=== block 1 ===
Fig. 1: block 1, cell placement
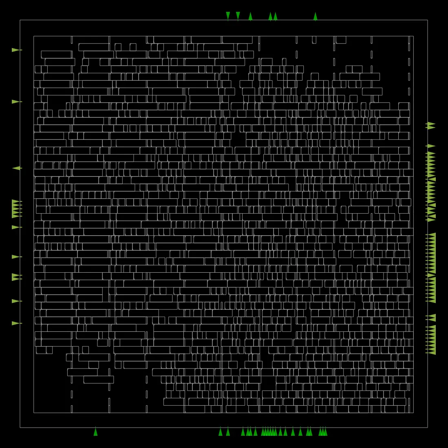

$ cat src/rtl/note_sequencer.sv
// -----------------------------------------------------------------------------
// note_sequencer
//
// Pattern-driven note source feeding the square-wave oscillator. Plays a
// 16-entry writable note pattern at a programmable tempo, converts each note
// code into the oscillator's counter_top period (12 MHz clock assumed) and
// drives a gate that mutes or passes the tone downstream.
//
// Build option: define NOTE_SEQ_LOOP_EN to make the pattern wrap to step 0
// forever. Without it the sequencer stops in DONE after step seq_len_i and
// pulses done_o once.
//
// Ports
//   clk_i          system clock
//   rst_ni         synchronous reset, active low
//   run_i          level: 1 = play, 0 = stop and return to step 0
//   step_ticks_i   clocks per step (0 behaves as 1)
//   gate_ticks_i   clocks the gate stays high per sounding step
//   seq_len_i      last step index (pattern plays seq_len_i+1 steps)
//   wr_en_i        pattern write strobe
//   wr_addr_i      pattern write address
//   wr_note_i      note code: [7] sound, [6:4] octave, [3:0] semitone
//   counter_top_o  oscillator period
//   gate_o         note sounding
//   step_idx_o     index of the current step
//   step_pulse_o   one-cycle strobe on each step load
//   done_o         one-cycle strobe at pattern end (tied 0 in loop build)
// -----------------------------------------------------------------------------
module note_sequencer #(
    parameter int WIDTH  = 18,
    parameter int TICK_W = 24
) (
    input  logic              clk_i,
    input  logic              rst_ni,
    input  logic              run_i,
    input  logic [TICK_W-1:0] step_ticks_i,
    input  logic [TICK_W-1:0] gate_ticks_i,
    input  logic [3:0]        seq_len_i,
    input  logic              wr_en_i,
    input  logic [3:0]        wr_addr_i,
    input  logic [7:0]        wr_note_i,
    output logic [WIDTH-1:0]  counter_top_o,
    output logic              gate_o,
    output logic [3:0]        step_idx_o,
    output logic              step_pulse_o,
    output logic              done_o
);

    // state | meaning
    // IDLE  | stopped, step 0 selected, gate low; waits for run_i
    // PLAY  | stepping through the pattern
    // DONE  | pattern finished (non-loop build); holds until run_i drops
    typedef enum logic [1:0] {
        IDLE = 2'd0,
        PLAY = 2'd1,
        DONE = 2'd2
    } state_t;

    state_t            state_q;
    logic [TICK_W-1:0] tick_q;
    logic [7:0]        pattern_q [16];
    logic [WIDTH-1:0]  counter_top_q;
    logic              gate_q;
    logic [3:0]        step_idx_q;
    logic              step_pulse_q;
`ifndef NOTE_SEQ_LOOP_EN
    logic              done_q;
`endif

    // -------------------------------------------------------------------------
    // Period lookup: C2..B2 base periods shifted down by the octave.
    // -------------------------------------------------------------------------
    function automatic logic [WIDTH-1:0] note_period(input logic [7:0] note);
        logic [16:0]      base;
        logic [WIDTH-1:0] period;
        case (note[3:0])
            4'd0:    base = 17'd91732;
            4'd1:    base = 17'd86585;
            4'd2:    base = 17'd81725;
            4'd3:    base = 17'd77138;
            4'd4:    base = 17'd72809;
            4'd5:    base = 17'd68721;
            4'd6:    base = 17'd64865;
            4'd7:    base = 17'd61224;
            4'd8:    base = 17'd57788;
            4'd9:    base = 17'd54544;
            4'd10:   base = 17'd51483;
            4'd11:   base = 17'd48593;
            default: base = 17'd0;
        endcase
        period       = '0;
        period[16:0] = base >> note[6:4];
        return period;
    endfunction

    // -------------------------------------------------------------------------
    // Pattern storage. Reads are combinational from the flops, so a write on
    // the same edge as a load of that address only affects later visits.
    // -------------------------------------------------------------------------
    always_ff @(posedge clk_i) begin
        if (!rst_ni) begin
            for (int i = 0; i < 16; i++) begin
                pattern_q[i] <= 8'h00;
            end
        end else if (wr_en_i) begin
            pattern_q[wr_addr_i] <= wr_note_i;
        end
    end

    // -------------------------------------------------------------------------
    // Step timing and next-step selection
    // -------------------------------------------------------------------------
    logic [TICK_W-1:0] eff_ticks_d;
    logic [TICK_W-1:0] eff_last_d;
    logic [TICK_W:0]   tick_inc_d;
    logic              step_end_d;
    logic              gate_fall_d;
    logic              wrap_d;
    logic [3:0]        load_idx_d;
    logic [7:0]        load_note_d;
    logic              load_sound_d;
    logic [WIDTH-1:0]  load_period_d;
    logic              load_now_d;

    always_comb begin
        eff_ticks_d = (step_ticks_i == '0) ? TICK_W'(1) : step_ticks_i;
        eff_last_d  = eff_ticks_d - TICK_W'(1);
        tick_inc_d  = {1'b0, tick_q} + {{TICK_W{1'b0}}, 1'b1};
        // >= rather than == so a tempo shortened below the current tick
        // ends the step at once instead of waiting for the counter to wrap.
        step_end_d  = (tick_q >= eff_last_d);
        gate_fall_d = (gate_ticks_i < eff_ticks_d) &&
                      (tick_inc_d == {1'b0, gate_ticks_i});
        wrap_d      = (step_idx_q >= seq_len_i);

        if (state_q == IDLE) begin
            load_idx_d = 4'd0;
        end else if (wrap_d) begin
            load_idx_d = 4'd0;
        end else begin
            load_idx_d = step_idx_q + 4'd1;
        end

        load_note_d   = pattern_q[load_idx_d];
        load_sound_d  = load_note_d[7] && (load_note_d[3:0] <= 4'd11);
        load_period_d = note_period(load_note_d);

        load_now_d = 1'b0;
        if (state_q == IDLE && run_i) begin
            load_now_d = 1'b1;
        end else if (state_q == PLAY && run_i && step_end_d) begin
`ifdef NOTE_SEQ_LOOP_EN
            load_now_d = 1'b1;
`else
            load_now_d = !wrap_d;
`endif
        end
    end

    // -------------------------------------------------------------------------
    // Sequencer FSM with registered outputs
    // -------------------------------------------------------------------------
    always_ff @(posedge clk_i) begin
        if (!rst_ni) begin
            state_q       <= IDLE;
            tick_q        <= '0;
            counter_top_q <= '0;
            gate_q        <= 1'b0;
            step_idx_q    <= 4'd0;
            step_pulse_q  <= 1'b0;
`ifndef NOTE_SEQ_LOOP_EN
            done_q        <= 1'b0;
`endif
        end else begin
            step_pulse_q <= 1'b0;
`ifndef NOTE_SEQ_LOOP_EN
            done_q       <= 1'b0;
`endif
            case (state_q)
                IDLE: begin
                    gate_q     <= 1'b0;
                    tick_q     <= '0;
                    step_idx_q <= 4'd0;
                    if (run_i) begin
                        state_q <= PLAY;
                    end
                end
                PLAY: begin
                    if (!run_i) begin
                        state_q    <= IDLE;
                        gate_q     <= 1'b0;
                        tick_q     <= '0;
                        step_idx_q <= 4'd0;
                    end else if (step_end_d) begin
`ifndef NOTE_SEQ_LOOP_EN
                        if (wrap_d) begin
                            state_q <= DONE;
                            done_q  <= 1'b1;
                            gate_q  <= 1'b0;
                        end
`endif
                    end else begin
                        tick_q <= tick_inc_d[TICK_W-1:0];
                        if (gate_fall_d) begin
                            gate_q <= 1'b0;
                        end
                    end
                end
                DONE: begin
                    gate_q <= 1'b0;
                    if (!run_i) begin
                        state_q    <= IDLE;
                        tick_q     <= '0;
                        step_idx_q <= 4'd0;
                    end
                end
                default: begin
                    state_q <= IDLE;
                end
            endcase

            // Step load overrides the per-state updates above.
            if (load_now_d) begin
                step_idx_q   <= load_idx_d;
                gate_q       <= load_sound_d && (gate_ticks_i != '0);
                step_pulse_q <= 1'b1;
                tick_q       <= '0;
                if (load_sound_d) begin
                    counter_top_q <= load_period_d;
                end
            end
        end
    end

    assign counter_top_o = counter_top_q;
    assign gate_o        = gate_q;
    assign step_idx_o    = step_idx_q;
    assign step_pulse_o  = step_pulse_q;
`ifdef NOTE_SEQ_LOOP_EN
    assign done_o        = 1'b0;
`else
    assign done_o        = done_q;
`endif

endmodule

$ cat config.mk
export PLATFORM = sky130hd
export DESIGN_NAME = note_sequencer
export DESIGN_NICKNAME = d
export VERILOG_FILES = /design/src/rtl/note_sequencer.sv
export SDC_FILE = /design/constraint.sdc
export NUM_CORES = 1
export LEC_CHECK = 0
export CAP_MARGIN = 10
export CORE_MARGIN = 5
export CORE_UTILIZATION = 60
export CTS_CLUSTER_SIZE = 40
export DETAILED_ROUTE_END_ITERATION = 8
export HOLD_SLACK_MARGIN = 0.08
export PLACE_DENSITY = 0.85
export SKIP_CTS_REPAIR_TIMING = 1
export SYNTH_ARGS = -nofsm -noshare
export SYNTH_HDL_FRONTEND = slang
export SYNTH_SLANG_ARGS = --single-unit
$ cat constraint.sdc
create_clock -name clk_i -period 5.09 [get_ports clk_i]
set_input_delay 0.7635 -clock clk_i [delete_from_list [all_inputs] [get_ports clk_i]]
set_output_delay 0.7635 -clock clk_i [all_outputs]
set_load 0.01 [all_outputs]
=== block 2 ===
`config.mk`:
```
export PLATFORM = sky130hd
export DESIGN_NAME = mem_arbiter_flat
export DESIGN_NICKNAME = d
export VERILOG_FILES = /design/src/rtl/mem_arb_pkg.sv /design/src/rtl/mem_arbiter_if.sv /design/src/rtl/rr_arbiter2.sv /design/src/rtl/mem_arbiter.sv /design/src/flat_wrapper.sv
export SDC_FILE = /design/constraint.sdc
export NUM_CORES = 1
export LEC_CHECK = 0
export ABC_AREA = 1
export CORE_ASPECT_RATIO = 1.4
export CORE_MARGIN = 2
export CORE_UTILIZATION = 44
export CTS_CLUSTER_DIAMETER = 50
export DETAILED_ROUTE_END_ITERATION = 16
export GPL_TIMING_DRIVEN = 0
export HOLD_SLACK_MARGIN = 0.03
export PLACE_DENSITY = 0.87
export SYNTH_ARGS = -nofsm -noshare
export SYNTH_HDL_FRONTEND = slang
export SYNTH_HIERARCHICAL = 1
export SYNTH_SLANG_ARGS = --single-unit
```
`constraint.sdc`:
```
create_clock -name i_clk -period 3.4 [get_ports i_clk]
set_input_delay 0.34 -clock i_clk [delete_from_list [all_inputs] [get_ports i_clk]]
set_output_delay 0.34 -clock i_clk [all_outputs]
set_load 0.02 [all_outputs]
```
`src/rtl/mem_arb_pkg.sv`:
```
// Shared types and constants for the two-port memory arbiter.
package mem_arb_pkg;

  typedef enum logic [1:0] {
    IDLE,
    ACCESS,
    RESP
  } state_t;

  localparam logic PORT_FETCH = 1'b0;
  localparam logic PORT_DATA  = 1'b1;

  // One-hot ack vector for a port index.
  function automatic logic [1:0] port_onehot(input logic idx);
    return (idx == PORT_DATA) ? 2'b10 : 2'b01;
  endfunction

endpackage

```
`src/rtl/mem_arbiter_if.sv`:
```
// Requester-side bus of the memory arbiter: fetch port 0 and data port 1.
interface mem_arbiter_if #(
  parameter int unsigned WORD_SIZE  = 32,
  parameter int unsigned ADDR_WIDTH = 16
);
  logic [1:0]            req;
  logic [1:0]            we;
  logic [ADDR_WIDTH-1:0] addr0;
  logic [ADDR_WIDTH-1:0] addr1;
  logic [WORD_SIZE-1:0]  wdata0;
  logic [WORD_SIZE-1:0]  wdata1;
  logic [1:0]            ack;
  logic [WORD_SIZE-1:0]  rdata;

  modport master (
    output req, we, addr0, addr1, wdata0, wdata1,
    input  ack, rdata
  );

  modport slave (
    input  req, we, addr0, addr1, wdata0, wdata1,
    output ack, rdata
  );
endinterface

```
`src/rtl/rr_arbiter2.sv`:
```
// Combinational two-way round-robin pick: on a tie the port that did not win last time wins.
module rr_arbiter2
  import mem_arb_pkg::*;
(
  input  logic [1:0] i_req,
  input  logic       i_last_grant,
  output logic       o_grant,
  output logic       o_valid
);

  always_comb begin
    o_valid = |i_req;
    o_grant = PORT_FETCH;
    if (&i_req) begin
      o_grant = ~i_last_grant;
    end else if (i_req[1]) begin
      o_grant = PORT_DATA;
    end
  end

endmodule

```
`src/rtl/mem_arbiter.sv`:
```
// Round-robin arbiter and access sequencer sharing one word memory between fetch and data ports.
module mem_arbiter
  import mem_arb_pkg::*;
#(
  parameter int unsigned WORD_SIZE  = 32,
  parameter int unsigned ADDR_WIDTH = 16
) (
  input  logic                  i_clk,
  input  logic                  i_rst,
  mem_arbiter_if.slave          io_bus,
  output logic [ADDR_WIDTH-1:0] o_mem_addr,
  output logic [WORD_SIZE-1:0]  o_mem_data,
  output logic                  o_mem_rd,
  output logic                  o_mem_wr,
  output logic                  o_mem_en,
  input  logic [WORD_SIZE-1:0]  i_mem_out
);

  state_t                r_state;
  state_t                w_state_next;
  logic                  r_grant;
  logic                  r_we;
  logic [ADDR_WIDTH-1:0] r_addr;
  logic [WORD_SIZE-1:0]  r_wdata;
  logic [WORD_SIZE-1:0]  r_rdata;
  logic                  r_last_grant;

  logic                  w_grant;
  logic                  w_valid;
  logic                  w_latch;
  logic                  w_capture;
  logic                  w_release;
  logic [1:0]            w_ack;

  rr_arbiter2 u_rr (
    .i_req        (io_bus.req),
    .i_last_grant (r_last_grant),
    .o_grant      (w_grant),
    .o_valid      (w_valid)
  );

  always_ff @(posedge i_clk) begin
    if (i_rst) begin
      r_state <= IDLE;
    end else begin
      r_state <= w_state_next;
    end
  end

  // Outputs decode only registered state, so no request input reaches an output combinationally.
  always_comb begin
    w_state_next = r_state;
    w_latch      = 1'b0;
    w_capture    = 1'b0;
    w_release    = 1'b0;
    w_ack        = 2'b00;
    o_mem_en     = 1'b0;
    o_mem_rd     = 1'b0;
    o_mem_wr     = 1'b0;
    o_mem_addr   = '0;
    o_mem_data   = '0;
    unique case (r_state)
      IDLE: begin
        if (w_valid) begin
          w_latch      = 1'b1;
          w_state_next = ACCESS;
        end
      end
      ACCESS: begin
        o_mem_en     = 1'b1;
        o_mem_rd     = ~r_we;
        o_mem_wr     = r_we;
        o_mem_addr   = r_addr;
        o_mem_data   = r_wdata;
        w_capture    = ~r_we;
        w_state_next = RESP;
      end
      RESP: begin
        w_ack        = port_onehot(r_grant);
        w_release    = 1'b1;
        w_state_next = IDLE;
      end
      default: w_state_next = IDLE;
    endcase
  end

  always_ff @(posedge i_clk) begin
    if (i_rst) begin
      r_grant      <= PORT_FETCH;
      r_we         <= 1'b0;
      r_addr       <= '0;
      r_wdata      <= '0;
      r_rdata      <= '0;
      r_last_grant <= PORT_DATA;
    end else begin
      if (w_latch) begin
        r_grant <= w_grant;
        r_we    <= (w_grant == PORT_DATA) ? io_bus.we[1]   : io_bus.we[0];
        r_addr  <= (w_grant == PORT_DATA) ? io_bus.addr1  : io_bus.addr0;
        r_wdata <= (w_grant == PORT_DATA) ? io_bus.wdata1 : io_bus.wdata0;
      end
      if (w_capture) begin
        r_rdata <= i_mem_out;
      end
      if (w_release) begin
        r_last_grant <= r_grant;
      end
    end
  end

  assign io_bus.ack   = w_ack;
  assign io_bus.rdata = r_rdata;

endmodule
```
`src/flat_wrapper.sv`:
```
// flat-port wrapper written by rule: the top's interface ports become plain ports
module mem_arbiter_flat import mem_arb_pkg::*;
#(
  parameter int unsigned WORD_SIZE  = 32,
  parameter int unsigned ADDR_WIDTH = 16
)
  (i_clk, i_rst, o_mem_addr, o_mem_data, o_mem_rd, o_mem_wr, o_mem_en, i_mem_out, io_bus_req, io_bus_we, io_bus_addr0, io_bus_addr1, io_bus_wdata0, io_bus_wdata1, io_bus_ack, io_bus_rdata);
  mem_arbiter_if #(.WORD_SIZE(WORD_SIZE), .ADDR_WIDTH(ADDR_WIDTH)) io_bus_i ();
  input  logic i_clk;
  input  logic i_rst;
  output logic [ADDR_WIDTH-1:0] o_mem_addr;
  output logic [WORD_SIZE-1:0] o_mem_data;
  output logic o_mem_rd;
  output logic o_mem_wr;
  output logic o_mem_en;
  input  logic [WORD_SIZE-1:0] i_mem_out;
  input wire logic [$bits(io_bus_i.req)-1:0] io_bus_req;
  input wire logic [$bits(io_bus_i.we)-1:0] io_bus_we;
  input wire logic [$bits(io_bus_i.addr0)-1:0] io_bus_addr0;
  input wire logic [$bits(io_bus_i.addr1)-1:0] io_bus_addr1;
  input wire logic [$bits(io_bus_i.wdata0)-1:0] io_bus_wdata0;
  input wire logic [$bits(io_bus_i.wdata1)-1:0] io_bus_wdata1;
  output wire logic [$bits(io_bus_i.ack)-1:0] io_bus_ack;
  output wire logic [$bits(io_bus_i.rdata)-1:0] io_bus_rdata;
  assign io_bus_i.req = io_bus_req;
  assign io_bus_i.we = io_bus_we;
  assign io_bus_i.addr0 = io_bus_addr0;
  assign io_bus_i.addr1 = io_bus_addr1;
  assign io_bus_i.wdata0 = io_bus_wdata0;
  assign io_bus_i.wdata1 = io_bus_wdata1;
  assign io_bus_ack = io_bus_i.ack;
  assign io_bus_rdata = io_bus_i.rdata;
  mem_arbiter #(.WORD_SIZE(WORD_SIZE), .ADDR_WIDTH(ADDR_WIDTH)) u_core (.i_clk(i_clk), .i_rst(i_rst), .io_bus(io_bus_i), .o_mem_addr(o_mem_addr), .o_mem_data(o_mem_data), .o_mem_rd(o_mem_rd), .o_mem_wr(o_mem_wr), .o_mem_en(o_mem_en), .i_mem_out(i_mem_out));
endmodule
```
=== block 3 ===
==> src/rtl/fetch_stage.sv <==
// rtl/fetch_stage.sv - instruction-fetch stage with one-entry decode hold buffer and branch flush
//
// Owns the fetch PC and issues one instruction-memory request at a time.
// Each returned word is presented with its PC in the IF/ID register.
// Decode back-pressure is absorbed by a one-entry hold buffer.
// A branch redirect flushes IF/ID and the buffer, and kills any in-flight response.
//
// Ports:
//   clk_i, rst_n_i                 clock, asynchronous active-low reset
//   pc_o / pc_next_i               fetch PC to the external adder, pc_o + 4 back
//   branch_taken_i, branch_target_i
//                                  redirect pulse and target from execute
//   stall_i                        decode cannot accept a new IF/ID word
//   imem_req_o, imem_addr_o, imem_gnt_i
//                                  request channel; address always equals pc_o
//   imem_rvalid_i, imem_rdata_i    response channel, one pulse per granted request
//   if_valid_o, if_pc_o, if_instr_o
//                                  IF/ID pipeline register
module fetch_stage #(
  parameter logic [31:0] RESET_PC = 32'h0000_0000
) (
  input  logic        clk_i,
  input  logic        rst_n_i,
  output logic [31:0] pc_o,
  input  logic [31:0] pc_next_i,
  input  logic        branch_taken_i,
  input  logic [31:0] branch_target_i,
  input  logic        stall_i,
  output logic        imem_req_o,
  output logic [31:0] imem_addr_o,
  input  logic        imem_gnt_i,
  input  logic        imem_rvalid_i,
  input  logic [31:0] imem_rdata_i,
  output logic        if_valid_o,
  output logic [31:0] if_pc_o,
  output logic [31:0] if_instr_o
);

  typedef enum logic [1:0] {
    S_IDLE = 2'd0,
    S_REQ  = 2'd1,
    S_WAIT = 2'd2,
    S_HOLD = 2'd3
  } state_e;

  state_e      state_q;
  logic [31:0] pc_q;
  logic        req_q;
  logic        kill_q;
  logic        if_valid_q;
  logic [31:0] if_pc_q;
  logic [31:0] if_instr_q;
  // The buffered word's PC is always pc_q: the PC does not advance while in HOLD.
  logic [31:0] hold_instr_q;
  logic        slot_free;

  assign slot_free = !stall_i || !if_valid_q;

  always_ff @(posedge clk_i or negedge rst_n_i) begin
    if (!rst_n_i) begin
      state_q      <= S_IDLE;
      pc_q         <= RESET_PC;
      req_q        <= 1'b0;
      kill_q       <= 1'b0;
      if_valid_q   <= 1'b0;
      if_pc_q      <= 32'h0;
      if_instr_q   <= 32'h0;
      hold_instr_q <= 32'h0;
    end else begin
      // Decode consumed the word; PC and instruction are left stale.
      if (!stall_i) begin
        if_valid_q <= 1'b0;
      end

      if (branch_taken_i) begin
        // Redirect wins over stall, rvalid and grant. Dropping the buffer is
        // implicit in leaving HOLD.
        if_valid_q <= 1'b0;
        pc_q       <= branch_target_i;
        case (state_q)
          S_REQ: begin
            if (imem_gnt_i) begin
              // The old-address request was accepted: its response must be dropped.
              state_q <= S_WAIT;
              kill_q  <= 1'b1;
              req_q   <= 1'b0;
            end else begin
              state_q <= S_REQ;
              req_q   <= 1'b1;
            end
          end
          S_WAIT: begin
            if (imem_rvalid_i) begin
              state_q <= S_REQ;
              kill_q  <= 1'b0;
              req_q   <= 1'b1;
            end else begin
              kill_q  <= 1'b1;
            end
          end
          default: begin
            state_q <= S_REQ;
            req_q   <= 1'b1;
          end
        endcase
      end else begin
        case (state_q)
          S_IDLE: begin
            state_q <= S_REQ;
            req_q   <= 1'b1;
          end
          S_REQ: begin
            if (imem_gnt_i) begin
              state_q <= S_WAIT;
              req_q   <= 1'b0;
            end
          end
          S_WAIT: begin
            if (imem_rvalid_i) begin
              if (kill_q) begin
                // Stale response from before a redirect; pc_q already holds the target.
                kill_q  <= 1'b0;
                state_q <= S_REQ;
                req_q   <= 1'b1;
              end else if (slot_free) begin
                if_valid_q <= 1'b1;
                if_pc_q    <= pc_q;
                if_instr_q <= imem_rdata_i;
                pc_q       <= pc_next_i;
                state_q    <= S_REQ;
                req_q      <= 1'b1;
              end else begin
                hold_instr_q <= imem_rdata_i;
                state_q      <= S_HOLD;
              end
            end
          end
          S_HOLD: begin
            if (!stall_i) begin
              if_valid_q <= 1'b1;
              if_pc_q    <= pc_q;
              if_instr_q <= hold_instr_q;
              pc_q       <= pc_next_i;
              state_q    <= S_REQ;
              req_q      <= 1'b1;
            end
          end
        endcase
      end
    end
  end

  assign pc_o        = pc_q;
  assign imem_addr_o = pc_q;
  assign imem_req_o  = req_q;
  assign if_valid_o  = if_valid_q;
  assign if_pc_o     = if_pc_q;
  assign if_instr_o  = if_instr_q;

endmodule

==> config.mk <==
export PLATFORM = sky130hd
export DESIGN_NAME = fetch_stage
export DESIGN_NICKNAME = d
export VERILOG_FILES = /design/src/rtl/fetch_stage.sv
export SDC_FILE = /design/constraint.sdc
export NUM_CORES = 1
export LEC_CHECK = 0
export CAP_MARGIN = 15
export CORE_MARGIN = 2
export CORE_UTILIZATION = 45
export CTS_CLUSTER_DIAMETER = 40
export DETAILED_ROUTE_END_ITERATION = 12
export PLACE_DENSITY = 0.81
export SLEW_MARGIN = 10
export SYNTH_ARGS = -nofsm -noshare
export SYNTH_HDL_FRONTEND = slang
export SYNTH_SLANG_ARGS = --single-unit
==> constraint.sdc <==
create_clock -name clk_i -period 5.8 [get_ports clk_i]
set_clock_uncertainty 0.05 [all_clocks]
set_input_delay 0.87 -clock clk_i [delete_from_list [all_inputs] [get_ports clk_i]]
set_output_delay 0.87 -clock clk_i [all_outputs]
set_load 0.05 [all_outputs]
Fig. 2: block 1, cells coloured by class
Fill, decap, tap and diode cells in grey.
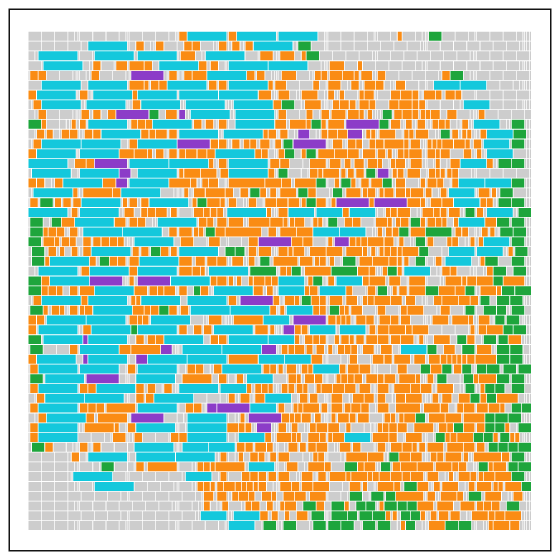
[cyan] flip-flops | cells: 178 | share of their area: 35%
[orange] all other logic | cells: 975 | share of their area: 49%
[green] other buffers and delay cells | cells: 184 | share of their area: 12%
[purple] clock drivers and dummy loads | cells: 32 | share of their area: 4.0%

About Fig. 1:
utilization after layout: 0.731
Non-Filler Instances: 1,634
# Taps: 265
core area: 19,400 um2
flop share of the area: 0.342

==> results.json, block 1 <==
{
  "status": "finished clean",
  "grtUsageMet1": 0.408,
  "ir_worst_vdd_v": 0.000243,
  "mostFrequentLayoutCell": "and2_1",
  "synth.logic.top_family": "simple AND/OR/NAND/NOR gates",
  "endpoint_kind": "flop",
  "highest_layer": "met5",
  "cp-start-kind": "primary input",
  "synth_area_leader_cell": "edfxtp_1",
  "hold_path_startpoint": "counter_top_o[15]",
  "path_max_fanout": 7,
  "ant_nets": 0,
  "grt_pass1_wl_mm": 51.3,
  "top_power_group": "sequential cells",
  "setup_viol_count_final": 0,
  "clkSlewWorstSetupHoldPaths_ps": 70,
  "drt_wl_total_mm": 33.4,
  "fin_setup_tns_ps": 0,
  "use_met2": 0.454,
  "max_slew_margin": 0.212,
  "final_nets": 1489,
  "ys_sh_simple": 0.214,
  "ys_seq_share": 0.411,
  "drv_slew": 0,
  "wl_met3_mm": 3.14
}
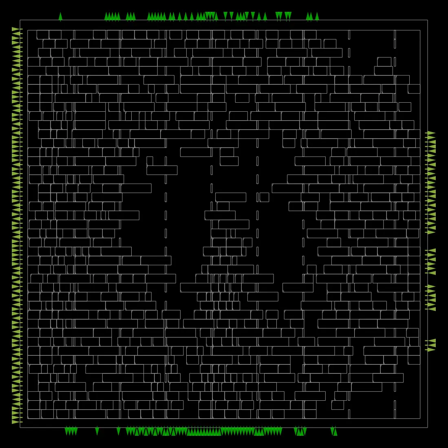
Fig. 3. Cell placement (block 3).
Non-Filler Instances: 849
# Taps: 180
Row Count: 43

==> results.json, block 3 <==
{
  "min_path_cells": 1,
  "top_power_group": "combinational logic",
  "diodes": 0,
  "wl_met3_mm": 1.29,
  "swShare": 0.435,
  "dp_slack_ps": 1730,
  "ctsHoldBuffers": 0,
  "core_area_um2": 13800,
  "comb_share": 0.282,
  "dpl.hpwl_mm": 11.0,
  "max_slew_margin": 0.435,
  "ys_sh_simple": 0.0193,
  "reg2reg_depth": 6,
  "detail_route.first_pass.iterations": 4,
  "die-area_um2": 15100,
  "overflow": 0,
  "cts.htree.levels": 4,
  "yosysWarnings": 0,
  "layout.nonclk_buf_frac": 0.262,
  "wl_per_cell_um": 18.7,
  "status": "finished clean",
  "drv_slew": 0
}
Fig. 4: block 2, signal wires by layer
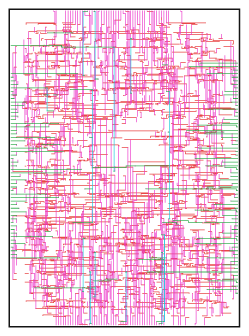
[cyan] met4 | wire length: 365 um
[green] met3 | wire length: 1,000 um
[red] met1 | wire length: 4,890 um
[magenta] met2 | wire length: 6,630 um

==> results.json, block 2 <==
{
  "dp_slack_ps": 1380,
  "gr-usage-met3": 0.0537,
  "worst_ep_required_time_ps": 3060,
  "synth_top_flop_cell": "dfxtp_1",
  "max_slew_margin": 0.693,
  "ys_seq_share": 0.393,
  "placed_cell_area_um2": 6680,
  "status": "finished clean",
  "finalCriticalPeriod_ps": 2370,
  "cp_common_cell": "nor2_1",
  "ys_cells": 753,
  "register_area_um2": 1700,
  "layout-drive-gt1-share": 0.0557,
  "multi_input_comb_cells": 537,
  "path_class": "reg2out",
  "yosys-top-cells-area": "dfxtp_1 39%, nand2_1 27%, nor2_1 19%",
  "p_comb_frac": 0.282,
  "internal_power_w": 0.00220,
  "syn_area_per_cell_um2": 5.75,
  "syn2layout_area_growth_pct": 61.8,
  "cp_cell_sequence": "inv_1, nor2_1, inv_2, buf_2, nor2_1, clkdlybuf4s50_1",
  "cp.depth": 6,
  "ios": 219,
  "cts_buffers": 9
}

=== block 4 ===
===== config.mk =====
export PLATFORM = sky130hd
export DESIGN_NAME = tt_um_ihp_uart_tx
export DESIGN_NICKNAME = d
export VERILOG_FILES = /design/src/rtl/tt_um_ihp_uart_tx.sv
export SDC_FILE = /design/constraint.sdc
export NUM_CORES = 1
export LEC_CHECK = 0
export CAP_MARGIN = 20
export CORE_MARGIN = 2
export CORE_UTILIZATION = 54
export CTS_BUF_LIST = sky130_fd_sc_hd__clkbuf_2 sky130_fd_sc_hd__clkbuf_4 sky130_fd_sc_hd__clkbuf_8
export DETAILED_ROUTE_END_ITERATION = 10
export HOLD_SLACK_MARGIN = 0.02
export PLACE_DENSITY = 0.9
export SYNTH_ARGS = -nofsm -noshare
export SYNTH_HDL_FRONTEND = slang
export SYNTH_SLANG_ARGS = --single-unit

===== constraint.sdc =====
create_clock -name clk -period 2.5 [get_ports clk]
set_input_delay 0.5 -clock clk [delete_from_list [all_inputs] [get_ports clk]]
set_output_delay 0.5 -clock clk [all_outputs]
set_load 0.05 [all_outputs]

===== src/rtl/tt_um_ihp_uart_tx.sv =====
// Byte-wide UART transmitter (8-N-1, or 8-E-1 with parity enabled) for Tiny Tapeout.
// The start strobe is synchronized and edge-detected; tx, busy and done are all registered.
module tt_um_ihp_uart_tx #(
    parameter int CLKS_PER_BIT = 434
) (
    input  logic       clk,
    input  logic       rst_n,
    input  logic       ena,
    input  logic [7:0] ui_in,
    input  logic [7:0] uio_in,
    output logic [7:0] uo_out,
    output logic [7:0] uio_out,
    output logic [7:0] uio_oe
);

    localparam int                 CNT_W    = $clog2(CLKS_PER_BIT);
    localparam logic [CNT_W-1:0]   CNT_LAST = CNT_W'(CLKS_PER_BIT - 1);

    typedef enum logic [2:0] {
        IDLE,
        START,
        DATA,
        PARITY,
        STOP
    } state_t;

    state_t           state_q, state_d;
    logic [2:0]       sync_q;
    logic [CNT_W-1:0] cnt_q, cnt_d;
    logic [2:0]       idx_q, idx_d;
    logic [7:0]       shift_q, shift_d;
    logic             par_q, par_d;
    logic             par_en_q, par_en_d;
    logic             tx_q, tx_d;
    logic             busy_q, busy_d;
    logic             done_q, done_d;
    logic             start_edge;
    logic             bit_end;
    logic             unused_in;

    assign unused_in  = &{1'b0, ena, uio_in[7:2]};

    // Synchronizer resets to all ones so a strobe held through reset release never fires.
    assign start_edge = sync_q[1] & ~sync_q[2];
    assign bit_end    = (cnt_q == CNT_LAST);

    always_comb begin
        state_d  = state_q;
        cnt_d    = cnt_q;
        idx_d    = idx_q;
        shift_d  = shift_q;
        par_d    = par_q;
        par_en_d = par_en_q;
        tx_d     = tx_q;
        busy_d   = busy_q;
        done_d   = 1'b0;

        case (state_q)
            IDLE: begin
                tx_d   = 1'b1;
                busy_d = 1'b0;
                if (start_edge) begin
                    shift_d  = ui_in;
                    par_en_d = uio_in[1];
                    cnt_d    = '0;
                    idx_d    = '0;
                    par_d    = 1'b0;
                    tx_d     = 1'b0;
                    busy_d   = 1'b1;
                    state_d  = START;
                end
            end
            START: begin
                if (bit_end) begin
                    cnt_d   = '0;
                    tx_d    = shift_q[0];
                    state_d = DATA;
                end else begin
                    cnt_d = cnt_q + CNT_W'(1);
                end
            end
            DATA: begin
                if (bit_end) begin
                    cnt_d   = '0;
                    shift_d = {1'b0, shift_q[7:1]};
                    par_d   = par_q ^ shift_q[0];
                    idx_d   = idx_q + 3'd1;
                    if (idx_q == 3'd7) begin
                        if (par_en_q) begin
                            tx_d    = par_q ^ shift_q[0];
                            state_d = PARITY;
                        end else begin
                            tx_d    = 1'b1;
                            state_d = STOP;
                        end
                    end else begin
                        tx_d = shift_q[1];
                    end
                end else begin
                    cnt_d = cnt_q + CNT_W'(1);
                end
            end
            PARITY: begin
                if (bit_end) begin
                    cnt_d   = '0;
                    tx_d    = 1'b1;
                    state_d = STOP;
                end else begin
                    cnt_d = cnt_q + CNT_W'(1);
                end
            end
            STOP: begin
                if (bit_end) begin
                    cnt_d   = '0;
                    tx_d    = 1'b1;
                    busy_d  = 1'b0;
                    done_d  = 1'b1;
                    state_d = IDLE;
                end else begin
                    cnt_d = cnt_q + CNT_W'(1);
                end
            end
            default: begin
                tx_d    = 1'b1;
                busy_d  = 1'b0;
                state_d = IDLE;
            end
        endcase
    end

    always_ff @(posedge clk) begin
        if (!rst_n) begin
            state_q  <= IDLE;
            sync_q   <= 3'b111;
            cnt_q    <= '0;
            idx_q    <= '0;
            par_q    <= 1'b0;
            par_en_q <= 1'b0;
            tx_q     <= 1'b1;
            busy_q   <= 1'b0;
            done_q   <= 1'b0;
        end else begin
            state_q  <= state_d;
            sync_q   <= {sync_q[1:0], uio_in[0]};
            cnt_q    <= cnt_d;
            idx_q    <= idx_d;
            par_q    <= par_d;
            par_en_q <= par_en_d;
            tx_q     <= tx_d;
            busy_q   <= busy_d;
            done_q   <= done_d;
        end
    end

    // Data shift register carries no reset; it is always loaded on capture.
    always_ff @(posedge clk) begin
        shift_q <= shift_d;
    end

    assign uo_out  = {5'b0, done_q, busy_q, tx_q};
    assign uio_out = 8'h00;
    assign uio_oe  = 8'h00;

endmodule


=== block 5 ===
===== src/rtl/pipe_hazard_ctrl_if.sv =====
// pipe_hazard_ctrl_if: hazard-unit signals between the ID/EX/MEM pipeline and its sequencer
interface pipe_hazard_ctrl_if #(parameter int CNT_W = 16);
    logic [4:0]       id_rs, id_rt;
    logic             id_use_rs, id_use_rt, id_is_store, id_mc_start;
    logic             ex_wreg, ex_m2reg;
    logic [4:0]       ex_wn;
    logic             mem_wreg;
    logic [4:0]       mem_wn;
    logic             ex_jump_taken;
    logic             pc_stall, ifid_stall, ifid_flush, idex_bubble, idex_hold;
    logic [1:0]       fwd_a, fwd_b;
    logic             is_store_hazard, mc_busy;
    logic [CNT_W-1:0] stall_cycles;

    modport master (
        output id_rs, id_rt, id_use_rs, id_use_rt, id_is_store, id_mc_start,
               ex_wreg, ex_m2reg, ex_wn, mem_wreg, mem_wn, ex_jump_taken,
        input  pc_stall, ifid_stall, ifid_flush, idex_bubble, idex_hold,
               fwd_a, fwd_b, is_store_hazard, mc_busy, stall_cycles
    );

    modport slave (
        input  id_rs, id_rt, id_use_rs, id_use_rt, id_is_store, id_mc_start,
               ex_wreg, ex_m2reg, ex_wn, mem_wreg, mem_wn, ex_jump_taken,
        output pc_stall, ifid_stall, ifid_flush, idex_bubble, idex_hold,
               fwd_a, fwd_b, is_store_hazard, mc_busy, stall_cycles
    );
endinterface


===== src/rtl/pipe_hazard_ctrl.sv =====
// pipe_hazard_ctrl: ID/EX stall/flush/bubble/hold sequencing, forwarding selects and multicycle-op hold
module pipe_hazard_ctrl #(
    parameter int MC_LATENCY = 4,
    parameter int CNT_W      = 16
) (
    input logic               clk,
    input logic               clrn,
    pipe_hazard_ctrl_if.slave bus
);
    localparam int            CW      = MC_LATENCY > 1 ? $clog2(MC_LATENCY) : 1;
    localparam logic [CW-1:0] CNT_INI = CW'(MC_LATENCY - 1);
    localparam bit            MC_EN   = MC_LATENCY > 1;

    typedef enum logic {RUN, MC} state_t;

    state_t           state;
    logic [CW-1:0]    cnt;
    logic [CNT_W-1:0] stall_cnt;
    logic             load_use, in_mc, mc_stall, jump, lu_stall, accept, pc_stall;
    logic [1:0]       fa, fb;

    function automatic logic [1:0] fwd_sel(input logic [4:0] s, input logic ew, input logic em,
                                           input logic [4:0] ewn, input logic mw, input logic [4:0] mwn);
        return (ew && !em && ewn != 5'd0 && ewn == s) ? 2'b01 :
               (mw && mwn != 5'd0 && mwn == s)        ? 2'b10 : 2'b00;
    endfunction

    // Hazard detection; a jump outranks a load-use stall, which outranks accepting a multicycle op
    always_comb begin
        fa       = fwd_sel(bus.id_rs, bus.ex_wreg, bus.ex_m2reg, bus.ex_wn, bus.mem_wreg, bus.mem_wn);
        fb       = fwd_sel(bus.id_rt, bus.ex_wreg, bus.ex_m2reg, bus.ex_wn, bus.mem_wreg, bus.mem_wn);
        load_use = bus.ex_wreg && bus.ex_m2reg && bus.ex_wn != 5'd0 &&
                   ((bus.id_use_rs && bus.ex_wn == bus.id_rs) || (bus.id_use_rt && bus.ex_wn == bus.id_rt));
        in_mc    = state == MC;
        mc_stall = in_mc && cnt != '0;
        jump     = !in_mc && bus.ex_jump_taken;
        lu_stall = !in_mc && !bus.ex_jump_taken && load_use;
        accept   = MC_EN && !in_mc && !bus.ex_jump_taken && !load_use && bus.id_mc_start;
        pc_stall = clrn && (lu_stall || mc_stall);
    end

    // Outputs are forced low while reset is asserted so an abort takes effect without waiting for a clock
    always_comb begin
        bus.pc_stall        = pc_stall;
        bus.ifid_stall      = pc_stall;
        bus.ifid_flush      = clrn && jump;
        bus.idex_bubble     = clrn && (jump || lu_stall);
        bus.idex_hold       = clrn && mc_stall;
        bus.fwd_a           = clrn ? fa : 2'b00;
        bus.fwd_b           = clrn ? fb : 2'b00;
        bus.is_store_hazard = clrn && bus.id_is_store && fb != 2'b00;
        bus.mc_busy         = clrn && in_mc;
        bus.stall_cycles    = stall_cnt;
    end

    // Sequencer state, multicycle countdown and saturating stall-cycle counter
    always_ff @(posedge clk or negedge clrn) begin
        if (!clrn) begin
            state     <= RUN;
            cnt       <= '0;
            stall_cnt <= '0;
        end else begin
            if (in_mc) begin
                state <= cnt == '0 ? RUN : MC;
                cnt   <= cnt == '0 ? cnt : cnt - 1'b1;
            end else if (accept) begin
                state <= MC;
                cnt   <= CNT_INI;
            end
            if (pc_stall && stall_cnt != '1)
                stall_cnt <= stall_cnt + 1'b1;
        end
    end
endmodule

===== src/flat_wrapper.sv =====
// flat-port wrapper written by rule: the top's interface ports become plain ports
module pipe_hazard_ctrl_flat 
#(
    parameter int MC_LATENCY = 4,
    parameter int CNT_W      = 16
)
  (clk, clrn, bus_id_rs, bus_id_rt, bus_id_use_rs, bus_id_use_rt, bus_id_is_store, bus_id_mc_start, bus_ex_wreg, bus_ex_m2reg, bus_ex_wn, bus_mem_wreg, bus_mem_wn, bus_ex_jump_taken, bus_pc_stall, bus_ifid_stall, bus_ifid_flush, bus_idex_bubble, bus_idex_hold, bus_fwd_a, bus_fwd_b, bus_is_store_hazard, bus_mc_busy, bus_stall_cycles);
  pipe_hazard_ctrl_if #(.CNT_W(CNT_W)) bus_i ();
  input logic clk;
  input logic clrn;
  input wire logic [$bits(bus_i.id_rs)-1:0] bus_id_rs;
  input wire logic [$bits(bus_i.id_rt)-1:0] bus_id_rt;
  input wire logic [$bits(bus_i.id_use_rs)-1:0] bus_id_use_rs;
  input wire logic [$bits(bus_i.id_use_rt)-1:0] bus_id_use_rt;
  input wire logic [$bits(bus_i.id_is_store)-1:0] bus_id_is_store;
  input wire logic [$bits(bus_i.id_mc_start)-1:0] bus_id_mc_start;
  input wire logic [$bits(bus_i.ex_wreg)-1:0] bus_ex_wreg;
  input wire logic [$bits(bus_i.ex_m2reg)-1:0] bus_ex_m2reg;
  input wire logic [$bits(bus_i.ex_wn)-1:0] bus_ex_wn;
  input wire logic [$bits(bus_i.mem_wreg)-1:0] bus_mem_wreg;
  input wire logic [$bits(bus_i.mem_wn)-1:0] bus_mem_wn;
  input wire logic [$bits(bus_i.ex_jump_taken)-1:0] bus_ex_jump_taken;
  output wire logic [$bits(bus_i.pc_stall)-1:0] bus_pc_stall;
  output wire logic [$bits(bus_i.ifid_stall)-1:0] bus_ifid_stall;
  output wire logic [$bits(bus_i.ifid_flush)-1:0] bus_ifid_flush;
  output wire logic [$bits(bus_i.idex_bubble)-1:0] bus_idex_bubble;
  output wire logic [$bits(bus_i.idex_hold)-1:0] bus_idex_hold;
  output wire logic [$bits(bus_i.fwd_a)-1:0] bus_fwd_a;
  output wire logic [$bits(bus_i.fwd_b)-1:0] bus_fwd_b;
  output wire logic [$bits(bus_i.is_store_hazard)-1:0] bus_is_store_hazard;
  output wire logic [$bits(bus_i.mc_busy)-1:0] bus_mc_busy;
  output wire logic [$bits(bus_i.stall_cycles)-1:0] bus_stall_cycles;
  assign bus_i.id_rs = bus_id_rs;
  assign bus_i.id_rt = bus_id_rt;
  assign bus_i.id_use_rs = bus_id_use_rs;
  assign bus_i.id_use_rt = bus_id_use_rt;
  assign bus_i.id_is_store = bus_id_is_store;
  assign bus_i.id_mc_start = bus_id_mc_start;
  assign bus_i.ex_wreg = bus_ex_wreg;
  assign bus_i.ex_m2reg = bus_ex_m2reg;
  assign bus_i.ex_wn = bus_ex_wn;
  assign bus_i.mem_wreg = bus_mem_wreg;
  assign bus_i.mem_wn = bus_mem_wn;
  assign bus_i.ex_jump_taken = bus_ex_jump_taken;
  assign bus_pc_stall = bus_i.pc_stall;
  assign bus_ifid_stall = bus_i.ifid_stall;
  assign bus_ifid_flush = bus_i.ifid_flush;
  assign bus_idex_bubble = bus_i.idex_bubble;
  assign bus_idex_hold = bus_i.idex_hold;
  assign bus_fwd_a = bus_i.fwd_a;
  assign bus_fwd_b = bus_i.fwd_b;
  assign bus_is_store_hazard = bus_i.is_store_hazard;
  assign bus_mc_busy = bus_i.mc_busy;
  assign bus_stall_cycles = bus_i.stall_cycles;
  pipe_hazard_ctrl #(.MC_LATENCY(MC_LATENCY), .CNT_W(CNT_W)) u_core (.clk(clk), .clrn(clrn), .bus(bus_i));
endmodule

===== config.mk =====
export PLATFORM = sky130hd
export DESIGN_NAME = pipe_hazard_ctrl_flat
export DESIGN_NICKNAME = d
export VERILOG_FILES = /design/src/rtl/pipe_hazard_ctrl_if.sv /design/src/rtl/pipe_hazard_ctrl.sv /design/src/flat_wrapper.sv
export SDC_FILE = /design/constraint.sdc
export NUM_CORES = 1
export LEC_CHECK = 0
export CORE_AREA = 2 2 60 62
export DETAILED_ROUTE_END_ITERATION = 6
export DIE_AREA = 0 0 62 64
export HOLD_SLACK_MARGIN = 0.08
export PLACE_DENSITY_LB_ADDON = 0.1
export SYNTH_ARGS = -nofsm -noshare
export SYNTH_HDL_FRONTEND = slang
export SYNTH_SLANG_ARGS = --single-unit

===== constraint.sdc =====
create_clock -name clk -period 3 [get_ports clk]
set_clock_uncertainty 0.2 [all_clocks]
set_input_delay 0.6 -clock clk [delete_from_list [all_inputs] [get_ports clk]]
set_output_delay 0.6 -clock clk [all_outputs]
set_load 0.05 [all_outputs]

=== block 6 ===
$ cat src/rtl/data_memory_banked_if.sv
// data_memory_banked_if
//   Request/response bundle between the memory stage and data_memory_banked.
//   master : drives req/memWrite/byte_en/address/writeData, observes the rest.
//   slave  : the memory; drives ready/readValid/readData/misalign_err.
interface data_memory_banked_if #(
  parameter int ADDR_WIDTH = 16
);
  logic                  req;
  logic                  memWrite;
  logic                  byte_en;
  logic [ADDR_WIDTH-1:0] address;
  logic [15:0]           writeData;
  logic                  ready;
  logic                  readValid;
  logic [15:0]           readData;
  logic                  misalign_err;

  modport master (
    output req, memWrite, byte_en, address, writeData,
    input  ready, readValid, readData, misalign_err
  );

  modport slave (
    input  req, memWrite, byte_en, address, writeData,
    output ready, readValid, readData, misalign_err
  );
endinterface

$ cat src/rtl/data_memory_banked.sv
// data_memory_banked
//   Single-port, byte-addressed, little-endian data memory of DEPTH halfwords
//   held as two byte lanes. Self-initialises after reset (zero plus optional
//   preload table), serves byte and halfword loads/stores, and splits a
//   misaligned halfword into two cycles (or rejects it).
// Ports
//   clk   : clock, all state on rising edge
//   reset : asynchronous, active-high
//   bus   : slave side of data_memory_banked_if (req/ready handshake,
//           load/store controls, readValid/readData, misalign_err)
module data_memory_banked #(
  parameter int ADDR_WIDTH       = 16,
  parameter int DEPTH            = 256,
  parameter int PRELOAD          = 1,
  parameter int ALLOW_MISALIGNED = 1
) (
  input  logic                 clk,
  input  logic                 reset,
  data_memory_banked_if.slave  bus
);

  localparam int AW = $clog2(DEPTH);
  localparam logic [AW-1:0] LAST_WORD = AW'(DEPTH - 1);
  localparam logic [AW-1:0] ONE_WORD  = AW'(1);

  typedef enum logic [1:0] {
    S_INIT  = 2'd0,
    S_IDLE  = 2'd1,
    S_SPLIT = 2'd2
  } state_t;

  // Init value of a word: preload table for words 0..4 when enabled.
  function automatic logic [15:0] init_word(input logic [AW-1:0] idx);
    logic [15:0] val;
    if (PRELOAD != 0) begin
      case (idx)
        AW'(0):  val = 16'h3856;
        AW'(1):  val = 16'h0000;
        AW'(2):  val = 16'h4312;
        AW'(3):  val = 16'hBEDE;
        AW'(4):  val = 16'hADEF;
        default: val = 16'h0000;
      endcase
    end else begin
      val = 16'h0000;
    end
    return val;
  endfunction

  state_t          state_q, state_d;
  logic [AW-1:0]   cnt_q, cnt_d;
  logic            rvalid_q, rvalid_d;
  logic [15:0]     rdata_q, rdata_d;
  logic            err_q, err_d;
  logic [AW-1:0]   split_word_q, split_word_d;
  logic [7:0]      split_byte_q, split_byte_d;
  logic            split_wr_q, split_wr_d;
  logic [7:0]      lo_byte_q, lo_byte_d;

  logic [7:0]      mem_lane0_q [DEPTH];
  logic [7:0]      mem_lane1_q [DEPTH];

  logic            we0_s, we1_s;
  logic [AW-1:0]   wa0_s, wa1_s;
  logic [7:0]      wd0_s, wd1_s;
  logic [AW-1:0]   word_s;
  logic            accept_s;
  logic [15:0]     init_val_s;
  logic            unused_addr_s;

  // Upper address bits alias; word index skips the lane-select bit.
  assign word_s        = bus.address[AW:1];
  assign unused_addr_s = ^{bus.address[ADDR_WIDTH-1:AW+1]};
  assign accept_s      = bus.req && (state_q == S_IDLE);
  assign init_val_s    = init_word(cnt_q);

  assign bus.ready        = (state_q == S_IDLE);
  assign bus.readValid    = rvalid_q;
  assign bus.readData     = rdata_q;
  assign bus.misalign_err = err_q;

  // Next-state, memory port controls and output computation.
  always_comb begin
    state_d      = state_q;
    cnt_d        = cnt_q;
    rvalid_d     = 1'b0;
    rdata_d      = rdata_q;
    err_d        = 1'b0;
    split_word_d = split_word_q;
    split_byte_d = split_byte_q;
    split_wr_d   = split_wr_q;
    lo_byte_d    = lo_byte_q;
    we0_s        = 1'b0;
    we1_s        = 1'b0;
    wa0_s        = word_s;
    wa1_s        = word_s;
    wd0_s        = bus.writeData[7:0];
    wd1_s        = bus.writeData[15:8];

    case (state_q)
      S_INIT: begin
        we0_s = 1'b1;
        we1_s = 1'b1;
        wa0_s = cnt_q;
        wa1_s = cnt_q;
        wd0_s = init_val_s[7:0];
        wd1_s = init_val_s[15:8];
        cnt_d = cnt_q + ONE_WORD;  // wraps to 0 after the last word
        if (cnt_q == LAST_WORD) begin
          state_d = S_IDLE;
        end else begin
          state_d = S_INIT;
        end
      end

      S_IDLE: begin
        if (!accept_s) begin
          state_d = S_IDLE;
        end else if (bus.byte_en) begin
          // Byte store always takes its data from writeData[7:0].
          wd1_s = bus.writeData[7:0];
          if (bus.memWrite) begin
            we0_s = !bus.address[0];
            we1_s = bus.address[0];
          end else begin
            rvalid_d = 1'b1;
            rdata_d  = bus.address[0] ? {8'h00, mem_lane1_q[word_s]}
                                      : {8'h00, mem_lane0_q[word_s]};
          end
        end else if (!bus.address[0]) begin
          if (bus.memWrite) begin
            we0_s = 1'b1;
            we1_s = 1'b1;
          end else begin
            rvalid_d = 1'b1;
            rdata_d  = {mem_lane1_q[word_s], mem_lane0_q[word_s]};
          end
        end else if (ALLOW_MISALIGNED != 0) begin
          // Low byte lives in lane1 of W; the high byte is deferred to SPLIT
          // on lane0 of W+1, using the values latched here.
          split_word_d = word_s + ONE_WORD;
          split_byte_d = bus.writeData[15:8];
          split_wr_d   = bus.memWrite;
          state_d      = S_SPLIT;
          if (bus.memWrite) begin
            we1_s = 1'b1;
            wd1_s = bus.writeData[7:0];
          end else begin
            lo_byte_d = mem_lane1_q[word_s];
          end
        end else begin
          err_d = 1'b1;
        end
      end

      S_SPLIT: begin
        state_d = S_IDLE;
        wa0_s   = split_word_q;
        wd0_s   = split_byte_q;
        if (split_wr_q) begin
          we0_s = 1'b1;
        end else begin
          rvalid_d = 1'b1;
          rdata_d  = {mem_lane0_q[split_word_q], lo_byte_q};
        end
      end

      default: begin
        state_d = S_INIT;
        cnt_d   = '0;
      end
    endcase
  end

  // Control and output registers; reset aborts any access and restarts init.
  always_ff @(posedge clk or posedge reset) begin
    if (reset) begin
      state_q      <= S_INIT;
      cnt_q        <= '0;
      rvalid_q     <= 1'b0;
      rdata_q      <= 16'h0000;
      err_q        <= 1'b0;
      split_word_q <= '0;
      split_byte_q <= 8'h00;
      split_wr_q   <= 1'b0;
      lo_byte_q    <= 8'h00;
    end else begin
      state_q      <= state_d;
      cnt_q        <= cnt_d;
      rvalid_q     <= rvalid_d;
      rdata_q      <= rdata_d;
      err_q        <= err_d;
      split_word_q <= split_word_d;
      split_byte_q <= split_byte_d;
      split_wr_q   <= split_wr_d;
      lo_byte_q    <= lo_byte_d;
    end
  end

  // Byte-lane storage; contents are rebuilt by INIT so no reset is needed.
  always_ff @(posedge clk) begin
    if (we0_s) begin
      mem_lane0_q[wa0_s] <= wd0_s;
    end
    if (we1_s) begin
      mem_lane1_q[wa1_s] <= wd1_s;
    end
  end

endmodule

$ cat src/flat_wrapper.sv
// flat-port wrapper written by rule: the top's interface ports become plain ports
module data_memory_banked_flat 
#(
  parameter int ADDR_WIDTH       = 16,
  parameter int DEPTH            = 256,
  parameter int PRELOAD          = 1,
  parameter int ALLOW_MISALIGNED = 1
)
  (clk, reset, bus_req, bus_memWrite, bus_byte_en, bus_address, bus_writeData, bus_ready, bus_readValid, bus_readData, bus_misalign_err);
  data_memory_banked_if #(.ADDR_WIDTH(ADDR_WIDTH)) bus_i ();
  input  logic clk;
  input  logic reset;
  input wire logic [$bits(bus_i.req)-1:0] bus_req;
  input wire logic [$bits(bus_i.memWrite)-1:0] bus_memWrite;
  input wire logic [$bits(bus_i.byte_en)-1:0] bus_byte_en;
  input wire logic [$bits(bus_i.address)-1:0] bus_address;
  input wire logic [$bits(bus_i.writeData)-1:0] bus_writeData;
  output wire logic [$bits(bus_i.ready)-1:0] bus_ready;
  output wire logic [$bits(bus_i.readValid)-1:0] bus_readValid;
  output wire logic [$bits(bus_i.readData)-1:0] bus_readData;
  output wire logic [$bits(bus_i.misalign_err)-1:0] bus_misalign_err;
  assign bus_i.req = bus_req;
  assign bus_i.memWrite = bus_memWrite;
  assign bus_i.byte_en = bus_byte_en;
  assign bus_i.address = bus_address;
  assign bus_i.writeData = bus_writeData;
  assign bus_ready = bus_i.ready;
  assign bus_readValid = bus_i.readValid;
  assign bus_readData = bus_i.readData;
  assign bus_misalign_err = bus_i.misalign_err;
  data_memory_banked #(.ADDR_WIDTH(ADDR_WIDTH), .DEPTH(DEPTH), .PRELOAD(PRELOAD), .ALLOW_MISALIGNED(ALLOW_MISALIGNED)) u_core (.clk(clk), .reset(reset), .bus(bus_i));
endmodule
$ cat config.mk
export PLATFORM = sky130hd
export DESIGN_NAME = data_memory_banked_flat
export DESIGN_NICKNAME = d
export VERILOG_FILES = /design/src/rtl/data_memory_banked_if.sv /design/src/rtl/data_memory_banked.sv /design/src/flat_wrapper.sv
export SDC_FILE = /design/constraint.sdc
export NUM_CORES = 2
export LEC_CHECK = 0
export CAP_MARGIN = 20
export CORE_UTILIZATION = 35
export CTS_CLUSTER_DIAMETER = 30
export DETAILED_ROUTE_END_ITERATION = 8
export HOLD_SLACK_MARGIN = 0.15
export MAX_ROUTING_LAYER = met4
export PLACE_DENSITY = 0.47
export SYNTH_ARGS = -nofsm -noshare
export SYNTH_HDL_FRONTEND = slang
export SYNTH_SLANG_ARGS = --single-unit
export TNS_END_PERCENT = 10
$ cat constraint.sdc
create_clock -name clk -period 8.9 [get_ports clk]
set_input_delay 0.89 -clock clk [delete_from_list [all_inputs] [get_ports clk]]
set_output_delay 0.89 -clock clk [all_outputs]
set_load 0.02 [all_outputs]
=== block 7 ===
--- src/rtl/chain_monitor_pkg.sv ---
// chain_monitor_pkg: state encoding, record layout and default constants.
// X checking is compiled in only when CHAIN_MONITOR_XCHK_EN is defined.
package chain_monitor_pkg;

  localparam int DEF_N_STAGES      = 5;
  localparam int DEF_SETTLE_CYCLES = 4;
  localparam int DEF_FIFO_DEPTH    = 8;
  localparam int DEF_TS_W          = 16;

  typedef enum logic [1:0] {
    S_IDLE   = 2'd0,
    S_SETTLE = 2'd1,
    S_CHECK  = 2'd2
  } state_e;

  // Record layout at default widths; the top rebuilds it at its own widths.
  typedef struct packed {
    logic [DEF_N_STAGES-1:0] mask;
    logic [DEF_TS_W-1:0]     ts;
    logic                    x;
  } rec_t;

  localparam int DEF_REC_W = $bits(rec_t);

endpackage

--- src/rtl/chain_monitor_fifo.sv ---
// chain_monitor_fifo: error-record FIFO with register-derived valid.
// Optional X checking of the parent is selected by CHAIN_MONITOR_XCHK_EN.
module chain_monitor_fifo
  import chain_monitor_pkg::*;
#(
  parameter int DEPTH = DEF_FIFO_DEPTH,
  parameter int WIDTH = DEF_REC_W
) (
  input  logic             clk,
  input  logic             reset,
  input  logic             i_push,
  input  logic [WIDTH-1:0] i_data,
  input  logic             i_ready,
  output logic             o_valid,
  output logic [WIDTH-1:0] o_data,
  output logic             o_drop
);

  localparam int AW = (DEPTH > 1) ? $clog2(DEPTH) : 1;
  localparam logic [AW:0] FULL_CNT = (AW+1)'(DEPTH);

  logic [WIDTH-1:0] r_mem [DEPTH];
  logic [AW-1:0]    r_wptr;
  logic [AW-1:0]    r_rptr;
  logic [AW:0]      r_cnt;
  logic             w_full;
  logic             w_pop;
  logic             w_wr;

  assign o_valid = (r_cnt != '0);
  assign w_full  = (r_cnt == FULL_CNT);
  assign w_pop   = o_valid & i_ready;
  // A pop in the same cycle frees the slot a full-FIFO push needs.
  assign w_wr    = i_push & (~w_full | w_pop);
  assign o_drop  = i_push & w_full & ~w_pop;
  assign o_data  = o_valid ? r_mem[r_rptr] : '0;

  always_ff @(posedge clk) begin
    if (reset) begin
      r_wptr <= '0;
      r_rptr <= '0;
      r_cnt  <= '0;
    end else begin
      if (w_wr)  r_wptr <= r_wptr + 1'b1;
      if (w_pop) r_rptr <= r_rptr + 1'b1;
      case ({w_wr, w_pop})
        2'b10:   r_cnt <= r_cnt + 1'b1;
        2'b01:   r_cnt <= r_cnt - 1'b1;
        default: r_cnt <= r_cnt;
      endcase
    end
  end

  always_ff @(posedge clk) begin
    if (w_wr) r_mem[r_wptr] <= i_data;
  end

endmodule

--- src/rtl/chain_monitor.sv ---
// chain_monitor: settles on the observed chain, checks inversion, logs errors.
// Define CHAIN_MONITOR_XCHK_EN to flag X/Z stage values as errors.
module chain_monitor
  import chain_monitor_pkg::*;
#(
  parameter int N_STAGES      = DEF_N_STAGES,
  parameter int SETTLE_CYCLES = DEF_SETTLE_CYCLES,
  parameter int FIFO_DEPTH    = DEF_FIFO_DEPTH,
  parameter int TS_W          = DEF_TS_W
) (
  input  logic                clk,
  input  logic                reset,
  input  logic                in,
  input  logic [N_STAGES-1:0] out,
  output logic                err_valid,
  input  logic                err_ready,
  output logic [N_STAGES-1:0] err_mask,
  output logic [TS_W-1:0]     err_ts,
  output logic                err_x,
  output logic [15:0]         mismatch_cnt,
  output logic                overflow,
  output logic                busy
);

  localparam logic [7:0] SETTLE_LD = 8'(SETTLE_CYCLES - 1);

  typedef struct packed {
    logic [N_STAGES-1:0] mask;
    logic [TS_W-1:0]     ts;
    logic                x;
  } mon_rec_t;

  logic [N_STAGES:0]   w_cur;
  logic [N_STAGES:0]   r_prev;
  logic                w_change;
  state_e              r_state;
  state_e              w_next;
  logic [7:0]          r_cnt;
  logic [7:0]          w_cnt;
  logic [TS_W-1:0]     r_ts;
  logic [N_STAGES-1:0] w_exp;
  logic [N_STAGES-1:0] w_diff;
  logic [N_STAGES-1:0] w_mask;
  logic                w_x;
  logic                w_push;
  logic                w_drop;
  logic [15:0]         r_mm;
  logic                r_ovf;
  mon_rec_t            w_rec_in;
  mon_rec_t            w_rec_out;

  assign w_cur = {in, out};

`ifdef CHAIN_MONITOR_XCHK_EN
  logic [N_STAGES-1:0] w_xbit;

  assign w_change = (w_cur !== r_prev);

  always_comb begin
    w_xbit    = '0;
    w_xbit[0] = $isunknown({in, out[0]});
    for (int i = 1; i < N_STAGES; i++) begin
      w_xbit[i] = $isunknown(out[i -: 2]);
    end
  end

  assign w_mask = (r_state == S_CHECK) ? (w_diff | w_xbit) : '0;
  assign w_x    = |w_xbit;
`else
  assign w_change = (w_cur != r_prev);
  assign w_mask   = (r_state == S_CHECK) ? w_diff : '0;
  assign w_x      = 1'b0;
`endif

  // Each stage must invert whatever actually drives it.
  always_comb begin
    w_exp    = '0;
    w_exp[0] = ~in;
    for (int i = 1; i < N_STAGES; i++) begin
      w_exp[i] = ~out[i-1];
    end
  end

  assign w_diff = out ^ w_exp;
  assign w_push = |w_mask;

  always_comb begin
    w_next = r_state;
    w_cnt  = r_cnt;
    unique case (r_state)
      S_IDLE: begin
        if (w_change) begin
          w_next = S_SETTLE;
          w_cnt  = SETTLE_LD;
        end
      end
      S_SETTLE: begin
        if (w_change)            w_cnt  = SETTLE_LD;
        else if (r_cnt == 8'd0)  w_next = S_CHECK;
        else                     w_cnt  = r_cnt - 8'd1;
      end
      S_CHECK: begin
        if (w_change) begin
          w_next = S_SETTLE;
          w_cnt  = SETTLE_LD;
        end else begin
          w_next = S_IDLE;
        end
      end
      default: w_next = S_IDLE;
    endcase
  end

  always_ff @(posedge clk) begin
    if (reset) begin
      r_state <= S_IDLE;
      r_cnt   <= '0;
      r_prev  <= w_cur;
      r_ts    <= '0;
      r_mm    <= '0;
      r_ovf   <= 1'b0;
    end else begin
      r_state <= w_next;
      r_cnt   <= w_cnt;
      r_prev  <= w_cur;
      r_ts    <= r_ts + TS_W'(1);
      if (w_push && (r_mm != 16'hFFFF)) r_mm <= r_mm + 16'd1;
      if (w_drop) r_ovf <= 1'b1;
    end
  end

  assign w_rec_in.mask = w_mask;
  assign w_rec_in.ts   = r_ts;
  assign w_rec_in.x    = w_x;

  chain_monitor_fifo #(
    .DEPTH (FIFO_DEPTH),
    .WIDTH ($bits(mon_rec_t))
  ) u_fifo (
    .clk     (clk),
    .reset   (reset),
    .i_push  (w_push),
    .i_data  (w_rec_in),
    .i_ready (err_ready),
    .o_valid (err_valid),
    .o_data  (w_rec_out),
    .o_drop  (w_drop)
  );

  assign err_mask     = w_rec_out.mask;
  assign err_ts       = w_rec_out.ts;
  assign err_x        = w_rec_out.x;
  assign mismatch_cnt = r_mm;
  assign overflow     = r_ovf;
  assign busy         = (r_state != S_IDLE);

endmodule

--- config.mk ---
export PLATFORM = sky130hd
export DESIGN_NAME = chain_monitor
export DESIGN_NICKNAME = d
export VERILOG_FILES = /design/src/rtl/chain_monitor_pkg.sv /design/src/rtl/chain_monitor_fifo.sv /design/src/rtl/chain_monitor.sv
export SDC_FILE = /design/constraint.sdc
export NUM_CORES = 1
export LEC_CHECK = 0
export ABC_AREA = 1
export CORE_ASPECT_RATIO = 0.7
export CORE_MARGIN = 3
export CORE_UTILIZATION = 60
export CTS_CLUSTER_SIZE = 30
export DETAILED_ROUTE_END_ITERATION = 16
export PLACE_DENSITY = 0.84
export SLEW_MARGIN = 20
export SYNTH_ARGS = -nofsm -noshare
export SYNTH_HDL_FRONTEND = slang
export SYNTH_SLANG_ARGS = --single-unit
--- constraint.sdc ---
create_clock -name clk -period 5.95 [get_ports clk]
set_clock_uncertainty 0.1 [all_clocks]
set_input_delay 0.595 -clock clk [delete_from_list [all_inputs] [get_ports clk]]
set_output_delay 0.595 -clock clk [all_outputs]
set_load 0.02 [all_outputs]
Fig. 5: block 6, signal wires by layer
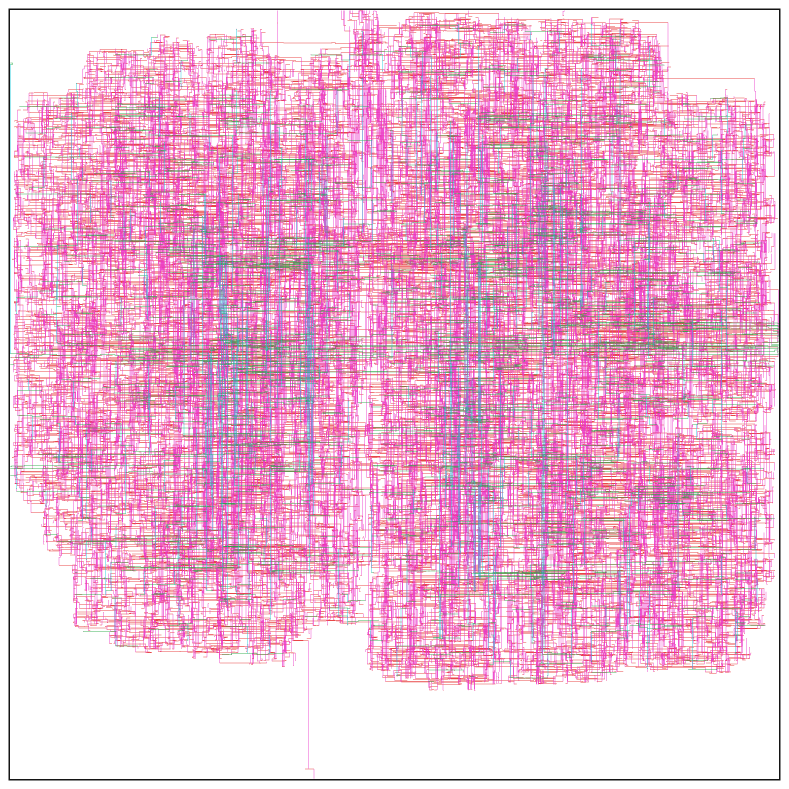
[magenta] met2 | wire length: 296 mm
[green] met3 | wire length: 42.9 mm
[red] met1 | wire length: 250 mm
[cyan] met4 | wire length: 21.3 mm

Fig. 6: block 6, cells coloured by class
Fill, decap, tap and diode cells in grey.
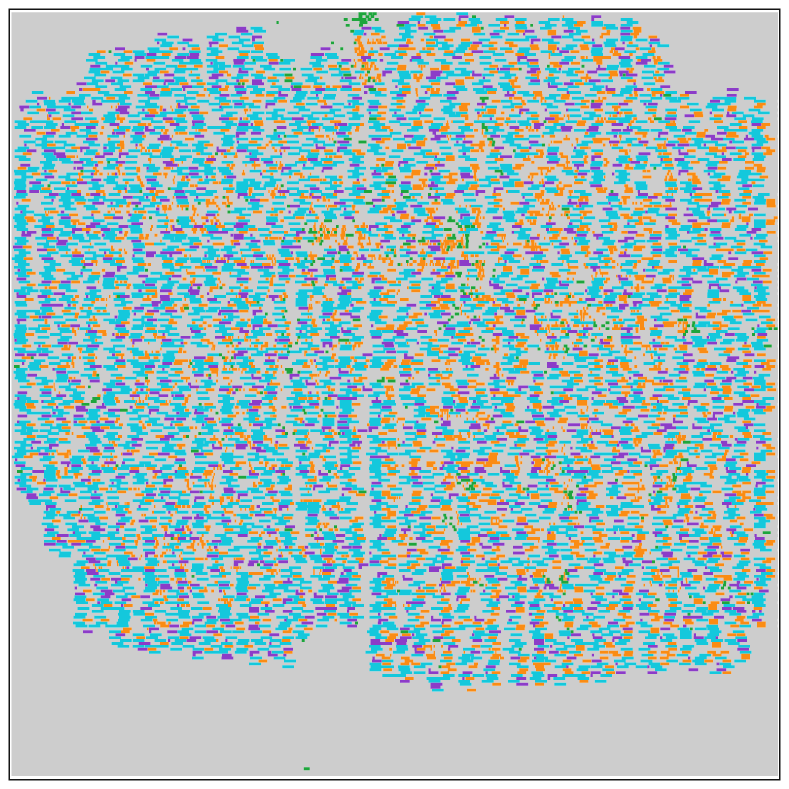
[green] other buffers and delay cells | cells: 421 | share of their area: 1.9%
[orange] all other logic | cells: 4,196 | share of their area: 24%
[cyan] flip-flops | cells: 4,148 | share of their area: 59%
[purple] clock drivers and dummy loads | cells: 1,717 | share of their area: 15%

==> results.json, block 6 <==
{
  "rsz0062_at_grt": "false",
  "clockPowerShare": 0.606,
  "cp_common_cell": "buf_4",
  "status": "finished clean",
  "ys_sh_simple": 0.0289,
  "syn_area_per_cell_um2": 19.9,
  "die-area_um2": 515000,
  "cpPeakStageDelay_ps": 580,
  "vias": 99900,
  "grt_max_degree": 224,
  "route.detailed.drc": 0,
  "dieWidth_um": 717,
  "synth.cell_area_um2": 179000,
  "r2r_slack_ps": 3980,
  "setup_ws_ps": 3980,
  "seq_share": 0.565,
  "finalCriticalPeriod_ps": 4920,
  "synth_top_flop_cell": "edfxtp_1",
  "xor_share": 0.000391,
  "fin_setup_tns_ps": 0,
  "p_clk_w": 0.0344,
  "switchingPower_w": 0.0120,
  "comb_share": 0.233,
  "path_max_fanout": 192
}
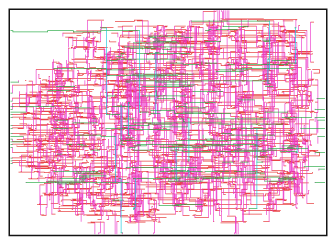
Fig. 7. Signal wires by layer (block 7).
[cyan] met4 | wire length: 353 um
[green] met3 | wire length: 2,080 um
[red] met1 | wire length: 9,410 um
[magenta] met2 | wire length: 10,100 um

==> results.json, block 7 <==
{
  "status": "finished clean",
  "highest_layer": "met4",
  "dp.cells": 1169,
  "setup_ws_ps": 2060,
  "yosysWarnings": 0,
  "detail_route.first_pass.iterations": 5,
  "busiest_layer": "met2",
  "endpoint_kind": "primary output",
  "warnings": 28,
  "yosys.area.top_type_share": 0.517,
  "core_area_um2": 15700,
  "async_flop_share": 0,
  "design.seq.count": 230,
  "setup_viol_count_final": 0,
  "synth.logic.top_family": "simple AND/OR/NAND/NOR gates",
  "final_cell_mix": "233 x nor2_1, 168 x edfxtp_1, 128 x nand2_1, 75 x o21ai_0, 60 x dfxtp_1",
  "grt_max_degree": 85,
  "fin_setup_tns_ps": 0,
  "regMostFlops": "u_fifo.r_mem",
  "clockPowerShare": 0.322,
  "fp.dieH_um": 113
}
Fig. 8: block 5, cells coloured by class
Fill, decap, tap and diode cells in grey.
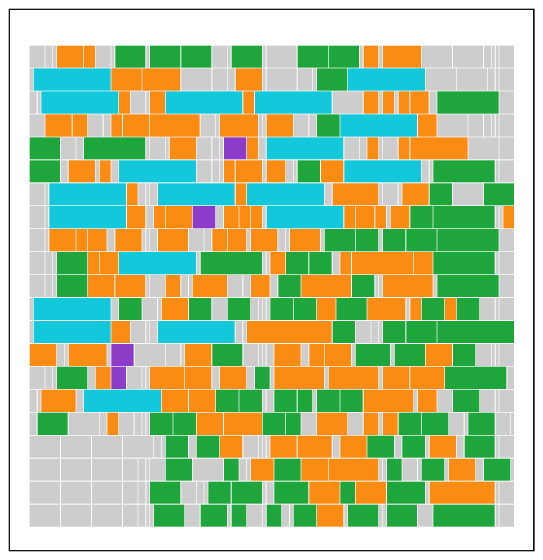
[cyan] flip-flops | cells: 19 | share of their area: 20%
[orange] all other logic | cells: 116 | share of their area: 41%
[purple] clock drivers and dummy loads | cells: 4 | share of their area: 1.2%
[green] other buffers and delay cells | cells: 91 | share of their area: 38%

==> results.json, block 5 <==
{
  "port-buffer-count": 56,
  "grt_pass1_wl_mm": 6.89,
  "nNonClkBuffers": 91,
  "final_util": 0.736,
  "ys_seq_share": 0.356,
  "highest_layer": "met4",
  "min_period_over_period": 0.979,
  "inv_count": 8,
  "synth.cell_area_um2": 1340,
  "powerSeq_w": 0.000401,
  "die-area_um2": 3970,
  "seq_power_share": 0.300,
  "min_to": "u_core.cnt[0]",
  "cpPeakStageDelay_ps": 330,
  "wl_met3_um": 193,
  "root_buffer": "clkbuf_4",
  "synth_top_flop_cell": "dfrtp_1",
  "internal_power_w": 0.000725,
  "finalCriticalPeriod_ps": 2940,
  "drt-initial-drc-count": 29,
  "overflow": 0,
  "p_per_area_nw_per_um2": 553,
  "worst_ep_required_time_ps": 2200,
  "status": "finished clean",
  "yosys.area.top_type_share": 0.356,
  "syn2layout_area_growth_pct": 81.0
}
Fig. 9: block 4, ports around the boundary
Pins as bars across the die edge, other pins in grey.
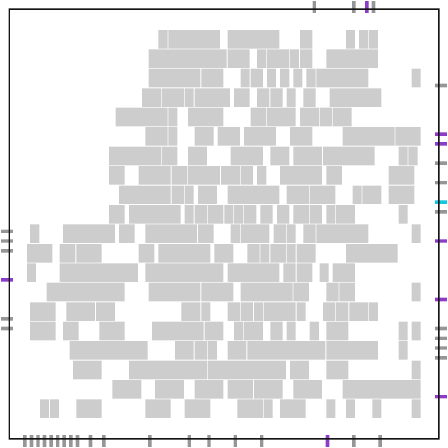
[purple] uio_out | pins: 8 | direction: output | edge: 5 right, 1 bottom, 1 top, 1 left
[cyan] rst_n | pins: 1 | direction: input | edge: right
all pins by edge: 19 bottom, 14 right, 6 left, 4 top

==> results.json, block 4 <==
{
  "warnings": 34,
  "clock_latency_ps": 330,
  "dieWidth_um": 59.8,
  "status": "finished clean",
  "port-buffer-count": 14,
  "nNonClkBuffers": 17,
  "ir_worst_vdd_v": 0.000285,
  "wl_met3_um": 166,
  "finalCriticalPeriod_ps": 2110,
  "yosys.area.top_type_share": 0.273,
  "ctsLongestPathBuffers": 2,
  "endpoint_kind": "flop",
  "dp.cells": 219,
  "comb_share": 0.455,
  "placed_cell_area_um2": 1760,
  "cpMaxStageDelayCell": "or3_1",
  "drt-initial-drc-count": 34,
  "post-cts-setup-buffers": 0,
  "dpl.hpwl_mm": 2.04,
  "leakage_nw": 0.676,
  "ctsHoldBuffers": 0,
  "cts_tree": "yes",
  "cp-start-kind": "flop",
  "highest_layer": "met4",
  "final_nets": 216,
  "hold_slack_ps": 418
}


==> gallery <==
Routed clock nets over the placement.
panel A
Scale bar: 20 um.
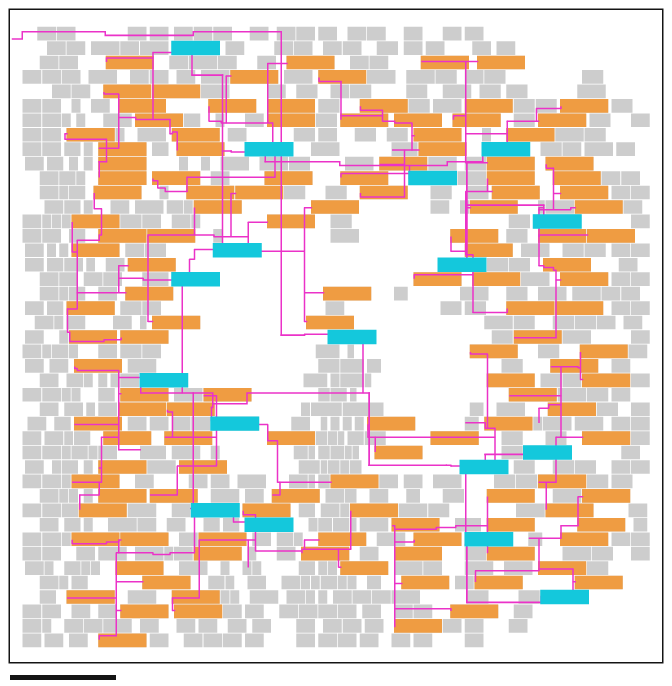
panel B
Scale bar: 200 um.
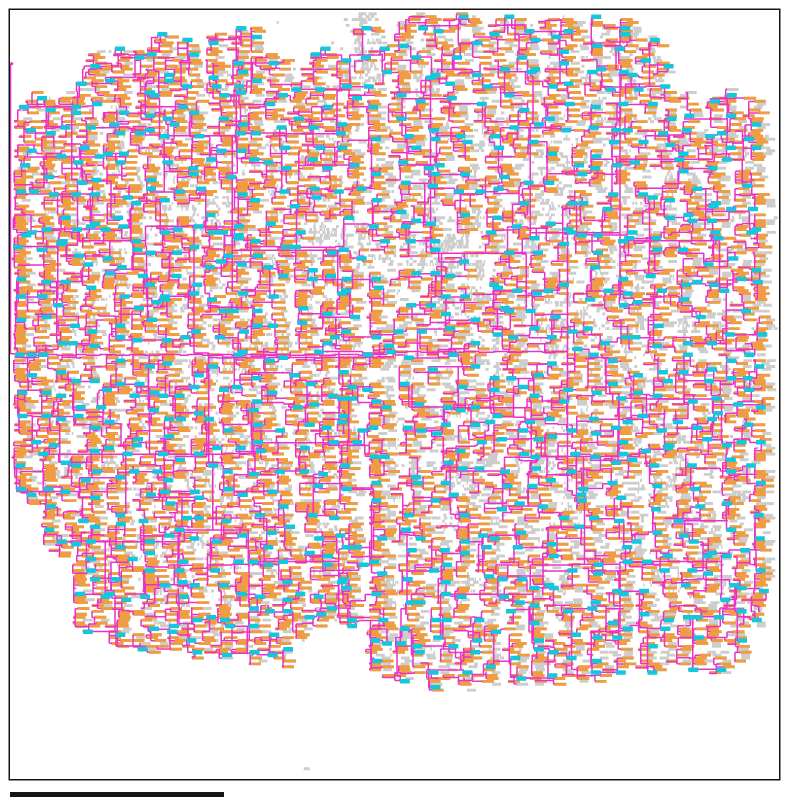
panel C
Scale bar: 20 um.
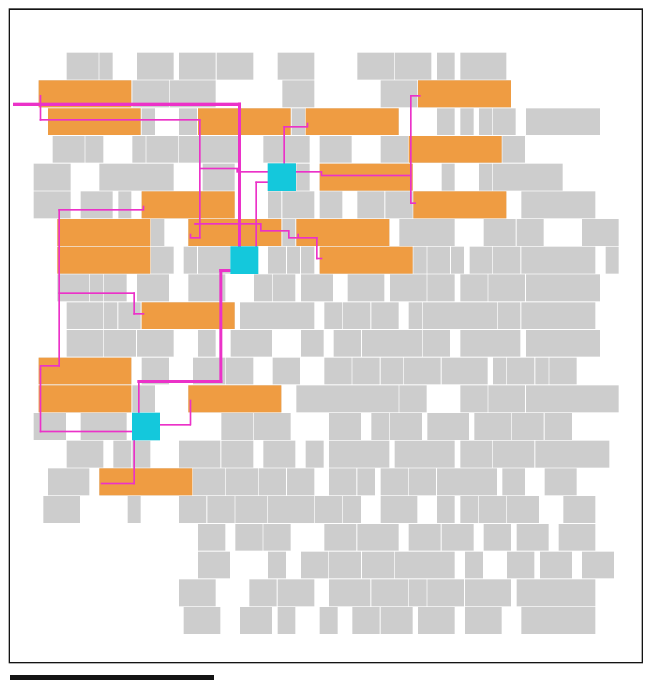
panel D
Scale bar: 20 um.
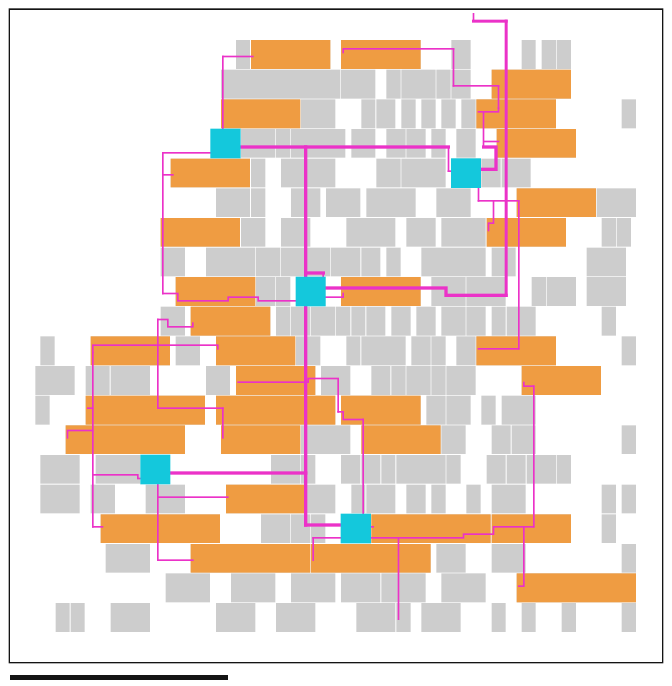
panel E
Scale bar: 20 um.
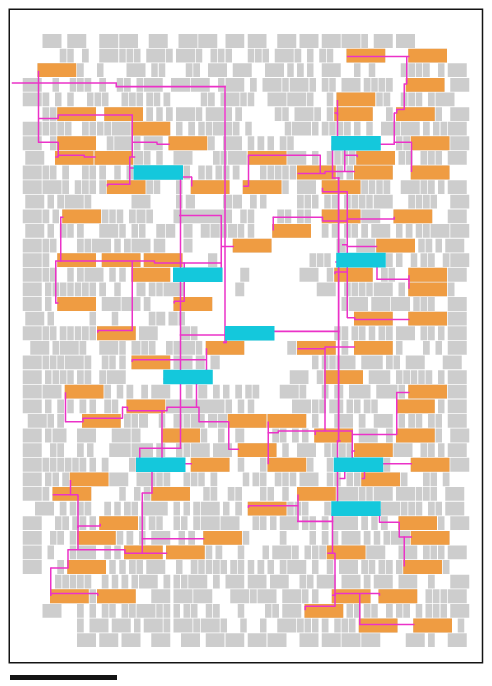
panel F
Scale bar: 50 um.
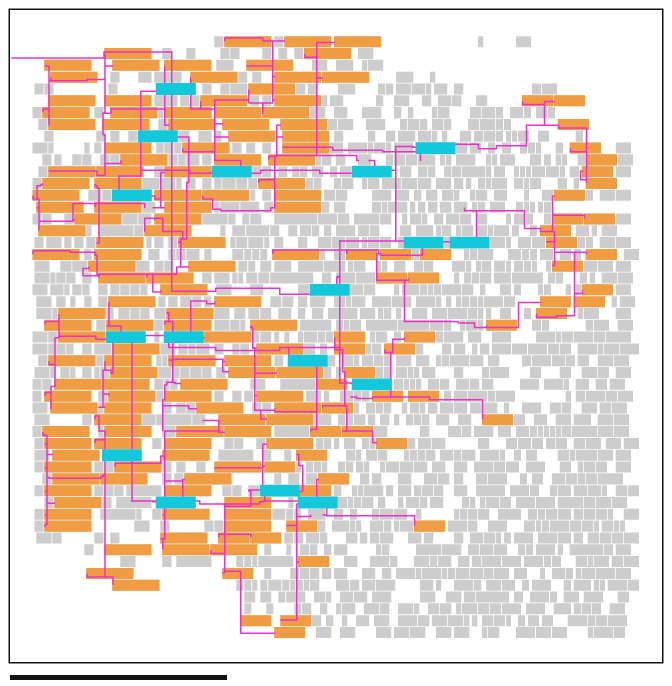
- block 4 = panel D
- block 5 = panel C
- block 1 = panel F
- block 3 = panel A
- block 2 = panel E
- block 6 = panel B
- fewest sequential cells: panel C

Key to panel E:
[magenta] clock wires | length: 1,010 um
[cyan] cells driving clock nets | count: 9
[orange] flip-flops | count: 85
routed clock nets: 10


==> layout pictures side by side <==
Cell placement.
shot_01.png
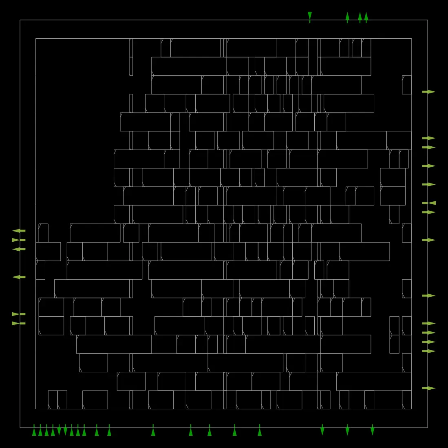
shot_02.png
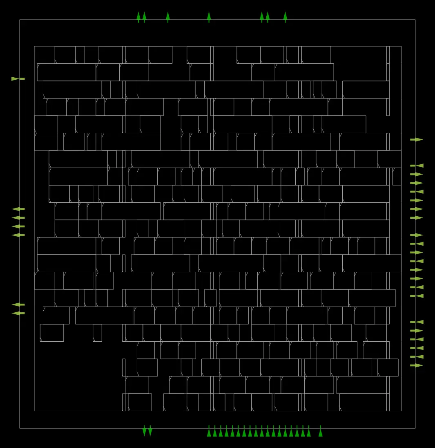
shot_03.png
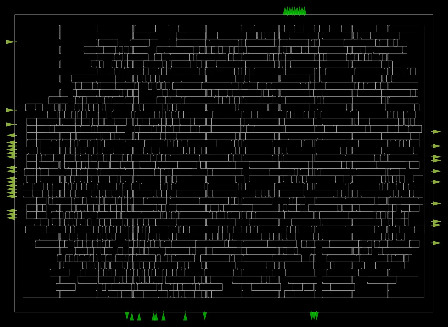
shot_04.png
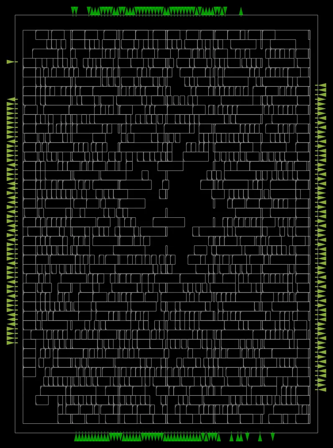
shot_05.png
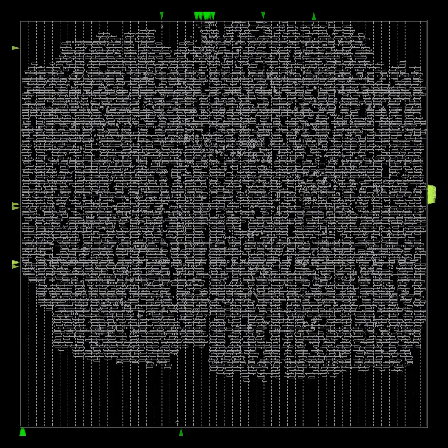
shot_02.png is block 5.
shot_03.png is block 7.
shot_05.png is block 6.
shot_01.png is block 4.
shot_04.png is block 2.
The one with the fewest sequential cells is shot_02.png.

